=== block 1 ===
<file path="src/rtl/regfile_wb_arbiter_if.sv">
// regfile_wb_arbiter_if: writeback request/ready bundle for the two requesters.
interface regfile_wb_arbiter_if #(parameter int DWIDTH = 32);
  logic              a_valid_i;
  logic [4:0]        a_rd_i;
  logic [DWIDTH-1:0] a_data_i;
  logic              a_ready_o;
  logic              b_valid_i;
  logic [4:0]        b_rd_i;
  logic [DWIDTH-1:0] b_data_i;
  logic              b_ready_o;
  modport slave (
    input  a_valid_i, a_rd_i, a_data_i, b_valid_i, b_rd_i, b_data_i,
    output a_ready_o, b_ready_o
  );
  modport master (
    output a_valid_i, a_rd_i, a_data_i, b_valid_i, b_rd_i, b_data_i,
    input  a_ready_o, b_ready_o
  );
endinterface

</file>
<file path="src/rtl/regfile_wb_arbiter.sv">
// regfile_wb_arbiter: register-file write-port sequencer (init walk, then round-robin writeback).
module regfile_wb_arbiter #(
  parameter int                DWIDTH      = 32,
  parameter logic [DWIDTH-1:0] SP_INIT     = 32'h7FFFFFFC,
  parameter bit                ENABLE_INIT = 1'b1
) (
  input  logic                     clk,
  input  logic                     rst,
  regfile_wb_arbiter_if.slave      wb,
  output logic [4:0]               rd_o,
  output logic [DWIDTH-1:0]        datawb_o,
  output logic                     regwren_o,
  output logic                     init_done_o
);
  typedef enum logic {INIT, RUN} state_t;
  state_t            state_q, state_d;
  logic [4:0]        cnt_q, cnt_d;
  logic              rr_q, rr_d;
  logic [4:0]        rd_q, rd_d;
  logic [DWIDTH-1:0] data_q, data_d;
  logic              wren_q, wren_d;
  logic              done_q, done_d;
  logic              gnt_a, gnt_b;
  // rr_q=0 favours A on contention, rr_q=1 favours B
  assign gnt_a = (state_q == RUN) && wb.a_valid_i && (!wb.b_valid_i || !rr_q);
  assign gnt_b = (state_q == RUN) && wb.b_valid_i && (!wb.a_valid_i || rr_q);
  // ready is masked while reset is asserted so no requester sees a false accept
  assign wb.a_ready_o = rst && gnt_a;
  assign wb.b_ready_o = rst && gnt_b;
  assign rd_o        = rd_q;
  assign datawb_o    = data_q;
  assign regwren_o   = wren_q;
  assign init_done_o = done_q;
  always_comb begin
    state_d = state_q;
    cnt_d   = cnt_q;
    rr_d    = rr_q;
    rd_d    = rd_q;
    data_d  = data_q;
    wren_d  = 1'b0;
    done_d  = done_q;
    if (state_q == INIT) begin
      rd_d    = cnt_q;
      data_d  = (cnt_q == 5'd2) ? SP_INIT : '0;
      wren_d  = 1'b1;
      cnt_d   = cnt_q + 5'd1;
      state_d = (cnt_q == 5'd31) ? RUN : INIT;
      done_d  = (cnt_q == 5'd31);
    end else if (gnt_a) begin
      rd_d   = wb.a_rd_i;
      data_d = wb.a_data_i;
      wren_d = |wb.a_rd_i;
      rr_d   = 1'b1;
    end else if (gnt_b) begin
      rd_d   = wb.b_rd_i;
      data_d = wb.b_data_i;
      wren_d = |wb.b_rd_i;
      rr_d   = 1'b0;
    end
  end
  always_ff @(posedge clk) begin
    if (!rst) begin
      state_q <= ENABLE_INIT ? INIT : RUN;
      cnt_q   <= 5'd1;
      rr_q    <= 1'b0;
      rd_q    <= '0;
      data_q  <= '0;
      wren_q  <= 1'b0;
      done_q  <= !ENABLE_INIT;
    end else begin
      state_q <= state_d;
      cnt_q   <= cnt_d;
      rr_q    <= rr_d;
      rd_q    <= rd_d;
      data_q  <= data_d;
      wren_q  <= wren_d;
      done_q  <= done_d;
    end
  end
endmodule
</file>
<file path="src/flat_wrapper.sv">
// flat-port wrapper written by rule: the top's interface ports become plain ports
module regfile_wb_arbiter_flat 
#(
  parameter int                DWIDTH      = 32,
  parameter logic [DWIDTH-1:0] SP_INIT     = 32'h7FFFFFFC,
  parameter bit                ENABLE_INIT = 1'b1
)
  (clk, rst, rd_o, datawb_o, regwren_o, init_done_o, wb_a_valid_i, wb_a_rd_i, wb_a_data_i, wb_b_valid_i, wb_b_rd_i, wb_b_data_i, wb_a_ready_o, wb_b_ready_o);
  regfile_wb_arbiter_if #(.DWIDTH(DWIDTH)) wb_i ();
  input  logic clk;
  input  logic rst;
  output logic [4:0] rd_o;
  output logic [DWIDTH-1:0] datawb_o;
  output logic regwren_o;
  output logic init_done_o;
  input wire logic [$bits(wb_i.a_valid_i)-1:0] wb_a_valid_i;
  input wire logic [$bits(wb_i.a_rd_i)-1:0] wb_a_rd_i;
  input wire logic [$bits(wb_i.a_data_i)-1:0] wb_a_data_i;
  input wire logic [$bits(wb_i.b_valid_i)-1:0] wb_b_valid_i;
  input wire logic [$bits(wb_i.b_rd_i)-1:0] wb_b_rd_i;
  input wire logic [$bits(wb_i.b_data_i)-1:0] wb_b_data_i;
  output wire logic [$bits(wb_i.a_ready_o)-1:0] wb_a_ready_o;
  output wire logic [$bits(wb_i.b_ready_o)-1:0] wb_b_ready_o;
  assign wb_i.a_valid_i = wb_a_valid_i;
  assign wb_i.a_rd_i = wb_a_rd_i;
  assign wb_i.a_data_i = wb_a_data_i;
  assign wb_i.b_valid_i = wb_b_valid_i;
  assign wb_i.b_rd_i = wb_b_rd_i;
  assign wb_i.b_data_i = wb_b_data_i;
  assign wb_a_ready_o = wb_i.a_ready_o;
  assign wb_b_ready_o = wb_i.b_ready_o;
  regfile_wb_arbiter #(.DWIDTH(DWIDTH), .SP_INIT(SP_INIT), .ENABLE_INIT(ENABLE_INIT)) u_core (.clk(clk), .rst(rst), .wb(wb_i), .rd_o(rd_o), .datawb_o(datawb_o), .regwren_o(regwren_o), .init_done_o(init_done_o));
endmodule
</file>
<file path="config.mk">
export PLATFORM = sky130hd
export DESIGN_NAME = regfile_wb_arbiter_flat
export DESIGN_NICKNAME = d
export VERILOG_FILES = /design/src/rtl/regfile_wb_arbiter_if.sv /design/src/rtl/regfile_wb_arbiter.sv /design/src/flat_wrapper.sv
export SDC_FILE = /design/constraint.sdc
export NUM_CORES = 1
export LEC_CHECK = 0
export ABC_AREA = 1
export CAP_MARGIN = 10
export CORE_MARGIN = 8
export CORE_UTILIZATION = 42
export DETAILED_ROUTE_END_ITERATION = 6
export GPL_ROUTABILITY_DRIVEN = 0
export PLACE_DENSITY = 0.81
export SLEW_MARGIN = 10
export SYNTH_ARGS = -nofsm -noshare
export SYNTH_HDL_FRONTEND = slang
export SYNTH_SLANG_ARGS = --single-unit
</file>
<file path="constraint.sdc">
create_clock -name clk -period 1.75 [get_ports clk]
set_input_delay 0.175 -clock clk [delete_from_list [all_inputs] [get_ports clk]]
set_output_delay 0.175 -clock clk [all_outputs]
set_load 0.01 [all_outputs]
</file>
=== block 2 ===
[config.mk]
export PLATFORM = sky130hd
export DESIGN_NAME = pc_redirect_unit_flat
export DESIGN_NICKNAME = d
export VERILOG_FILES = /design/src/rtl/pc_redirect_unit_if.sv /design/src/rtl/pc_redirect_unit.sv /design/src/flat_wrapper.sv
export SDC_FILE = /design/constraint.sdc
export NUM_CORES = 1
export LEC_CHECK = 0
export CAP_MARGIN = 20
export CORE_MARGIN = 4
export CORE_UTILIZATION = 40
export DETAILED_ROUTE_END_ITERATION = 8
export PLACE_DENSITY = 0.74
export SYNTH_ARGS = -nofsm -noshare
export SYNTH_HDL_FRONTEND = slang
export SYNTH_SLANG_ARGS = --single-unit
[constraint.sdc]
create_clock -name clk -period 14.8 [get_ports clk]
set_input_delay 2.96 -clock clk [delete_from_list [all_inputs] [get_ports clk]]
set_output_delay 2.96 -clock clk [all_outputs]
set_load 0.02 [all_outputs]
[src/rtl/pc_redirect_unit_if.sv]
// ---------------------------------------------------------------------------
// pc_redirect_unit_if
// Purpose : bundles the branch-resolution inputs and the fetch-PC / flush
//           outputs of pc_redirect_unit into a single interface.
// Signals :
//   stall, TakeBranch, UncondBr, cond_addr19, br_addr26, branch_pc,
//   br_reg_en, br_reg_target              driven by the pipeline (master)
//   pc, pc_plus4, flush, redirect,
//   branch_taken_count                    driven by pc_redirect_unit (slave)
// ---------------------------------------------------------------------------
interface pc_redirect_unit_if #(
    parameter int ADDR_WIDTH = 64
);
    logic                  stall;
    logic                  TakeBranch;
    logic                  UncondBr;
    logic [18:0]           cond_addr19;
    logic [25:0]           br_addr26;
    logic [ADDR_WIDTH-1:0] branch_pc;
    logic                  br_reg_en;
    logic [ADDR_WIDTH-1:0] br_reg_target;
    logic [ADDR_WIDTH-1:0] pc;
    logic [ADDR_WIDTH-1:0] pc_plus4;
    logic                  flush;
    logic                  redirect;
    logic [31:0]           branch_taken_count;

    modport master (
        output stall, TakeBranch, UncondBr, cond_addr19, br_addr26,
               branch_pc, br_reg_en, br_reg_target,
        input  pc, pc_plus4, flush, redirect, branch_taken_count
    );

    modport slave (
        input  stall, TakeBranch, UncondBr, cond_addr19, br_addr26,
               branch_pc, br_reg_en, br_reg_target,
        output pc, pc_plus4, flush, redirect, branch_taken_count
    );
endinterface

[src/rtl/pc_redirect_unit.sv]
// ---------------------------------------------------------------------------
// pc_redirect_unit
// Purpose : fetch program counter plus branch-redirect stage. Computes the
//           PC-relative branch target (or takes a BR register target),
//           updates the PC and holds flush high for FLUSH_CYCLES unstalled
//           cycles after each accepted redirect.
// Ports   :
//   clk  - pipeline clock, rising edge
//   rst  - synchronous reset, active-low
//   bus  - pc_redirect_unit_if.slave (branch inputs, pc/flush outputs)
// Optional: define PC_REDIRECT_STATS_EN to enable the saturating
//           accepted-redirect counter; otherwise branch_taken_count is 0.
// ---------------------------------------------------------------------------
module pc_redirect_unit #(
    parameter int                    ADDR_WIDTH   = 64,
    parameter logic [ADDR_WIDTH-1:0] RESET_PC     = '0,
    parameter int                    FLUSH_CYCLES = 2
) (
    input  logic                clk,
    input  logic                rst,
    pc_redirect_unit_if.slave   bus
);

    typedef enum logic [0:0] {
        RUN   = 1'b0,
        FLUSH = 1'b1
    } state_t;

    state_t                r_state;
    logic [ADDR_WIDTH-1:0] r_pc;
    logic [3:0]            r_cnt;
    logic                  r_flush;
    logic                  r_redirect;

    state_t                w_state_nxt;
    logic [ADDR_WIDTH-1:0] w_pc_nxt;
    logic [3:0]            w_cnt_nxt;
    logic                  w_flush_nxt;
    logic                  w_accept;
    logic [ADDR_WIDTH-1:0] w_pc_plus4;
    logic [ADDR_WIDTH-1:0] w_sext;
    logic [ADDR_WIDTH-1:0] w_target;

    assign w_pc_plus4 = r_pc + {{(ADDR_WIDTH-3){1'b0}}, 3'd4};

    // Sign-extend the selected word offset, scale to bytes, add to branch PC.
    assign w_sext   = bus.UncondBr ? {{(ADDR_WIDTH-26){bus.br_addr26[25]}}, bus.br_addr26}
                                   : {{(ADDR_WIDTH-19){bus.cond_addr19[18]}}, bus.cond_addr19};
    assign w_target = bus.branch_pc + (w_sext << 2);

    // Next-state, next-PC and flush-counter decisions.
    always_comb begin
        w_state_nxt = r_state;
        w_pc_nxt    = r_pc;
        w_cnt_nxt   = r_cnt;
        w_flush_nxt = r_flush;
        w_accept    = 1'b0;
        case (r_state)
            RUN: begin
                w_flush_nxt = 1'b0;
                // Redirects win over stall: the resolved branch must not be lost.
                if (bus.br_reg_en) begin
                    w_pc_nxt = bus.br_reg_target;
                    w_accept = 1'b1;
                end else if (bus.TakeBranch) begin
                    w_pc_nxt = w_target;
                    w_accept = 1'b1;
                end else if (!bus.stall) begin
                    w_pc_nxt = w_pc_plus4;
                end else begin
                    w_pc_nxt = r_pc;
                end
                if (w_accept) begin
                    w_state_nxt = FLUSH;
                    w_cnt_nxt   = 4'(FLUSH_CYCLES);
                    w_flush_nxt = 1'b1;
                end else begin
                    w_state_nxt = RUN;
                end
            end
            FLUSH: begin
                // Branch inputs here come from wrong-path instructions: ignored.
                w_flush_nxt = 1'b1;
                if (!bus.stall) begin
                    w_pc_nxt  = w_pc_plus4;
                    w_cnt_nxt = r_cnt - 4'd1;
                    if (r_cnt == 4'd1) begin
                        w_state_nxt = RUN;
                        w_flush_nxt = 1'b0;
                    end else begin
                        w_state_nxt = FLUSH;
                    end
                end else begin
                    w_pc_nxt  = r_pc;
                    w_cnt_nxt = r_cnt;
                end
            end
            default: begin
                w_state_nxt = RUN;
                w_cnt_nxt   = 4'd0;
                w_flush_nxt = 1'b0;
            end
        endcase
    end

    // State, PC, flush counter and registered flags.
    always_ff @(posedge clk) begin
        if (!rst) begin
            r_state    <= RUN;
            r_pc       <= RESET_PC;
            r_cnt      <= 4'd0;
            r_flush    <= 1'b0;
            r_redirect <= 1'b0;
        end else begin
            r_state    <= w_state_nxt;
            r_pc       <= w_pc_nxt;
            r_cnt      <= w_cnt_nxt;
            r_flush    <= w_flush_nxt;
            r_redirect <= w_accept;
        end
    end

`ifdef PC_REDIRECT_STATS_EN
    logic [31:0] r_taken_count;

    // Saturating count of accepted redirects.
    always_ff @(posedge clk) begin
        if (!rst) begin
            r_taken_count <= 32'd0;
        end else if (w_accept && (r_taken_count != 32'hFFFF_FFFF)) begin
            r_taken_count <= r_taken_count + 32'd1;
        end else begin
            r_taken_count <= r_taken_count;
        end
    end

    assign bus.branch_taken_count = r_taken_count;
`else
    assign bus.branch_taken_count = 32'd0;
`endif

    assign bus.pc       = r_pc;
    assign bus.pc_plus4 = w_pc_plus4;
    assign bus.flush    = r_flush;
    assign bus.redirect = r_redirect;

endmodule
[src/flat_wrapper.sv]
// flat-port wrapper written by rule: the top's interface ports become plain ports
module pc_redirect_unit_flat 
#(
    parameter int                    ADDR_WIDTH   = 64,
    parameter logic [ADDR_WIDTH-1:0] RESET_PC     = '0,
    parameter int                    FLUSH_CYCLES = 2
)
  (clk, rst, bus_stall, bus_TakeBranch, bus_UncondBr, bus_cond_addr19, bus_br_addr26, bus_branch_pc, bus_br_reg_en, bus_br_reg_target, bus_pc, bus_pc_plus4, bus_flush, bus_redirect, bus_branch_taken_count);
  pc_redirect_unit_if #(.ADDR_WIDTH(ADDR_WIDTH)) bus_i ();
  input  logic clk;
  input  logic rst;
  input wire logic [$bits(bus_i.stall)-1:0] bus_stall;
  input wire logic [$bits(bus_i.TakeBranch)-1:0] bus_TakeBranch;
  input wire logic [$bits(bus_i.UncondBr)-1:0] bus_UncondBr;
  input wire logic [$bits(bus_i.cond_addr19)-1:0] bus_cond_addr19;
  input wire logic [$bits(bus_i.br_addr26)-1:0] bus_br_addr26;
  input wire logic [$bits(bus_i.branch_pc)-1:0] bus_branch_pc;
  input wire logic [$bits(bus_i.br_reg_en)-1:0] bus_br_reg_en;
  input wire logic [$bits(bus_i.br_reg_target)-1:0] bus_br_reg_target;
  output wire logic [$bits(bus_i.pc)-1:0] bus_pc;
  output wire logic [$bits(bus_i.pc_plus4)-1:0] bus_pc_plus4;
  output wire logic [$bits(bus_i.flush)-1:0] bus_flush;
  output wire logic [$bits(bus_i.redirect)-1:0] bus_redirect;
  output wire logic [$bits(bus_i.branch_taken_count)-1:0] bus_branch_taken_count;
  assign bus_i.stall = bus_stall;
  assign bus_i.TakeBranch = bus_TakeBranch;
  assign bus_i.UncondBr = bus_UncondBr;
  assign bus_i.cond_addr19 = bus_cond_addr19;
  assign bus_i.br_addr26 = bus_br_addr26;
  assign bus_i.branch_pc = bus_branch_pc;
  assign bus_i.br_reg_en = bus_br_reg_en;
  assign bus_i.br_reg_target = bus_br_reg_target;
  assign bus_pc = bus_i.pc;
  assign bus_pc_plus4 = bus_i.pc_plus4;
  assign bus_flush = bus_i.flush;
  assign bus_redirect = bus_i.redirect;
  assign bus_branch_taken_count = bus_i.branch_taken_count;
  pc_redirect_unit #(.ADDR_WIDTH(ADDR_WIDTH), .RESET_PC(RESET_PC), .FLUSH_CYCLES(FLUSH_CYCLES)) u_core (.clk(clk), .rst(rst), .bus(bus_i));
endmodule
=== block 3 ===
`src/rtl/adc_sample_pacer.sv`:
```
// adc_sample_pacer
//   Transmit side of the ready/x sample interface. Raw unsigned offset-binary
//   ADC conversions are converted to signed values. They are block-averaged by
//   DECIM and scaled to 16 bits. The results are buffered in a small FIFO, and
//   one word is emitted with a 1-cycle ready_out strobe exactly every PERIOD
//   clocks once the FIFO has primed to half full.
//
// Ports
//   clk_in          system clock
//   rst_in          synchronous reset, active-low
//   adc_valid_in    1-cycle strobe, adc_data_in valid
//   adc_data_in     unsigned offset-binary conversion (IN_W bits)
//   ready_out       1-cycle strobe, x_out valid on the same cycle
//   x_out           signed 16-bit sample, held between strobes
//   fifo_level_out  current FIFO occupancy
//   overflow_out    sticky, a decimated sample was dropped (FIFO full)
//   underflow_out   sticky, a strobe fired with the FIFO empty
//
// Build option
//   PACER_ZERO_FILL_EN  defined: an underflow strobe emits 0.
//                       undefined: an underflow strobe repeats the last emitted value.

module adc_sample_pacer #(
  parameter int unsigned PERIOD     = 128,
  parameter int unsigned DECIM      = 4,
  parameter int unsigned FIFO_DEPTH = 8,
  parameter int unsigned IN_W       = 12
) (
  input  logic                        clk_in,
  input  logic                        rst_in,
  input  logic                        adc_valid_in,
  input  logic [IN_W-1:0]             adc_data_in,
  output logic                        ready_out,
  output logic [15:0]                 x_out,
  output logic [$clog2(FIFO_DEPTH):0] fifo_level_out,
  output logic                        overflow_out,
  output logic                        underflow_out
);

  localparam int unsigned DW    = $clog2(DECIM);
  localparam int unsigned ACC_W = IN_W + DW;
  localparam int unsigned CW    = (DW > 0) ? DW : 1;
  localparam int unsigned AW    = $clog2(FIFO_DEPTH);
  localparam int unsigned LW    = AW + 1;
  localparam int unsigned PW    = (PERIOD > 1) ? $clog2(PERIOD) : 1;
  // Only one of these is non-zero: left shift up to 16 bits, or right shift down.
  localparam int unsigned SHL   = (ACC_W <= 16) ? (16 - ACC_W) : 0;
  localparam int unsigned SHR   = (ACC_W > 16) ? (ACC_W - 16) : 0;

  localparam logic [CW-1:0] DCNT_LAST = CW'(DECIM - 1);
  localparam logic [PW-1:0] PCNT_LAST = PW'(PERIOD - 1);
  localparam logic [LW-1:0] LVL_FULL  = LW'(FIFO_DEPTH);
  localparam logic [LW-1:0] LVL_PRIME = LW'(FIFO_DEPTH / 2);

  typedef enum logic {S_PRIME, S_RUN} state_t;

  // ---------------------------------------------------------------------------
  // Decimator: signed conversion, accumulate DECIM samples, scale to 16 bits
  // ---------------------------------------------------------------------------
  logic signed [IN_W-1:0]  s_c;
  logic signed [ACC_W-1:0] sum_c;
  logic signed [31:0]      sum_ext_c;
  logic signed [31:0]      scaled_c;
  logic                    last_c;

  logic signed [ACC_W-1:0] acc;
  logic [CW-1:0]           dcnt;
  logic                    push_q;
  logic [15:0]             push_data;

  // Subtracting mid-scale from offset-binary is an MSB flip.
  assign s_c       = {~adc_data_in[IN_W-1], adc_data_in[IN_W-2:0]};
  assign sum_c     = acc + ACC_W'(s_c);
  assign sum_ext_c = 32'(sum_c);
  assign scaled_c  = (sum_ext_c <<< SHL) >>> SHR;
  assign last_c    = adc_valid_in && (dcnt == DCNT_LAST);

  // Accumulator and registered push toward the FIFO
  always_ff @(posedge clk_in) begin
    if (!rst_in) begin
      acc       <= '0;
      dcnt      <= '0;
      push_q    <= 1'b0;
      push_data <= '0;
    end else begin
      push_q <= 1'b0;
      if (last_c) begin
        push_q    <= 1'b1;
        push_data <= 16'(scaled_c);
        acc       <= '0;
        dcnt      <= '0;
      end else if (adc_valid_in) begin
        acc  <= sum_c;
        dcnt <= dcnt + CW'(1);
      end
    end
  end

  // ---------------------------------------------------------------------------
  // Pacing FSM: PRIME until half full, then strobe every PERIOD clocks forever
  // ---------------------------------------------------------------------------
  state_t        state, state_nxt;
  logic [PW-1:0] pcnt, pcnt_nxt;
  logic          strobe_c;

  // State and period counter registers
  always_ff @(posedge clk_in) begin
    if (!rst_in) begin
      state <= S_PRIME;
      pcnt  <= '0;
    end else begin
      state <= state_nxt;
      pcnt  <= pcnt_nxt;
    end
  end

  // Next state, period count and strobe request
  always_comb begin
    state_nxt = state;
    pcnt_nxt  = '0;
    strobe_c  = 1'b0;
    case (state)
      S_PRIME: begin
        if (fifo_level_out >= LVL_PRIME) state_nxt = S_RUN;
      end
      S_RUN: begin
        strobe_c = (pcnt == PCNT_LAST);
        pcnt_nxt = strobe_c ? '0 : (pcnt + PW'(1));
      end
      default: state_nxt = S_PRIME;
    endcase
  end

  // ---------------------------------------------------------------------------
  // Output FIFO
  // ---------------------------------------------------------------------------
  logic [15:0]   mem [FIFO_DEPTH];
  logic [AW-1:0] wr_ptr;
  logic [AW-1:0] rd_ptr;
  logic          pop_c;
  logic          push_ok_c;

  assign pop_c     = strobe_c && (fifo_level_out != '0);
  // A pop on the same edge frees a slot, so a push into a full FIFO still lands.
  assign push_ok_c = push_q && ((fifo_level_out != LVL_FULL) || pop_c);

  // Storage array (no reset needed; occupancy tracks validity)
  always_ff @(posedge clk_in) begin
    if (push_ok_c) mem[wr_ptr] <= push_data;
  end

  // Pointers, occupancy, strobe output and sticky flags
  always_ff @(posedge clk_in) begin
    if (!rst_in) begin
      wr_ptr         <= '0;
      rd_ptr         <= '0;
      fifo_level_out <= '0;
      ready_out      <= 1'b0;
      x_out          <= '0;
      overflow_out   <= 1'b0;
      underflow_out  <= 1'b0;
    end else begin
      ready_out <= strobe_c;
      if (push_ok_c) wr_ptr <= wr_ptr + AW'(1);
      if (push_q && !push_ok_c) overflow_out <= 1'b1;
      if (pop_c) begin
        x_out  <= mem[rd_ptr];
        rd_ptr <= rd_ptr + AW'(1);
      end else if (strobe_c) begin
        underflow_out <= 1'b1;
`ifdef PACER_ZERO_FILL_EN
        x_out <= '0;
`else
        x_out <= x_out;
`endif
      end
      case ({push_ok_c, pop_c})
        2'b10:   fifo_level_out <= fifo_level_out + LW'(1);
        2'b01:   fifo_level_out <= fifo_level_out - LW'(1);
        default: fifo_level_out <= fifo_level_out;
      endcase
    end
  end

endmodule

```
`config.mk`:
```
export PLATFORM = sky130hd
export DESIGN_NAME = adc_sample_pacer
export DESIGN_NICKNAME = d
export VERILOG_FILES = /design/src/rtl/adc_sample_pacer.sv
export SDC_FILE = /design/constraint.sdc
export NUM_CORES = 1
export LEC_CHECK = 0
export CAP_MARGIN = 15
export CORE_UTILIZATION = 40
export CTS_CLUSTER_SIZE = 40
export DETAILED_ROUTE_END_ITERATION = 10
export GPL_ROUTABILITY_DRIVEN = 0
export PLACE_DENSITY_LB_ADDON = 0.25
export SLEW_MARGIN = 25
export SYNTH_ARGS = -nofsm -noshare
export SYNTH_HDL_FRONTEND = slang
export SYNTH_SLANG_ARGS = --single-unit
```
`constraint.sdc`:
```
create_clock -name clk_in -period 3 [get_ports clk_in]
set_input_delay 0.45 -clock clk_in [delete_from_list [all_inputs] [get_ports clk_in]]
set_output_delay 0.45 -clock clk_in [all_outputs]
set_load 0.02 [all_outputs]
```
=== block 4 ===
==> config.mk <==
export PLATFORM = sky130hd
export DESIGN_NAME = pw_trigger_sequencer
export DESIGN_NICKNAME = d
export VERILOG_FILES = /design/src/rtl/pw_trig_pkg.sv /design/src/rtl/pw_trigger_sequencer_down_counter.sv /design/src/rtl/pw_trigger_sequencer.sv
export SDC_FILE = /design/constraint.sdc
export NUM_CORES = 1
export LEC_CHECK = 0
export CAP_MARGIN = 25
export CORE_MARGIN = 1
export CORE_UTILIZATION = 38
export CTS_BUF_LIST = sky130_fd_sc_hd__clkbuf_8
export CTS_CLUSTER_DIAMETER = 60
export DETAILED_ROUTE_END_ITERATION = 7
export GPL_ROUTABILITY_DRIVEN = 1
export PLACE_DENSITY_LB_ADDON = 0.1
export SYNTH_ARGS = -nofsm -noshare
export SYNTH_HDL_FRONTEND = slang
export SYNTH_HIERARCHICAL = 1
export SYNTH_SLANG_ARGS = --single-unit
==> constraint.sdc <==
create_clock -name fe_clk -period 4.3 [get_ports fe_clk]
set_input_delay 0.86 -clock fe_clk [delete_from_list [all_inputs] [get_ports fe_clk]]
set_output_delay 0.86 -clock fe_clk [all_outputs]
set_load 0.05 [all_outputs]
==> src/rtl/pw_trig_pkg.sv <==
// Shared state encoding and default widths for the trigger sequencer.
package pw_trig_pkg;

  localparam int unsigned DEF_DELAY_WIDTH = 20;
  localparam int unsigned DEF_WIDTH_WIDTH = 17;
  localparam int unsigned DEF_COUNT_WIDTH = 8;

  typedef enum logic [2:0] {
    IDLE  = 3'd0,
    ARMED = 3'd1,
    DELAY = 3'd2,
    PULSE = 3'd3,
    GAP   = 3'd4,
    DONE  = 3'd5
  } pw_state_e;

endpackage

==> src/rtl/pw_trigger_sequencer_down_counter.sv <==
// Loadable down counter that stops at zero; load has priority over enable.
module pw_down_counter #(
  parameter int unsigned pW = 8
) (
  input  logic          i_clk,
  input  logic          i_rst_n,
  input  logic          i_load,
  input  logic [pW-1:0] i_load_val,
  input  logic          i_en,
  output logic          o_zero
);

  logic [pW-1:0] r_count;

  always_ff @(posedge i_clk or negedge i_rst_n) begin
    if (!i_rst_n) begin
      r_count <= '0;
    end else if (i_load) begin
      r_count <= i_load_val;
    end else if (i_en && (r_count != '0)) begin
      r_count <= r_count - pW'(1);
    end
  end

  assign o_zero = (r_count == '0);

endmodule

==> src/rtl/pw_trigger_sequencer.sv <==
// Arms the pattern matcher, then turns each match into a delayed train of
// registered trigger pulses of programmable width, gap and count.
module pw_trigger_sequencer
  import pw_trig_pkg::*;
#(
  parameter int unsigned pDELAY_WIDTH = DEF_DELAY_WIDTH,
  parameter int unsigned pWIDTH_WIDTH = DEF_WIDTH_WIDTH,
  parameter int unsigned pCOUNT_WIDTH = DEF_COUNT_WIDTH
) (
  input  logic                    fe_clk,
  input  logic                    reset_n_i,
  input  logic                    I_arm,
  input  logic                    I_match_trigger,
  input  logic [pDELAY_WIDTH-1:0] I_delay,
  input  logic [pWIDTH_WIDTH-1:0] I_width,
  input  logic [pWIDTH_WIDTH-1:0] I_gap,
  input  logic [pCOUNT_WIDTH-1:0] I_num_triggers,
  output logic                    O_arm_matcher,
  output logic                    O_trigger,
  output logic                    O_armed,
  output logic                    O_done,
  output logic [pCOUNT_WIDTH-1:0] O_triggers_fired
);

  pw_state_e r_state;
  pw_state_e w_next_state;

  logic                    r_arm;
  logic                    w_arm_rise;
  logic                    r_trigger;
  logic [pDELAY_WIDTH-1:0] r_delay;
  logic [pWIDTH_WIDTH-1:0] r_width;
  logic [pWIDTH_WIDTH-1:0] r_gap;
  logic [pCOUNT_WIDTH-1:0] r_num;
  logic [pCOUNT_WIDTH-1:0] r_fired;

  logic                    w_dly_load;
  logic                    w_dly_en;
  logic                    w_dly_zero;
  logic                    w_ph_load;
  logic [pWIDTH_WIDTH-1:0] w_ph_val;
  logic                    w_ph_en;
  logic                    w_ph_zero;
  logic                    w_cnt_load;
  logic                    w_cnt_en;
  logic                    w_cnt_zero;
  logic                    w_fire;

  assign w_arm_rise = I_arm & ~r_arm;

  always_ff @(posedge fe_clk or negedge reset_n_i) begin
    if (!reset_n_i) begin
      r_arm <= 1'b0;
    end else begin
      r_arm <= I_arm;
    end
  end

  // Zero width/gap/count are stored as 1 so the counters can always load value-1.
  always_ff @(posedge fe_clk or negedge reset_n_i) begin
    if (!reset_n_i) begin
      r_delay <= '0;
      r_width <= '0;
      r_gap   <= '0;
      r_num   <= '0;
    end else if (w_arm_rise) begin
      r_delay <= I_delay;
      r_width <= (I_width == '0)        ? pWIDTH_WIDTH'(1) : I_width;
      r_gap   <= (I_gap == '0)          ? pWIDTH_WIDTH'(1) : I_gap;
      r_num   <= (I_num_triggers == '0) ? pCOUNT_WIDTH'(1) : I_num_triggers;
    end
  end

  pw_down_counter #(.pW(pDELAY_WIDTH)) u_delay_cnt (
    .i_clk      (fe_clk),
    .i_rst_n    (reset_n_i),
    .i_load     (w_dly_load),
    .i_load_val (r_delay - pDELAY_WIDTH'(1)),
    .i_en       (w_dly_en),
    .o_zero     (w_dly_zero)
  );

  pw_down_counter #(.pW(pWIDTH_WIDTH)) u_phase_cnt (
    .i_clk      (fe_clk),
    .i_rst_n    (reset_n_i),
    .i_load     (w_ph_load),
    .i_load_val (w_ph_val),
    .i_en       (w_ph_en),
    .o_zero     (w_ph_zero)
  );

  pw_down_counter #(.pW(pCOUNT_WIDTH)) u_pulse_cnt (
    .i_clk      (fe_clk),
    .i_rst_n    (reset_n_i),
    .i_load     (w_cnt_load),
    .i_load_val (r_num - pCOUNT_WIDTH'(1)),
    .i_en       (w_cnt_en),
    .o_zero     (w_cnt_zero)
  );

  always_ff @(posedge fe_clk or negedge reset_n_i) begin
    if (!reset_n_i) begin
      r_state <= IDLE;
    end else begin
      r_state <= w_next_state;
    end
  end

  // Counters hold value-1, so a zero flag marks the final cycle of each phase.
  always_comb begin
    w_next_state = r_state;
    w_dly_load   = 1'b0;
    w_dly_en     = 1'b0;
    w_ph_load    = 1'b0;
    w_ph_val     = r_width - pWIDTH_WIDTH'(1);
    w_ph_en      = 1'b0;
    w_cnt_load   = 1'b0;
    w_cnt_en     = 1'b0;
    w_fire       = 1'b0;
    if ((r_state != IDLE) && !I_arm) begin
      w_next_state = IDLE;
    end else begin
      case (r_state)
        IDLE: begin
          if (w_arm_rise) w_next_state = ARMED;
        end
        ARMED: begin
          if (I_match_trigger) begin
            w_cnt_load = 1'b1;
            if (r_delay == '0) begin
              w_next_state = PULSE;
              w_ph_load    = 1'b1;
            end else begin
              w_next_state = DELAY;
              w_dly_load   = 1'b1;
            end
          end
        end
        DELAY: begin
          if (w_dly_zero) begin
            w_next_state = PULSE;
            w_ph_load    = 1'b1;
          end else begin
            w_dly_en = 1'b1;
          end
        end
        PULSE: begin
          if (w_ph_zero) begin
            w_fire = 1'b1;
            if (w_cnt_zero) begin
              w_next_state = DONE;
            end else begin
              w_next_state = GAP;
              w_ph_load    = 1'b1;
              w_ph_val     = r_gap - pWIDTH_WIDTH'(1);
              w_cnt_en     = 1'b1;
            end
          end else begin
            w_ph_en = 1'b1;
          end
        end
        GAP: begin
          if (w_ph_zero) begin
            w_next_state = PULSE;
            w_ph_load    = 1'b1;
          end else begin
            w_ph_en = 1'b1;
          end
        end
        DONE: begin
          if (w_arm_rise) w_next_state = ARMED;
        end
        default: w_next_state = IDLE;
      endcase
    end
  end

  always_ff @(posedge fe_clk or negedge reset_n_i) begin
    if (!reset_n_i) begin
      r_trigger <= 1'b0;
      r_fired   <= '0;
    end else begin
      r_trigger <= (w_next_state == PULSE);
      if (w_arm_rise) begin
        r_fired <= '0;
      end else if (w_fire && (r_fired != '1)) begin
        r_fired <= r_fired + pCOUNT_WIDTH'(1);
      end
    end
  end

  assign O_arm_matcher    = (r_state == ARMED);
  assign O_armed          = (r_state == ARMED) || (r_state == DELAY) ||
                            (r_state == PULSE) || (r_state == GAP);
  assign O_done           = (r_state == DONE);
  assign O_trigger        = r_trigger;
  assign O_triggers_fired = r_fired;

endmodule

**Block 2: routed metal per tile**

Scale: 2 px per um. The die is cut into 32 by 32 equal tiles; dark blue is low, red is high, scaled to the fullest tile. Values are wire area over tile area, all layers added.
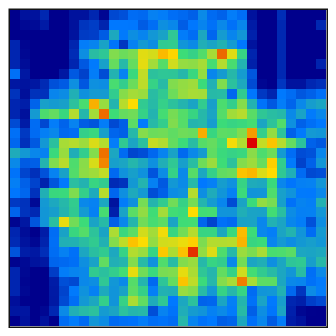
tiles over half the peak	22%
nearly empty tiles	9.8%
mean over tiles	0.24

==> flow_summary.json, block 2 <==
{
  "warnings": 27,
  "layout_top_cell": "clkdlybuf4s50_1",
  "synthArstFlopShare_pct": 0,
  "drive_gt1_share_pct": 4.43,
  "die_area_sq_um": 25000,
  "crit_path_end_kind": "flop",
  "outcome": "finished clean",
  "clk_pin_slew_worst_paths_ns": 0.06,
  "antenna_found_initial": 0,
  "port_buffers": 308,
  "overflow": 0,
  "cp_max_fo": 36,
  "synth.cells.most_frequent": "128 x nand2_1, 111 x xnor2_1, 107 x nor2_1",
  "num_io_pins": 341,
  "crit_cells": 17,
  "htreeDepth": 3,
  "slew_headroom_pct": 39.7,
  "ys_cells": 1250
}
-- block 2: cell type report --
type,count,area share (%)
multi-input cells,1080,57.2
repair buffers,318,25.5
flip-flops and latches,70,11.3
well taps,280,2.83
clock buffers,9,1.82
inverters,30,0.910
clock inverters,7,0.465
-- block 2: stage by stage --
| stage | area, sq um | setup WS (ns) | hold WS (ns) | util, % | total power [mW] |
|---|---|---|---|---|---|
| global route | 12400 | 6.87 | 0.464 | 56.2 | 1.01 |
| global placement | 12100 | 7.12 | 0.438 | 54.9 | 0.748 |
| floorplan | 9140 | 7.95 | 0.423 | - | 0.548 |
| detailed placement | 12100 | 7.00 | 0.444 | 54.9 | 0.749 |
| finish | 12400 | 7.19 | 0.453 | 56.2 | 0.963 |
| CTS | 12400 | 7.36 | 0.453 | 56.2 | 0.958 |
-- block 2: cells by family (layout without fill, tap and decap cells) --
group,count (synthesis),count (layout),share of synthesized area [%]
buffers and inverters,131,364,7.38
AND/OR/NAND/NOR,435,435,23.6
AND-OR/OR-AND,357,357,25.3
adder cells (fa/ha/maj),65,65,9.09
XOR/XNOR,171,171,16.6
other,1,32,0.0416
multiplexers,20,20,2.48
flip-flops,70,70,15.5
**Block 1: metal layers overlaid**

Scale: 4 px per um. Only two layers are drawn.
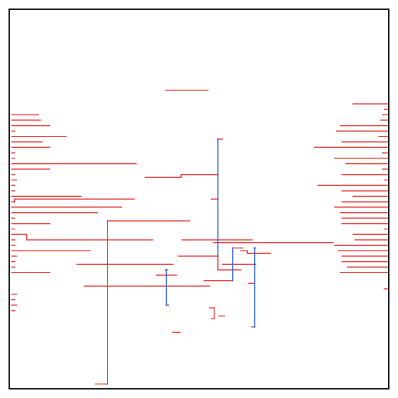
layer	color	wire length
met4	blue	107 um
met3	red	788 um

==> flow_summary.json, block 1 <==
{
  "outcome": "finished clean",
  "r2r-start": "u_core.state_q",
  "p_int_mw": 1.96,
  "p_leak_nw": 1.81,
  "powerDensity_nw_per_um2": 631,
  "rows": 28,
  "core_area_sq_um": 5960,
  "power_mw": 2.49,
  "worstRegToRegCells": 7,
  "clock_power_mw": 0.964,
  "routed_wl_um": 8170,
  "synth_seq_share_pct": 35.6,
  "grt_usage_pct": 18.1,
  "ir_drop_mv": 0.355,
  "finish.utilization_pct": 66.4,
  "die_h_um": 94.5,
  "placed_cell_area_sq_um": 3810,
  "synth-warning-count": 0,
  "fp-utilization_pct": 43.5,
  "port_buffers": 118,
  "finalCritPeriodShare_pct": 86.5,
  "hold_depth": 2
}
-- block 1: area by class of cell --
class | count | area [sq um] | share of cell area (%)
Clock buffer | 6 | 82.6 | 2.09
Clock inverter | 2 | 60.1 | 1.52
Inverter | 88 | 330 | 8.35
Multi-Input combinational cell | 239 | 1180 | 29.9
Sequential cell | 46 | 922 | 23.3
Tap cell | 75 | 93.8 | 2.37
Timing Repair Buffer | 130 | 1280 | 32.5
-- block 1: worst max-delay path, cell delays in order --
cell and delay (ns):
clkdlybuf4s50_1 0.51, nand2_1 0.09, o21bai_1 0.18, nor2_1 0.09, dlygate4sd2_1 0.29
-- block 1: state kept, by name, summed over array words and instances, names as in the netlist --
signal / flops
u_core.cnt_q: 5
u_core.datawb_o: 32
u_core.init_done_o: 1
u_core.rd_o: 5
u_core.regwren_o: 1
u_core.rr_q: 1
u_core.state_q: 1
-- block 1: cell usage in the layout (no fill, tap or decap), drive strengths merged --
master / n
clkdlybuf4s50: 116
inv: 88
nand3: 81
nand2: 52
dfxtp: 46
a21oi: 39
o21ai: 34
nor2: 22
buf: 12
clkbuf: 6
nor3: 4
ha: 3
nand4: 2
bufinv: 2
o21bai: 1
o21a: 1
dlymetal6s2s: 1
dlygate4sd2: 1
**Block 3: sequential cells grouped by signal name**

Scale: 4 px per um.
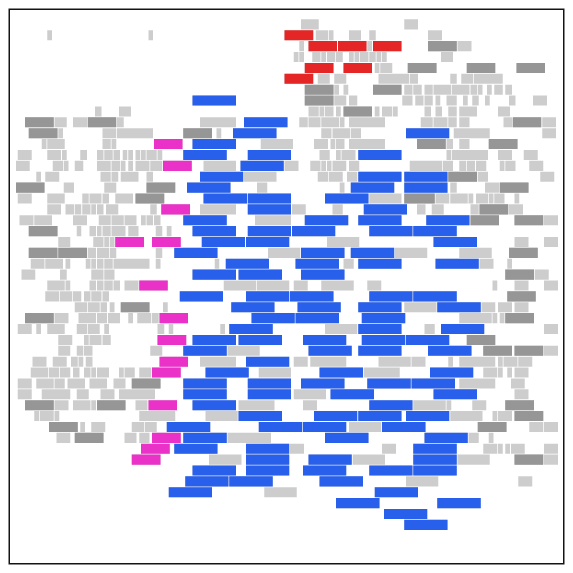
name in the netlist	color	flops
`push_data`	magenta	14
`pcnt`	red	7
`mem`	blue	112
flop share of the area: 54.2%
Seq. pwr: 2.64 mW
register area: 4690 sq um
final core occ: 47.8%

==> flow_summary.json, block 3 <==
{
  "outcome": "finished, violations left",
  "violations": "design-rule violations",
  "warnings": 26,
  "hp-start": "pcnt[0]",
  "antenna_found_initial": 0,
  "setup-tns-final_ns": 0,
  "hold_path_class": "flop to flop",
  "fillers": 1526,
  "startpoint": "pcnt[0]",
  "viasPerCell": 5.40,
  "ys_seq_elements": 178,
  "dp_cells": 778,
  "cts.path.max_buffers": 2,
  "synthAoiAreaFrac_pct": 8.71,
  "drc": 5,
  "drv_cap": 0,
  "grt_usage_pct": 15.8,
  "cp_data_arrival_time_ns": 3.11,
  "grt-busiest-layer": "met2",
  "skew_ns": 0.00555
}
## block 3: layout make-up
cell class / count / share of cell area (%)
timing repair buffer: 54 / 5.70
multi-input combinational: 308 / 30.3
sequential: 178 / 54.2
clock inverter: 13 / 1.11
clock buffer: 18 / 4.97
tap: 229 / 3.32
inverter: 9 / 0.391
## block 3: layout by cell type, fill, tap and decap left out, types with 7 or more instances in the layout
master,instances
nand3_1,11
xnor2_1,15
buf_4,19
inv_1,9
ha_1,19
o21ai_0,17
a21o_1,7
nand2_1,43
edfxtp_1,112
a21oi_1,12
clkdlybuf4s50_1,35
o211a_1,14
mux4_2,28
nor2_1,29
a22o_1,7
mux2i_1,24
dfxtp_1,65
clkbuf_16,17
## block 3: sequential cells by signal, indices dropped and copies added, names as in the netlist
register / flops
wr_ptr: 3
underflow_out: 1
dcnt: 2
push_q: 1
ready_out: 1
state: 1
acc: 14
pcnt: 7
rd_ptr: 3
x_out: 14
push_data: 14
fifo_level_out: 4
overflow_out: 1
mem: 112
**Block 4: sequential cells grouped by signal name**

Scale: 4 px per um.
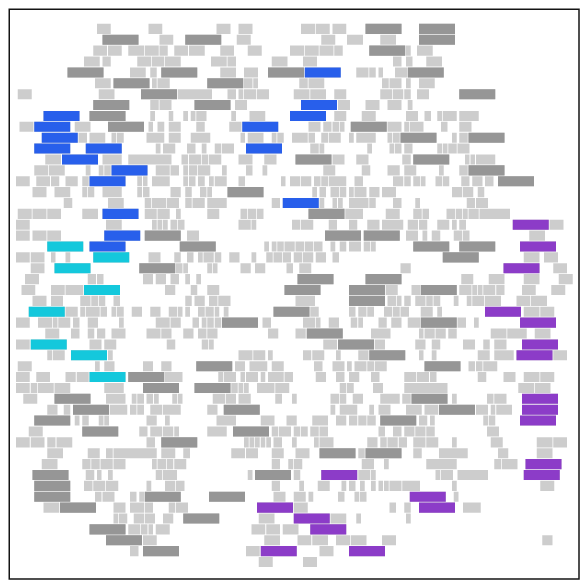
name in the netlist	color	flops
`O_triggers_fired`	cyan	8
`r_delay`	purple	20
`r_width`	blue	17

==> flow_summary.json, block 4 <==
{
  "outcome": "finished clean",
  "nNetsFinal": 944,
  "combGateArea_sq_um": 4210,
  "hold_path_class": "input pin to async pin",
  "hold_violations": 0,
  "final-clk-cell-share_pct": 4.75,
  "synth_nets": 867,
  "dp_cells": 1108,
  "diodes": 0,
  "place.gp.congestion": 0.813,
  "finalNonFillerCells": 1140,
  "met3_usage_pct": 4.85,
  "htreeDepth": 4,
  "inverters": 32,
  "setup-tns-final_ns": 0,
  "fin_ws_ns": 0.666,
  "clock_buffers": 17,
  "yosys_area_sq_um": 7460,
  "warnings": 29,
  "area_growth_pct": 20.4,
  "finish.utilization_pct": 47.3,
  "ys.flop_type": "dfrtp_1",
  "cts_sinks": 120,
  "crit_path_end_kind": "flop",
  "port_buffers": 77,
  "crit_type": "flop to flop"
}
## block 4: power by group
part           switching [mW]  internal [mW]  total, mW
clock network           0.524          0.586       1.11
logic                   0.395          0.407      0.802
registers               0.237           1.32       1.55
## block 4: worst max-delay path: stages (launching register included)
cell       delay, ns
dfrtp_1         0.39
inv_1           0.10
ha_1            0.16
nor4b_1         0.62
nand2_1         0.31
nor3_2          0.40
inv_1           0.07
o22ai_1         0.15
a31oi_1         0.10
o2bb2ai_1       0.22
clkinv_1        0.50
a31oi_1         0.35
o21ai_0         0.11
## block 4: logic make-up (layout without fill, tap and decap cells)
family / after synthesis / count (layout) / share of synthesized area [%]
AOI/OAI and AO/OA: 149 / 149 / 13.8
xor gates and xnor gates: 56 / 56 / 6.58
adders and majority gates: 11 / 11 / 1.85
buffers and inverters: 66 / 156 / 3.46
DFF: 120 / 120 / 40.3
muxes: 61 / 61 / 9.08
and+or+nand+nor: 327 / 327 / 25.0
## block 4: flip-flops by register name, summed over array words and instances (netlist names)
name / cells
r_num: 8
r_state: 3
O_triggers_fired: 8
r_width: 17
u_delay_cnt/r_count: 20
u_pulse_cnt/r_count: 8
r_gap: 17
r_delay: 20
r_arm: 1
O_trigger: 1
u_phase_cnt/r_count: 17

==> gallery <==
I/O nets highlighted.
shot_01.png
Scale: 3 px per um.
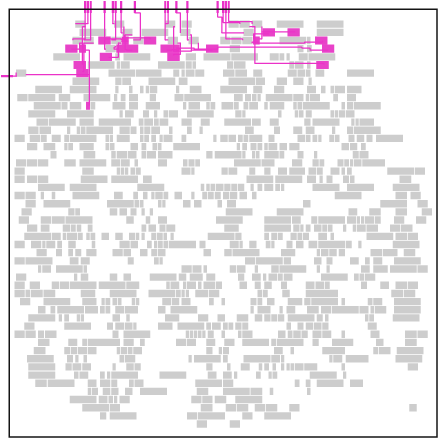
shot_02.png
Scale: 3 px per um.
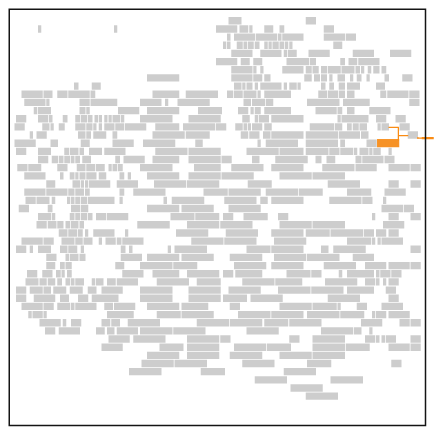
shot_03.png
Scale: 4 px per um.
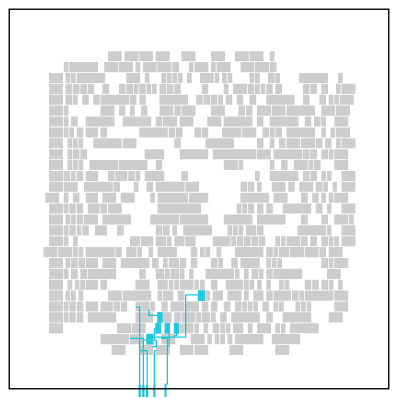
shot_04.png
Scale: 3 px per um.
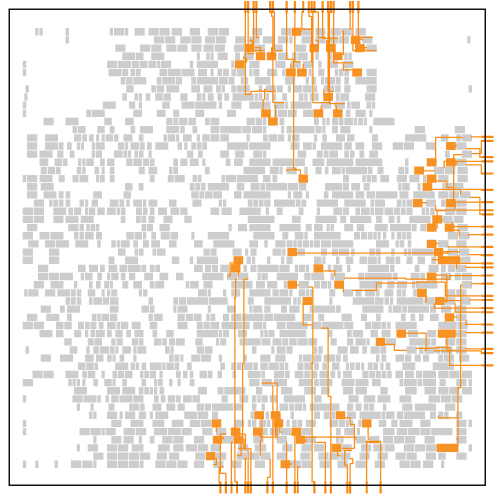
- block 3 = shot_02.png
- block 1 = shot_03.png
- block 4 = shot_01.png
- block 2 = shot_04.png
Of these, smallest die: shot_03.png
Of these, largest die: shot_04.png


=== block 5 ===
**Block 5: I/O nets highlighted**

Scale: 8 px per um.
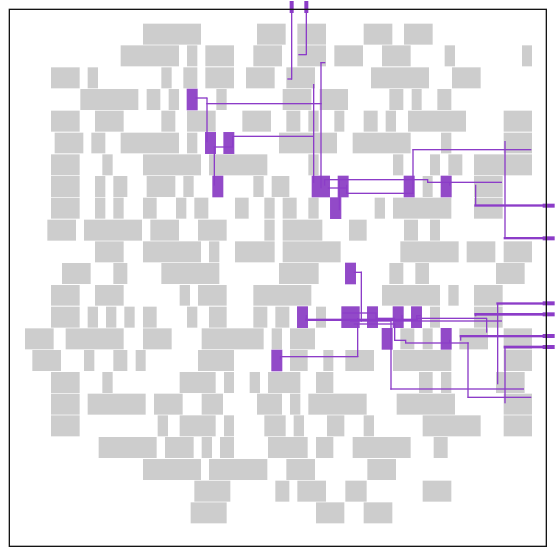

[src/rtl/gcd_requester.sv]
// gcd_requester: req/ack initiator for the GCD core, with valid/ready operand and result streams; GCD_REQ_TIMEOUT_EN adds a per-phase watchdog
module gcd_requester #(
   parameter int OP_W        = 8,
   parameter int TIMEOUT_CYC = 255
) (
   input  logic              clk,
   input  logic              reset,
   input  logic              in_valid,
   output logic              in_ready,
   input  logic [OP_W-1:0]   in_a,
   input  logic [OP_W-1:0]   in_b,
   output logic              res_valid,
   input  logic              res_ready,
   output logic [OP_W-1:0]   res_c,
   output logic              err,
   output logic              req,
   output logic [2*OP_W-1:0] AB,
   input  logic              ack,
   input  logic [OP_W-1:0]   C
);
   typedef enum logic [1:0] {IDLE, REQ, REL, DONE} state_t;
   state_t              state_q, state_d;
   logic                req_q, req_d;
   logic                res_valid_q, res_valid_d;
   logic [2*OP_W-1:0]   ab_q, ab_d;
   logic [OP_W-1:0]     res_c_q, res_c_d;
   logic                accept;
   logic                wd_hit;
   assign in_ready  = (state_q == IDLE) && !ack;
   assign accept    = in_valid && in_ready;
   assign req       = req_q;
   assign res_valid = res_valid_q;
   assign AB        = ab_q;
   assign res_c     = res_c_q;
`ifdef GCD_REQ_TIMEOUT_EN
   localparam int WD_W = $clog2(TIMEOUT_CYC + 1);
   logic [WD_W-1:0] wd_q, wd_d;
   logic            err_q, err_d;
   assign wd_hit = (state_q == REQ || state_q == REL) && wd_q == WD_W'(TIMEOUT_CYC - 1);
   assign err    = err_q;
   // watchdog restarts on every phase change and counts while a phase persists
   always_comb begin
      wd_d  = (state_d == state_q && (state_q == REQ || state_q == REL)) ? wd_q + 1'b1 : '0;
      err_d = err_q | (wd_hit && ((state_q == REQ && !ack) || (state_q == REL && ack)));
   end
   // watchdog and sticky error registers
   always_ff @(posedge clk) begin
      if (reset) begin
         wd_q  <= '0;
         err_q <= 1'b0;
      end else begin
         wd_q  <= wd_d;
         err_q <= err_d;
      end
   end
`else
   assign wd_hit = 1'b0;
   assign err    = (TIMEOUT_CYC < 0);
`endif
   // handshake sequencing; a zero operand short-circuits straight to DONE
   always_comb begin
      state_d     = state_q;
      req_d       = req_q;
      res_valid_d = res_valid_q;
      ab_d        = ab_q;
      res_c_d     = res_c_q;
      case (state_q)
         IDLE: if (accept) begin
            ab_d = {in_b, in_a};
            if (in_a == '0 || in_b == '0) begin
               res_c_d     = in_a | in_b;
               res_valid_d = 1'b1;
               state_d     = DONE;
            end else begin
               req_d   = 1'b1;
               state_d = REQ;
            end
         end
         REQ: if (ack) begin
            res_c_d = C;
            req_d   = 1'b0;
            state_d = REL;
         end else if (wd_hit) begin
            req_d       = 1'b0;
            res_c_d     = '0;
            res_valid_d = 1'b1;
            state_d     = DONE;
         end
         REL: if (!ack || wd_hit) begin
            res_c_d     = ack ? '0 : res_c_q;
            res_valid_d = 1'b1;
            state_d     = DONE;
         end
         DONE: if (res_ready) begin
            res_valid_d = 1'b0;
            state_d     = IDLE;
         end
         default: state_d = IDLE;
      endcase
   end
   // state and registered outputs
   always_ff @(posedge clk) begin
      if (reset) begin
         state_q     <= IDLE;
         req_q       <= 1'b0;
         res_valid_q <= 1'b0;
         ab_q        <= '0;
         res_c_q     <= '0;
      end else begin
         state_q     <= state_d;
         req_q       <= req_d;
         res_valid_q <= res_valid_d;
         ab_q        <= ab_d;
         res_c_q     <= res_c_d;
      end
   end
endmodule

[config.mk]
export PLATFORM = sky130hd
export DESIGN_NAME = gcd_requester
export DESIGN_NICKNAME = d
export VERILOG_FILES = /design/src/rtl/gcd_requester.sv
export SDC_FILE = /design/constraint.sdc
export NUM_CORES = 1
export LEC_CHECK = 0
export CAP_MARGIN = 20
export CELL_PAD_IN_SITES_DETAIL_PLACEMENT = 1
export CELL_PAD_IN_SITES_GLOBAL_PLACEMENT = 1
export CORE_MARGIN = 1
export CORE_UTILIZATION = 31
export DETAILED_ROUTE_END_ITERATION = 12
export PLACE_DENSITY_LB_ADDON = 0.25
export SKIP_LAST_GASP = 1
export SYNTH_ARGS = -nofsm -noshare
export SYNTH_HDL_FRONTEND = slang
export SYNTH_SLANG_ARGS = --single-unit
[constraint.sdc]
create_clock -name clk -period 3.3 [get_ports clk]
set_input_delay 0.33 -clock clk [delete_from_list [all_inputs] [get_ports clk]]
set_output_delay 0.33 -clock clk [all_outputs]
set_load 0.005 [all_outputs]
=== block 6 ===
File: config.mk
export PLATFORM = sky130hd
export DESIGN_NAME = rcpa_error_monitor_flat
export DESIGN_NICKNAME = d
export VERILOG_FILES = /design/src/rtl/rcpa_error_monitor_if.sv /design/src/rtl/rcpa_error_monitor.sv /design/src/flat_wrapper.sv
export SDC_FILE = /design/constraint.sdc
export NUM_CORES = 1
export LEC_CHECK = 0
export CAP_MARGIN = 10
export CORE_AREA = 2 2 176 178
export DETAILED_ROUTE_END_ITERATION = 6
export DIE_AREA = 0 0 178 180
export SKIP_CTS_REPAIR_TIMING = 1
export SYNTH_ARGS = -nofsm -noshare
export SYNTH_HDL_FRONTEND = slang
export SYNTH_SLANG_ARGS = --single-unit
export TNS_END_PERCENT = 100
File: constraint.sdc
create_clock -name clk -period 7.6 [get_ports clk]
set_input_delay 1.52 -clock clk [delete_from_list [all_inputs] [get_ports clk]]
set_output_delay 1.52 -clock clk [all_outputs]
set_load 0.02 [all_outputs]
File: src/rtl/rcpa_error_monitor_if.sv
// Sample/result bundle between a stimulus source and rcpa_error_monitor.
// Optional sq_ed_sum result is present when RCPA_SQERR_EN is defined.
`timescale 1ns/1ps
interface rcpa_error_monitor_if #(
  parameter int unsigned N     = 8,
  parameter int unsigned ACC_W = 32
) ();
  logic             start;
  logic             in_valid;
  logic             in_ready;
  logic [N-1:0]     a;
  logic [N-1:0]     b;
  logic [N-1:0]     approx_sum;
  logic             fn;
  logic             busy;
  logic             done;
  logic [16:0]      samples;
  logic [16:0]      err_count;
  logic [16:0]      fn_count;
  logic [ACC_W-1:0] sum_ed;
  logic [N:0]       max_ed;
`ifdef RCPA_SQERR_EN
  logic [2*ACC_W-1:0] sq_ed_sum;
`endif

  modport master (
    output start, in_valid, a, b, approx_sum, fn,
    input  in_ready, busy, done, samples, err_count, fn_count, sum_ed, max_ed
`ifdef RCPA_SQERR_EN
    , input sq_ed_sum
`endif
  );

  modport slave (
    input  start, in_valid, a, b, approx_sum, fn,
    output in_ready, busy, done, samples, err_count, fn_count, sum_ed, max_ed
`ifdef RCPA_SQERR_EN
    , output sq_ed_sum
`endif
  );
endinterface

File: src/rtl/rcpa_error_monitor.sv
// Accuracy monitor for the approximate adder: batch statistics of error distance.
// Define RCPA_SQERR_EN to also accumulate the sum of squared error distance.
`timescale 1ns/1ps
module rcpa_error_monitor #(
  parameter int unsigned N     = 8,
  parameter int unsigned BATCH = 256,
  parameter int unsigned ACC_W = 32
) (
  input  logic                  clk,
  input  logic                  rst_n,
  rcpa_error_monitor_if.slave   bus
);
  localparam logic [16:0] BatchCnt = 17'(BATCH);
  localparam int unsigned AccExt   = ACC_W + 1;

  typedef enum logic [1:0] {StIdle, StRun, StDrain} state_e;
  state_e state_q, state_d;

  logic             done_q, done_d;
  logic             clear;
  logic             xfer;
  logic             ready;
  logic [16:0]      samples_q, err_count_q, fn_count_q;
  logic [ACC_W-1:0] sum_ed_q;
  logic [N:0]       max_ed_q;

  logic             s1_valid_q;
  logic [N-1:0]     s1_a_q, s1_b_q;
  logic [N:0]       s1_approx_q;

  logic [N:0]       exact;
  logic [N:0]       ed;
  logic [ACC_W:0]   sum_ext;

  assign ready = (state_q == StRun) && (samples_q < BatchCnt);
  assign xfer  = bus.in_valid && ready;

  // Stage 2 arithmetic on the captured sample.
  assign exact   = {1'b0, s1_a_q} + {1'b0, s1_b_q};
  assign ed      = (exact >= s1_approx_q) ? exact - s1_approx_q : s1_approx_q - exact;
  assign sum_ext = {1'b0, sum_ed_q} + AccExt'(ed);

  always_comb begin
    state_d = state_q;
    done_d  = 1'b0;
    clear   = 1'b0;
    unique case (state_q)
      StIdle: begin
        if (bus.start) begin
          clear   = 1'b1;
          state_d = StRun;
        end
      end
      StRun: begin
        if (xfer && (samples_q == BatchCnt - 17'd1)) state_d = StDrain;
      end
      StDrain: begin
        // Registered done lands one edge after stage 1 empties.
        if (!s1_valid_q) begin
          state_d = StIdle;
          done_d  = 1'b1;
        end
      end
      default: state_d = StIdle;
    endcase
  end

  always_ff @(posedge clk or negedge rst_n) begin
    if (!rst_n) begin
      state_q     <= StIdle;
      done_q      <= 1'b0;
      s1_valid_q  <= 1'b0;
      s1_a_q      <= '0;
      s1_b_q      <= '0;
      s1_approx_q <= '0;
      samples_q   <= '0;
      err_count_q <= '0;
      fn_count_q  <= '0;
      sum_ed_q    <= '0;
      max_ed_q    <= '0;
    end else begin
      state_q    <= state_d;
      done_q     <= done_d;
      s1_valid_q <= xfer;
      if (xfer) begin
        s1_a_q      <= bus.a;
        s1_b_q      <= bus.b;
        s1_approx_q <= {bus.fn, bus.approx_sum};
      end
      if (clear) begin
        samples_q   <= '0;
        err_count_q <= '0;
        fn_count_q  <= '0;
        sum_ed_q    <= '0;
        max_ed_q    <= '0;
      end else begin
        if (xfer) samples_q <= samples_q + 17'd1;
        if (s1_valid_q) begin
          if (ed != '0) err_count_q <= err_count_q + 17'd1;
          if (s1_approx_q[N]) fn_count_q <= fn_count_q + 17'd1;
          sum_ed_q <= sum_ext[ACC_W] ? '1 : sum_ext[ACC_W-1:0];
          if (ed > max_ed_q) max_ed_q <= ed;
        end
      end
    end
  end

`ifdef RCPA_SQERR_EN
  localparam int unsigned SqW   = 2 * N + 2;
  localparam int unsigned SqExt = 2 * ACC_W + 1;

  logic [SqW-1:0]     sq;
  logic [2*ACC_W:0]   sq_ext;
  logic [2*ACC_W-1:0] sq_ed_sum_q;

  assign sq     = SqW'(ed) * SqW'(ed);
  assign sq_ext = {1'b0, sq_ed_sum_q} + SqExt'(sq);

  always_ff @(posedge clk or negedge rst_n) begin
    if (!rst_n) begin
      sq_ed_sum_q <= '0;
    end else if (clear) begin
      sq_ed_sum_q <= '0;
    end else if (s1_valid_q) begin
      sq_ed_sum_q <= sq_ext[2*ACC_W] ? '1 : sq_ext[2*ACC_W-1:0];
    end
  end

  assign bus.sq_ed_sum = sq_ed_sum_q;
`endif

  assign bus.in_ready  = ready;
  assign bus.busy      = (state_q != StIdle);
  assign bus.done      = done_q;
  assign bus.samples   = samples_q;
  assign bus.err_count = err_count_q;
  assign bus.fn_count  = fn_count_q;
  assign bus.sum_ed    = sum_ed_q;
  assign bus.max_ed    = max_ed_q;
endmodule

File: src/flat_wrapper.sv
// flat-port wrapper written by rule: the top's interface ports become plain ports
module rcpa_error_monitor_flat 
#(
  parameter int unsigned N     = 8,
  parameter int unsigned BATCH = 256,
  parameter int unsigned ACC_W = 32
)
  (clk, rst_n, bus_start, bus_in_valid, bus_a, bus_b, bus_approx_sum, bus_fn, bus_in_ready, bus_busy, bus_done, bus_samples, bus_err_count, bus_fn_count, bus_sum_ed, bus_max_ed);
  rcpa_error_monitor_if #(.N(N), .ACC_W(ACC_W)) bus_i ();
  input  logic clk;
  input  logic rst_n;
  input wire logic [$bits(bus_i.start)-1:0] bus_start;
  input wire logic [$bits(bus_i.in_valid)-1:0] bus_in_valid;
  input wire logic [$bits(bus_i.a)-1:0] bus_a;
  input wire logic [$bits(bus_i.b)-1:0] bus_b;
  input wire logic [$bits(bus_i.approx_sum)-1:0] bus_approx_sum;
  input wire logic [$bits(bus_i.fn)-1:0] bus_fn;
  output wire logic [$bits(bus_i.in_ready)-1:0] bus_in_ready;
  output wire logic [$bits(bus_i.busy)-1:0] bus_busy;
  output wire logic [$bits(bus_i.done)-1:0] bus_done;
  output wire logic [$bits(bus_i.samples)-1:0] bus_samples;
  output wire logic [$bits(bus_i.err_count)-1:0] bus_err_count;
  output wire logic [$bits(bus_i.fn_count)-1:0] bus_fn_count;
  output wire logic [$bits(bus_i.sum_ed)-1:0] bus_sum_ed;
  output wire logic [$bits(bus_i.max_ed)-1:0] bus_max_ed;
  assign bus_i.start = bus_start;
  assign bus_i.in_valid = bus_in_valid;
  assign bus_i.a = bus_a;
  assign bus_i.b = bus_b;
  assign bus_i.approx_sum = bus_approx_sum;
  assign bus_i.fn = bus_fn;
  assign bus_in_ready = bus_i.in_ready;
  assign bus_busy = bus_i.busy;
  assign bus_done = bus_i.done;
  assign bus_samples = bus_i.samples;
  assign bus_err_count = bus_i.err_count;
  assign bus_fn_count = bus_i.fn_count;
  assign bus_sum_ed = bus_i.sum_ed;
  assign bus_max_ed = bus_i.max_ed;
  rcpa_error_monitor #(.N(N), .BATCH(BATCH), .ACC_W(ACC_W)) u_core (.clk(clk), .rst_n(rst_n), .bus(bus_i));
endmodule
=== block 7 ===
==> config.mk <==
export PLATFORM = sky130hd
export DESIGN_NAME = mips_cpu_harvard
export DESIGN_NICKNAME = d
export VERILOG_FILES = /design/src/rtl/mips_cpu_harvard.sv
export SDC_FILE = /design/constraint.sdc
export NUM_CORES = 2
export LEC_CHECK = 0
export CAP_MARGIN = 20
export CORE_MARGIN = 4
export CORE_UTILIZATION = 50
export DETAILED_ROUTE_END_ITERATION = 8
export PLACE_DENSITY = 0.63
export SETUP_SLACK_MARGIN = 0.02
export SYNTH_ARGS = -nofsm -noshare
export SYNTH_HDL_FRONTEND = slang
export SYNTH_SLANG_ARGS = --single-unit
==> constraint.sdc <==
create_clock -name clk -period 21.8 [get_ports clk]
set_input_delay 4.36 -clock clk [delete_from_list [all_inputs] [get_ports clk]]
set_output_delay 4.36 -clock clk [all_outputs]
set_load 0.02 [all_outputs]
==> src/rtl/mips_cpu_harvard.sv <==
// mips_cpu_harvard: single-cycle MIPS32 subset core with
// separate instruction and data ports and a run/halt flag.
module mips_cpu_harvard #(
  parameter logic [31:0] RESET_VECTOR = 32'hBFC00000
) (
  input  logic        clk,
  input  logic        reset,
  output logic        active,
  output logic [31:0] register_v0,
  input  logic        clk_enable,
  output logic [31:0] instr_address,
  input  logic [31:0] instr_readdata,
  output logic [31:0] data_address,
  output logic        data_write,
  output logic        data_read,
  output logic [31:0] data_writedata,
  input  logic [31:0] data_readdata
);

  localparam logic [5:0] OP_R     = 6'h00;
  localparam logic [5:0] OP_J     = 6'h02;
  localparam logic [5:0] OP_JAL   = 6'h03;
  localparam logic [5:0] OP_BEQ   = 6'h04;
  localparam logic [5:0] OP_BNE   = 6'h05;
  localparam logic [5:0] OP_ADDIU = 6'h09;
  localparam logic [5:0] OP_SLTI  = 6'h0a;
  localparam logic [5:0] OP_SLTIU = 6'h0b;
  localparam logic [5:0] OP_ANDI  = 6'h0c;
  localparam logic [5:0] OP_ORI   = 6'h0d;
  localparam logic [5:0] OP_XORI  = 6'h0e;
  localparam logic [5:0] OP_LUI   = 6'h0f;
  localparam logic [5:0] OP_LW    = 6'h23;
  localparam logic [5:0] OP_SW    = 6'h2b;

  localparam logic [5:0] F_SLL  = 6'h00;
  localparam logic [5:0] F_SRL  = 6'h02;
  localparam logic [5:0] F_SRA  = 6'h03;
  localparam logic [5:0] F_SLLV = 6'h04;
  localparam logic [5:0] F_SRLV = 6'h06;
  localparam logic [5:0] F_SRAV = 6'h07;
  localparam logic [5:0] F_JR   = 6'h08;
  localparam logic [5:0] F_JALR = 6'h09;
  localparam logic [5:0] F_ADDU = 6'h21;
  localparam logic [5:0] F_SUBU = 6'h23;
  localparam logic [5:0] F_AND  = 6'h24;
  localparam logic [5:0] F_OR   = 6'h25;
  localparam logic [5:0] F_XOR  = 6'h26;
  localparam logic [5:0] F_NOR  = 6'h27;
  localparam logic [5:0] F_SLT  = 6'h2a;
  localparam logic [5:0] F_SLTU = 6'h2b;

  logic [31:0] pc;
  logic [31:0] gpr [32];

  logic [5:0]  op;
  logic [5:0]  fn;
  logic [4:0]  rs_a;
  logic [4:0]  rt_a;
  logic [4:0]  rd_a;
  logic [4:0]  sh;
  logic [15:0] imm;
  logic [31:0] rs_v;
  logic [31:0] rt_v;
  logic [31:0] sext;
  logic [31:0] zext;
  logic [31:0] pc4;
  logic [31:0] jtgt;
  logic [31:0] mem_addr;

  logic        wr_en;
  logic [4:0]  wr_a;
  logic [31:0] wr_d;
  logic [31:0] next_pc;
  logic        is_lw;
  logic        is_sw;
  logic        unused_ok;

  assign unused_ok = clk_enable;

  assign op   = instr_readdata[31:26];
  assign rs_a = instr_readdata[25:21];
  assign rt_a = instr_readdata[20:16];
  assign rd_a = instr_readdata[15:11];
  assign sh   = instr_readdata[10:6];
  assign fn   = instr_readdata[5:0];
  assign imm  = instr_readdata[15:0];

  assign rs_v = (rs_a == 5'd0) ? '0 : gpr[rs_a];
  assign rt_v = (rt_a == 5'd0) ? '0 : gpr[rt_a];
  assign sext = {{16{imm[15]}}, imm};
  assign zext = {16'h0000, imm};
  assign pc4  = pc + 32'd4;
  assign jtgt = {pc[31:28], instr_readdata[25:0], 2'b00};
  assign mem_addr = rs_v + sext;

  always_comb begin
    wr_en   = 1'b0;
    wr_a    = rt_a;
    wr_d    = '0;
    next_pc = pc4;
    is_lw   = 1'b0;
    is_sw   = 1'b0;
    unique case (op)
      OP_R: begin
        wr_en = 1'b1;
        wr_a  = rd_a;
        unique case (fn)
          F_ADDU: wr_d = rs_v + rt_v;
          F_SUBU: wr_d = rs_v - rt_v;
          F_AND:  wr_d = rs_v & rt_v;
          F_OR:   wr_d = rs_v | rt_v;
          F_XOR:  wr_d = rs_v ^ rt_v;
          F_NOR:  wr_d = ~(rs_v | rt_v);
          F_SLT:  wr_d = {31'b0, $signed(rs_v) < $signed(rt_v)};
          F_SLTU: wr_d = {31'b0, rs_v < rt_v};
          F_SLL:  wr_d = rt_v << sh;
          F_SRL:  wr_d = rt_v >> sh;
          F_SRA:  wr_d = $signed(rt_v) >>> sh;
          F_SLLV: wr_d = rt_v << rs_v[4:0];
          F_SRLV: wr_d = rt_v >> rs_v[4:0];
          F_SRAV: wr_d = $signed(rt_v) >>> rs_v[4:0];
          F_JR: begin
            wr_en   = 1'b0;
            next_pc = rs_v;
          end
          F_JALR: begin
            wr_d    = pc4;
            next_pc = rs_v;
          end
          default: wr_en = 1'b0;
        endcase
      end
      OP_J: next_pc = jtgt;
      OP_JAL: begin
        next_pc = jtgt;
        wr_en   = 1'b1;
        wr_a    = 5'd31;
        wr_d    = pc4;
      end
      // branch offset is a byte offset, no shift
      OP_BEQ: if (rs_v == rt_v) next_pc = pc + sext;
      OP_BNE: if (rs_v != rt_v) next_pc = pc + sext;
      OP_ADDIU: begin
        wr_en = 1'b1;
        wr_d  = rs_v + sext;
      end
      OP_SLTI: begin
        wr_en = 1'b1;
        wr_d  = {31'b0, $signed(rs_v) < $signed(sext)};
      end
      OP_SLTIU: begin
        wr_en = 1'b1;
        wr_d  = {31'b0, rs_v < sext};
      end
      OP_ANDI: begin
        wr_en = 1'b1;
        wr_d  = rs_v & zext;
      end
      OP_ORI: begin
        wr_en = 1'b1;
        wr_d  = rs_v | zext;
      end
      OP_XORI: begin
        wr_en = 1'b1;
        wr_d  = rs_v ^ zext;
      end
      OP_LUI: begin
        wr_en = 1'b1;
        wr_d  = {imm, 16'h0000};
      end
      OP_LW: begin
        wr_en = 1'b1;
        is_lw = 1'b1;
        wr_d  = data_readdata;
      end
      OP_SW: is_sw = 1'b1;
      default: ;
    endcase
  end

  always_ff @(posedge clk) begin
    if (reset) begin
      pc     <= RESET_VECTOR;
      active <= 1'b1;
      for (int i = 0; i < 32; i++) gpr[i] <= '0;
    end else if (active) begin
      pc     <= next_pc;
      active <= (next_pc != 32'h0);
      if (wr_en && wr_a != 5'd0) gpr[wr_a] <= wr_d;
    end
  end

  assign instr_address  = pc;
  assign register_v0    = gpr[2];
  assign data_read      = active & is_lw;
  // a store on the reset edge must not reach memory
  assign data_write     = active & is_sw & ~reset;
  assign data_address   = (active & (is_lw | is_sw)) ? mem_addr : '0;
  assign data_writedata = (active & is_sw) ? rt_v : '0;

endmodule

=== block 8 ===
### src/rtl/buffer_slots_pkg.sv
// Shared defaults and helpers for the buffer_slots_fifo block.
// BUFFER_SLOTS_SECURE_CLEAR_EN selects zeroing of popped entries and idle out_data.
package buffer_slots_pkg;

  localparam int unsigned DefWidth    = 32;
  localparam int unsigned DefDepth    = 4;
  localparam int unsigned DefAfullLvl = DefDepth - 1;

  // Count must hold DEPTH itself, hence DEPTH+1 states.
  function automatic int unsigned cnt_width(input int unsigned depth);
    return $clog2(depth + 1);
  endfunction

  typedef logic [$clog2(DefDepth)-1:0] ptr_t;

endpackage

### src/rtl/buffer_fifo_store.sv
// DEPTH x WIDTH overflow store with head/tail pointers and an occupancy count.
// With BUFFER_SLOTS_SECURE_CLEAR_EN the popped entry is zeroed on the pop cycle.
module buffer_fifo_store
  import buffer_slots_pkg::*;
#(
  parameter int unsigned WIDTH = DefWidth,
  parameter int unsigned DEPTH = DefDepth,
  localparam int unsigned CntW = cnt_width(DEPTH)
) (
  input  logic             clk,
  input  logic             reset,
  input  logic             push,
  input  logic             pop,
  input  logic [WIDTH-1:0] wr_data,
  output logic [WIDTH-1:0] head_data,
  output logic [CntW-1:0]  count
);

  localparam int unsigned PtrW = $clog2(DEPTH);

  logic [WIDTH-1:0] mem_q [DEPTH];
  logic [PtrW-1:0]  head_q, tail_q;
  logic [CntW-1:0]  count_q;

  // Pointers wrap naturally because DEPTH is a power of two.
  always_ff @(posedge clk) begin
    if (reset) begin
      head_q  <= '0;
      tail_q  <= '0;
      count_q <= '0;
      for (int i = 0; i < DEPTH; i++) mem_q[i] <= '0;
    end else begin
      if (push) begin
        mem_q[tail_q] <= wr_data;
        tail_q        <= tail_q + 1'b1;
      end
      if (pop) begin
`ifdef BUFFER_SLOTS_SECURE_CLEAR_EN
        mem_q[head_q] <= '0;
`endif
        head_q <= head_q + 1'b1;
      end
      case ({push, pop})
        2'b10:   count_q <= count_q + 1'b1;
        2'b01:   count_q <= count_q - 1'b1;
        default: count_q <= count_q;
      endcase
    end
  end

  assign head_data = mem_q[head_q];
  assign count     = count_q;

endmodule

### src/rtl/buffer_slots_fifo.sv
// Registered main output slot backed by an overflow FIFO, with almost-full and sticky drop flags.
// BUFFER_SLOTS_SECURE_CLEAR_EN forces out_data to zero whenever out_valid drops.
module buffer_slots_fifo
  import buffer_slots_pkg::*;
#(
  parameter int unsigned WIDTH     = DefWidth,
  parameter int unsigned DEPTH     = DefDepth,
  parameter int unsigned AFULL_LVL = DEPTH - 1,
  localparam int unsigned CntW     = cnt_width(DEPTH)
) (
  input  logic             clk,
  input  logic             reset,
  input  logic             in_valid,
  input  logic [WIDTH-1:0] in_data,
  output logic             in_ready,
  input  logic             stall,
  output logic             out_valid,
  output logic [WIDTH-1:0] out_data,
  output logic [CntW-1:0]  occupancy,
  output logic             to_stall_mgmt,
  output logic             overflow_err
);

  logic [CntW-1:0]  count;
  logic [WIDTH-1:0] head_data;
  logic             full, fifo_empty, accept, push, pop;
  logic             out_valid_q, out_valid_d;
  logic [WIDTH-1:0] out_data_q, out_data_d;
  logic             overflow_err_q;

  assign full       = (count == CntW'(DEPTH));
  assign fifo_empty = (count == '0);
  assign in_ready   = ~full;
  assign accept     = in_valid & in_ready;
  assign pop        = ~stall & ~fifo_empty;
  // Bypass only when the FIFO is empty and the slot is free to move, so order is kept.
  assign push       = accept & (stall | ~fifo_empty);

  buffer_fifo_store #(
    .WIDTH (WIDTH),
    .DEPTH (DEPTH)
  ) u_store (
    .clk       (clk),
    .reset     (reset),
    .push      (push),
    .pop       (pop),
    .wr_data   (in_data),
    .head_data (head_data),
    .count     (count)
  );

  always_comb begin
    out_valid_d = out_valid_q;
    out_data_d  = out_data_q;
    if (!stall) begin
      if (!fifo_empty) begin
        out_valid_d = 1'b1;
        out_data_d  = head_data;
      end else if (accept) begin
        out_valid_d = 1'b1;
        out_data_d  = in_data;
      end else begin
        out_valid_d = 1'b0;
`ifdef BUFFER_SLOTS_SECURE_CLEAR_EN
        out_data_d  = '0;
`endif
      end
    end
  end

  always_ff @(posedge clk) begin
    if (reset) begin
      out_valid_q    <= 1'b0;
      out_data_q     <= '0;
      overflow_err_q <= 1'b0;
    end else begin
      out_valid_q    <= out_valid_d;
      out_data_q     <= out_data_d;
      overflow_err_q <= overflow_err_q | (in_valid & full);
    end
  end

  assign out_valid     = out_valid_q;
  assign out_data      = out_data_q;
  assign occupancy     = count;
  assign to_stall_mgmt = (count >= CntW'(AFULL_LVL));
  assign overflow_err  = overflow_err_q;

endmodule
### config.mk
export PLATFORM = sky130hd
export DESIGN_NAME = buffer_slots_fifo
export DESIGN_NICKNAME = d
export VERILOG_FILES = /design/src/rtl/buffer_slots_pkg.sv /design/src/rtl/buffer_fifo_store.sv /design/src/rtl/buffer_slots_fifo.sv
export SDC_FILE = /design/constraint.sdc
export NUM_CORES = 1
export LEC_CHECK = 0
export ABC_AREA = 1
export CAP_MARGIN = 15
export CORE_UTILIZATION = 57
export DETAILED_ROUTE_END_ITERATION = 8
export PLACE_DENSITY = 0.8
export SYNTH_ARGS = -nofsm -noshare
export SYNTH_HDL_FRONTEND = slang
export SYNTH_HIERARCHICAL = 1
export SYNTH_SLANG_ARGS = --single-unit
### constraint.sdc
create_clock -name clk -period 4.75 [get_ports clk]
set_clock_uncertainty 0.2 [all_clocks]
set_input_delay 0.95 -clock clk [delete_from_list [all_inputs] [get_ports clk]]
set_output_delay 0.95 -clock clk [all_outputs]
set_load 0.01 [all_outputs]

==> layout pictures side by side <==
I/O nets highlighted.
image #1
Scale: 1 px per um.
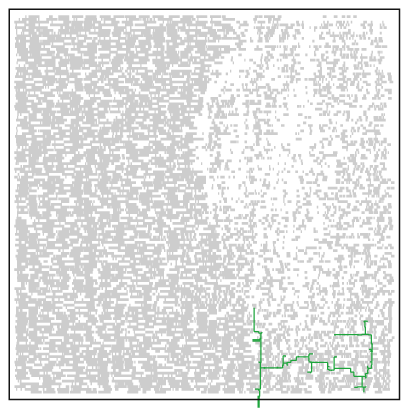
image #2
Scale: 4 px per um.
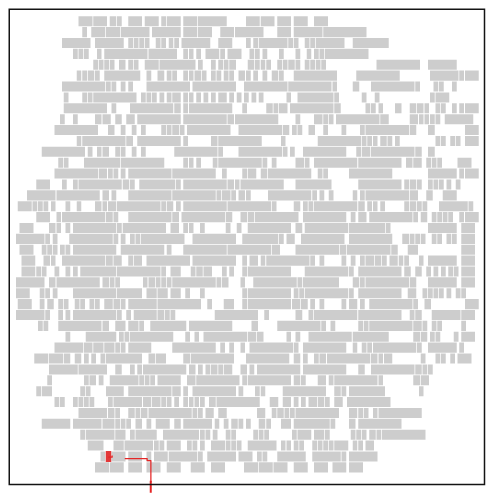
image #3
Scale: 3 px per um.
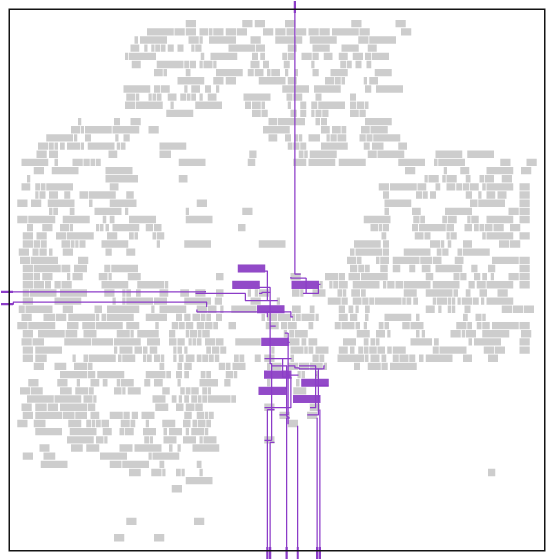
- block 7 = image #1
- block 6 = image #3
- block 8 = image #2
The one with the fewest cells is image #2.

Key to image #2:
port	color	bits	direction	edge	end cells	wire
`to_stall_mgmt`	red	1	output	bottom	1	13.7 um

**Block 7: sequential cells grouped by signal name**

Scale: 1.5 px per um.
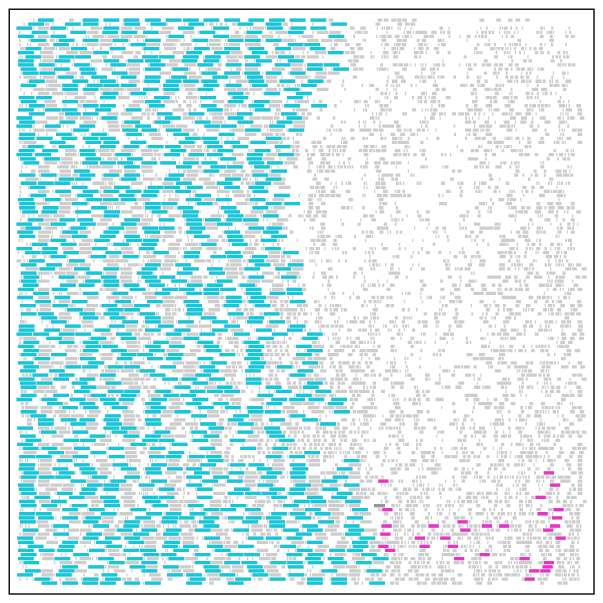
name in the netlist	color	flops
`gpr`	cyan	1023
`instr_address`	magenta	32
not colored	1

==> flow_summary.json, block 7 <==
{
  "outcome": "finished clean",
  "met2WireLength_um": 148000,
  "die_area_sq_um": 151000,
  "setup_viol_count_final": 0,
  "antenna_left": 0,
  "area_growth_pct": 10.9,
  "finalCritPeriodShare_pct": 72.8,
  "wl_met1_um": 118000,
  "slew_headroom_pct": 18.6,
  "ys.flop_type": "edfxtp_1",
  "place.gp.congestion": 1.05,
  "drc": 0,
  "hp-start": "instr_address[11]",
  "avgSynthCellArea_sq_um": 11.3,
  "routed_wl_um": 340000,
  "port_buffers": 196,
  "grt_pass1_wl_um": 468000,
  "hold_violations": 0,
  "clk_pin_slew_worst_paths_ns": 0.06,
  "num_io_pins": 198,
  "ys_sh_mux_pct": 23.0,
  "nNetsFinal": 6770,
  "p_leak_nw": 28.3
}
## block 7: registers in the layout (all words and copies together) (netlist names)
signal         count
gpr             1023
instr_address     32
active             1
## block 7: cell type report
type,instances,area (sq um),area share [%]
multi-input combinational,4693,38600,48.0
sequential,1056,31400,39.0
tap,1903,2380,2.96
clock buffer,145,2910,3.61
antenna,9,22.5,0.0280
inverter,157,594,0.739
timing repair buffer,475,4100,5.10
clock inverter,58,454,0.564
## block 7: synth_stat cells (72+ instances only)
library cell,number
mux2i_1,309
a21oi_1,251
nor2_1,1356
mux4_2,563
nand2_1,421
clkbuf_1,302
xnor2_1,74
nor3_1,78
inv_1,137
edfxtp_1,1023
mux2_2,72
o21ai_0,222
buf_2,169
nand3_1,73
ha_1,205
## block 7: where the power goes
group	leakage (nW)	switching [mW]	total [mW]	internal, mW
clock	1.63	0.832	1.80	0.967
sequential	10.8	0.0420	2.34	2.30
combinational	15.8	1.03	1.53	0.503
## block 7: worst paths after layout
kind                  endpoint  slack (ns)  cells past startpoint
min reg2reg  instr_address[11]        0.56                      2
min          instr_address[11]        0.56                      2
max reg2reg             active       13.35                     21
max           data_address[30]        5.94                     16
**Block 8: routed metal per tile**

Scale: 3 px per um. The die is cut into 24 by 24 equal tiles; dark blue is low, red is high, scaled to the fullest tile. Values are wire area over tile area, all layers added.
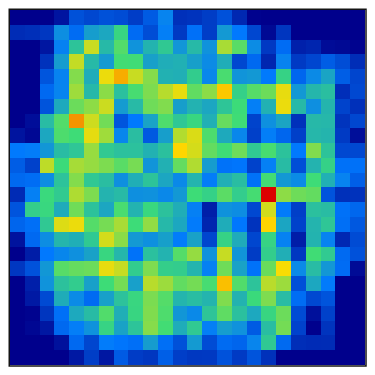
fullest tile	0.63
nearly empty tiles	11%
tiles over half the peak	21%

==> flow_summary.json, block 8 <==
{
  "outcome": "finished clean",
  "hold_violations": 0,
  "port_buffers": 74,
  "slew_headroom_pct": 31.4,
  "critPathBufInv": 4,
  "synthCells": 861,
  "antenna_found_initial": 0,
  "grt_usage_pct": 26.2,
  "die_h_um": 118,
  "cp_max_fo": 33,
  "met2WireLength_um": 8960,
  "rsz0062_at_grt": "no",
  "overflow": 0,
  "drive_gt1_share_pct": 6.87,
  "comb_share_pct": 26.9,
  "met3_length_um": 1140,
  "clk_pin_slew_worst_paths_ns": 0.06,
  "num_io_pins": 75,
  "final_layout_top_logic_cells": "234 x nor2_1, 163 x nand2_1, 128 x edfxtp_1",
  "fin_ws_ns": 1.58,
  "simple_gate_area_share_pct": 23.1,
  "clkLatencyLatePin_ns": 0.43,
  "edf_count": 128,
  "yosys_area_sq_um": 7720,
  "area_growth_pct": 17.8,
  "inverters": 80,
  "worstPathRequired_ns": 4.65,
  "cp-start-kind": "input pin"
}
## block 8: cells in the mapped netlist, types with 2 or more instances
cell type  instances
a21oi_1            6
buf_1              5
buf_2             23
buf_4              3
buf_6             10
clkbuf_1           8
dfxtp_1           43
edfxtp_1         128
inv_1             76
inv_2              2
inv_4              2
nand2_1          164
nand2_2           13
nand3_1           33
nor2_1           234
o21ai_0           64
o21ai_1            6
o22ai_1           32
## block 8: where the power goes
group | switching [mW] | leakage [nW] | internal (mW)
sequential | 0.103 | 1.69 | 1.82
clock | 0.532 | 0.274 | 0.813
combinational | 0.946 | 1.92 | 0.529
total | 1.58 | 3.88 | 3.16
## block 8: metal layers
| layer | track usage, % | vias up |
|---|---|---|
| met5 | 0 | - |
| met4 | 12.3 | 0 |
| met3 | 5.16 | 29 |
| met2 | 44.6 | 243 |
| met1 | 32.3 | 2765 |
| li1 | - | 2898 |
## block 8: final timing paths
path / end / slack [ns] / depth (start not counted)
worst max register to register: u_store/mem_q[0][30] / 1.76 / 9
worst min register to register: flop / 0.24 / 1
worst max-delay path: u_store/mem_q[0][30] / 1.58 / 9
worst min-delay path: flop / 0.24 / 1
**Block 6: routed metal per tile**

Scale: 2 px per um. The die is cut into 36 by 36 equal tiles; dark blue is low, red is high, scaled to the fullest tile. Values are wire area over tile area, all layers added.
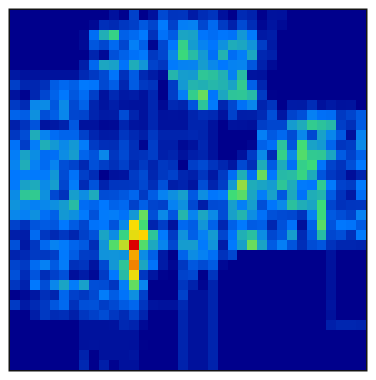
mean over tiles	0.10
emptiest ninth of the die	bottom right
fullest tile	0.76
nearly empty tiles	31%
densest ninth of the die	right middle
total track usage: 12.9%
total wire length: 20200 um
Via Count: 6346

==> flow_summary.json, block 6 <==
{
  "outcome": "finished clean",
  "edf_count": 0,
  "ir_drop_mv": 0.205,
  "avgSynthCellArea_sq_um": 9.54,
  "cp_data_arrival_time_ns": 6.40,
  "fillers": 3098,
  "num_io_pins": 124,
  "synthAoiAreaFrac_pct": 18.3,
  "ys_types": 63,
  "dp_cells": 1271,
  "fin_ws_ns": 1.45,
  "yosys_area_sq_um": 7400,
  "setup_viol_count_final": 0,
  "fin_crit_ns": 6.15,
  "cp_common_cell": "a21oi_1",
  "placed_cell_area_sq_um": 9070,
  "antenna_found_initial": 0,
  "grt_pass1_wl_um": 33000,
  "xor_area_share_pct": 3.90,
  "hold_path_class": "flop to flop",
  "port_buffers": 123,
  "crit-reg2reg-capture": "u_core.bus.sum_ed[30]",
  "cts_tree": "built",
  "die_x_um": 178,
  "critPathBufInv": 3,
  "cts_made_buffers": 17,
  "worstRegToRegCells": 26,
  "htreeDepth": 4,
  "hold_violations": 0
}
[block 6: where the power goes]
| part | leakage (nW) | internal (mW) | switching, mW |
|---|---|---|---|
| Combinational | 2.45 | 0.922 | 1.20 |
| Clock | 0.300 | 0.498 | 0.345 |
| Sequential | 1.50 | 0.804 | 0.186 |
[block 6: synthesized netlist by cell type (all sizes together) (16+ instances only)]
cell type	count
xor2	22
nand3	21
mux2	16
a31oi	16
and2	16
nor2	60
ha	48
clkbuf	25
a211oi	16
a21oi	46
dfrtp	121
and3	37
inv	46
nand2	57
o21ai	43
[block 6: metal layers]
metal	vias to the layer above	wire length (um)
li1	3062	-
met1	3079	9620
met2	190	9050
met3	15	1340
met4	0	191
met5	-	0
[block 6: cell type report]
type                       count  area [sq um]  area share, %
multi-input combinational    573          4050           41.9
tap                          396           495           5.12
clock inverter                15           184           1.90
timing repair buffer         135          1320           13.6
clock buffer                  17           425           4.40
sequential                   121          3030           31.3
inverter                      46           173           1.78
**Block 5: routed metal per tile**

Scale: 6 px per um. The die is cut into 13 by 13 equal tiles; dark blue is low, red is high, scaled to the fullest tile. Values are wire area over tile area, all layers added.
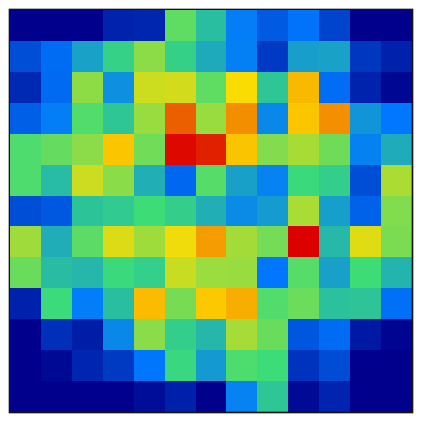
emptiest ninth of the die	bottom left
mean over tiles	0.13
nearly empty tiles	11%
fullest tile	0.34
tiles over half the peak	36%

**Block 5: metal layers overlaid**

Scale: 6 px per um. Only two layers are drawn.
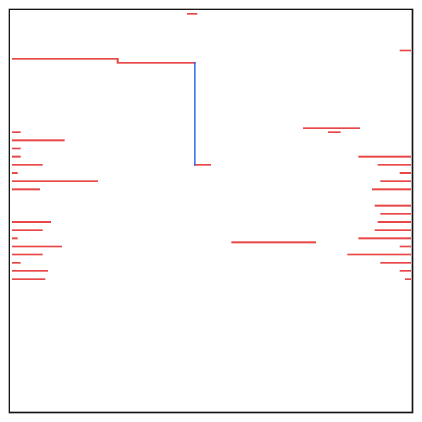
layer	color	wire length
met4	blue	17.0 um
met3	red	210 um

About 'I/O nets highlighted' of block 5:
port	color	bits	direction	edge	end cells	wire
`in_b`	purple	8	input	6 right, 2 top	18	347 um
port buffer count: 55
number of top-level design ports: 57

==> flow_summary.json, block 5 <==
{
  "outcome": "finished clean",
  "dp_hpwl_um": 2960,
  "edf_count": 0,
  "crit_path_end_kind": "flop",
  "powerDensity_nw_per_um2": 587,
  "most_common_cell": "nand2_1",
  "crit_type": "flop to flop",
  "htreeDepth": 1,
  "dp_cells": 260,
  "dr_total_vias": 1291,
  "fmax_mhz": 440,
  "met3_length_um": 209,
  "topCellsByArea": "dfxtp_1 43%, nand2_1 13%, a21oi_1 6.9%",
  "ys_types": 27,
  "p_leak_nw": 0.692,
  "cts_resized": 0
}
## block 5: area by class of cell
| cell class | instances | area (sq um) | share of cell area (%) |
|---|---|---|---|
| Clock buffer | 4 | 55.1 | 2.86 |
| Inverter | 5 | 18.8 | 0.975 |
| Multi-Input combinational cell | 122 | 677 | 35.2 |
| Sequential cell | 28 | 561 | 29.1 |
| Tap cell | 50 | 62.6 | 3.25 |
| Timing Repair Buffer | 55 | 551 | 28.6 |
## block 5: registers in the layout, indices dropped and copies added (netlist names)
| name | cells |
|---|---|
| res_valid | 1 |
| AB | 16 |
| req | 1 |
| state_q | 2 |
| res_c | 8 |
## block 5: kinds of logic after synthesis
group                    after synthesis  synth area share, %
AND-OR/OR-AND                         35                 16.5
adder cells (fa/ha/maj)                5                 4.78
buffers and inverters                 15                 5.36
flip-flops                            28                 42.9
multiplexers                           9                 6.89
other                                  1                0.287
AND/OR/NAND/NOR                       72                 23.3
## block 5: critical path, stage by stage, from the launching register on
cell	delay (ns)
dfxtp_1	0.35
inv_1	0.13
ha_1	0.40
nand3b_4	0.25
o22a_1	0.31
a31oi_4	0.38
mux2i_1	0.24
nor2_1	0.06


==> layout pictures side by side <==
Cell placement.
picture 1
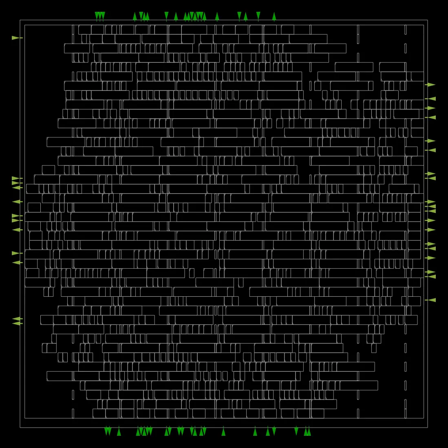
picture 2
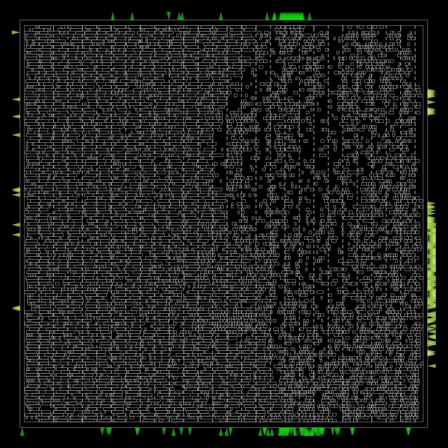
picture 3
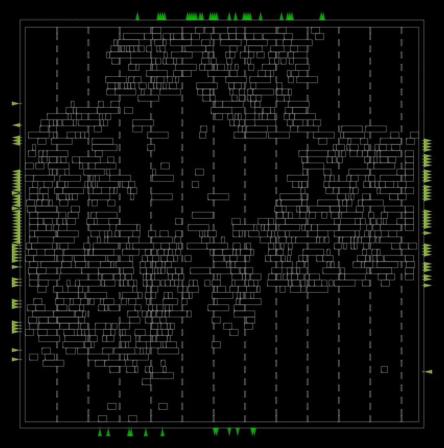
picture 4
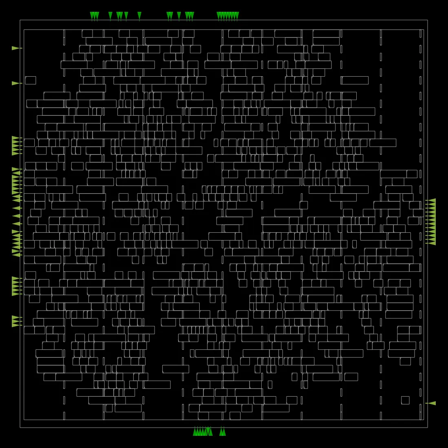
picture 5
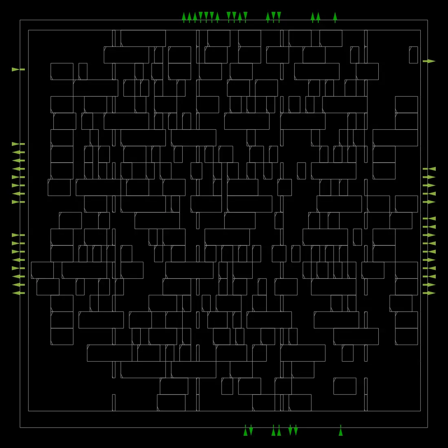
picture 6
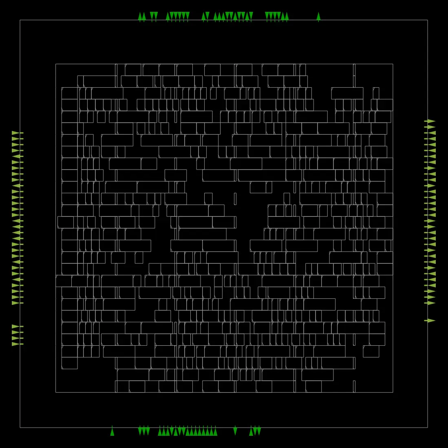
Picture 2 is block 7.
Picture 4 is block 4.
Picture 3 is block 6.
Picture 6 is block 1.
Picture 5 is block 5.
Picture 1 is block 8.
- most sequential cells: picture 2


==> layout pictures side by side <==
Sequential cells grouped by signal name.
panel A
Scale: 4 px per um.
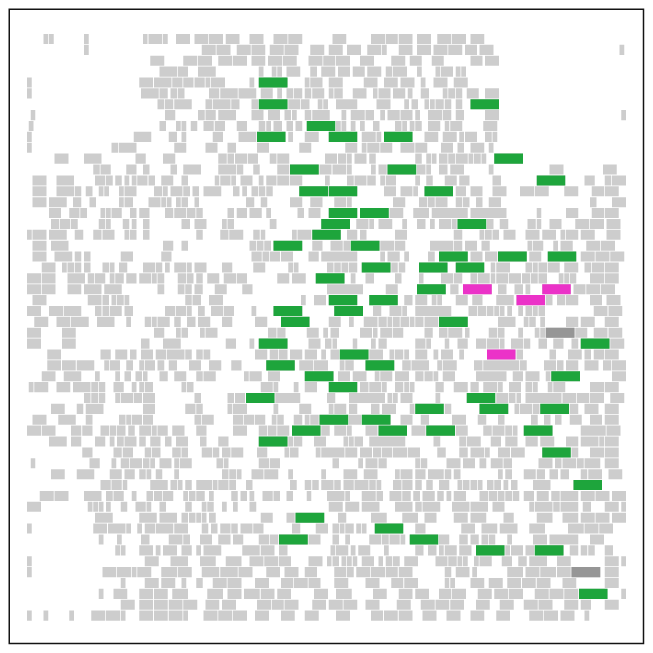
panel B
Scale: 6 px per um.
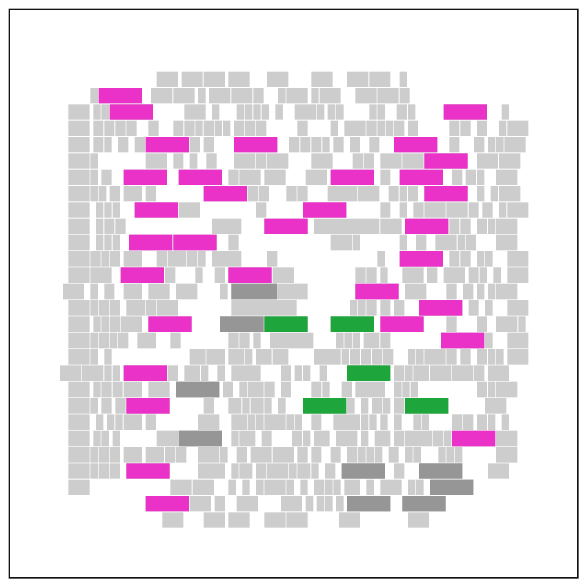
panel C
Scale: 4 px per um.
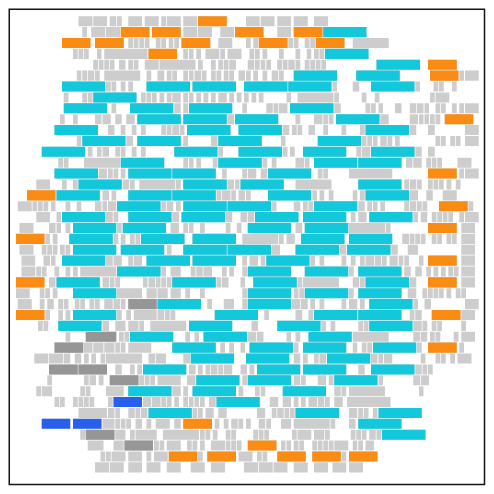
panel D
Scale: 3 px per um.
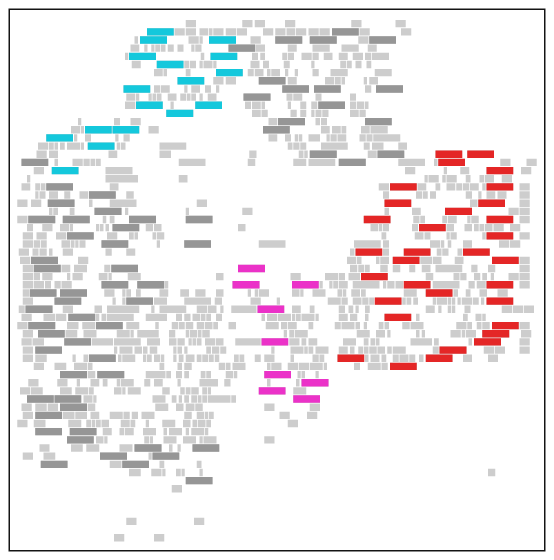
panel E
Scale: 8 px per um.
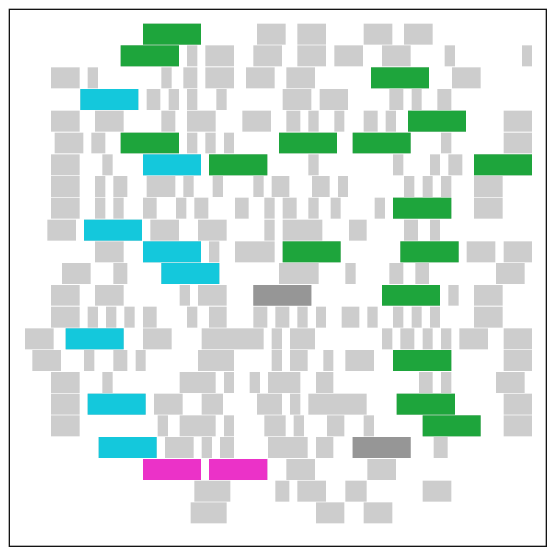
panel A: block 2
panel B: block 1
panel C: block 8
panel D: block 6
panel E: block 5
- largest die: panel D
- most cells: panel A

Key to panel B:
name in the netlist	color	flops
`u_core.cnt_q`	green	5
`u_core.datawb_o`	magenta	32
not colored	9

Power and IR drop assume default switching activity.
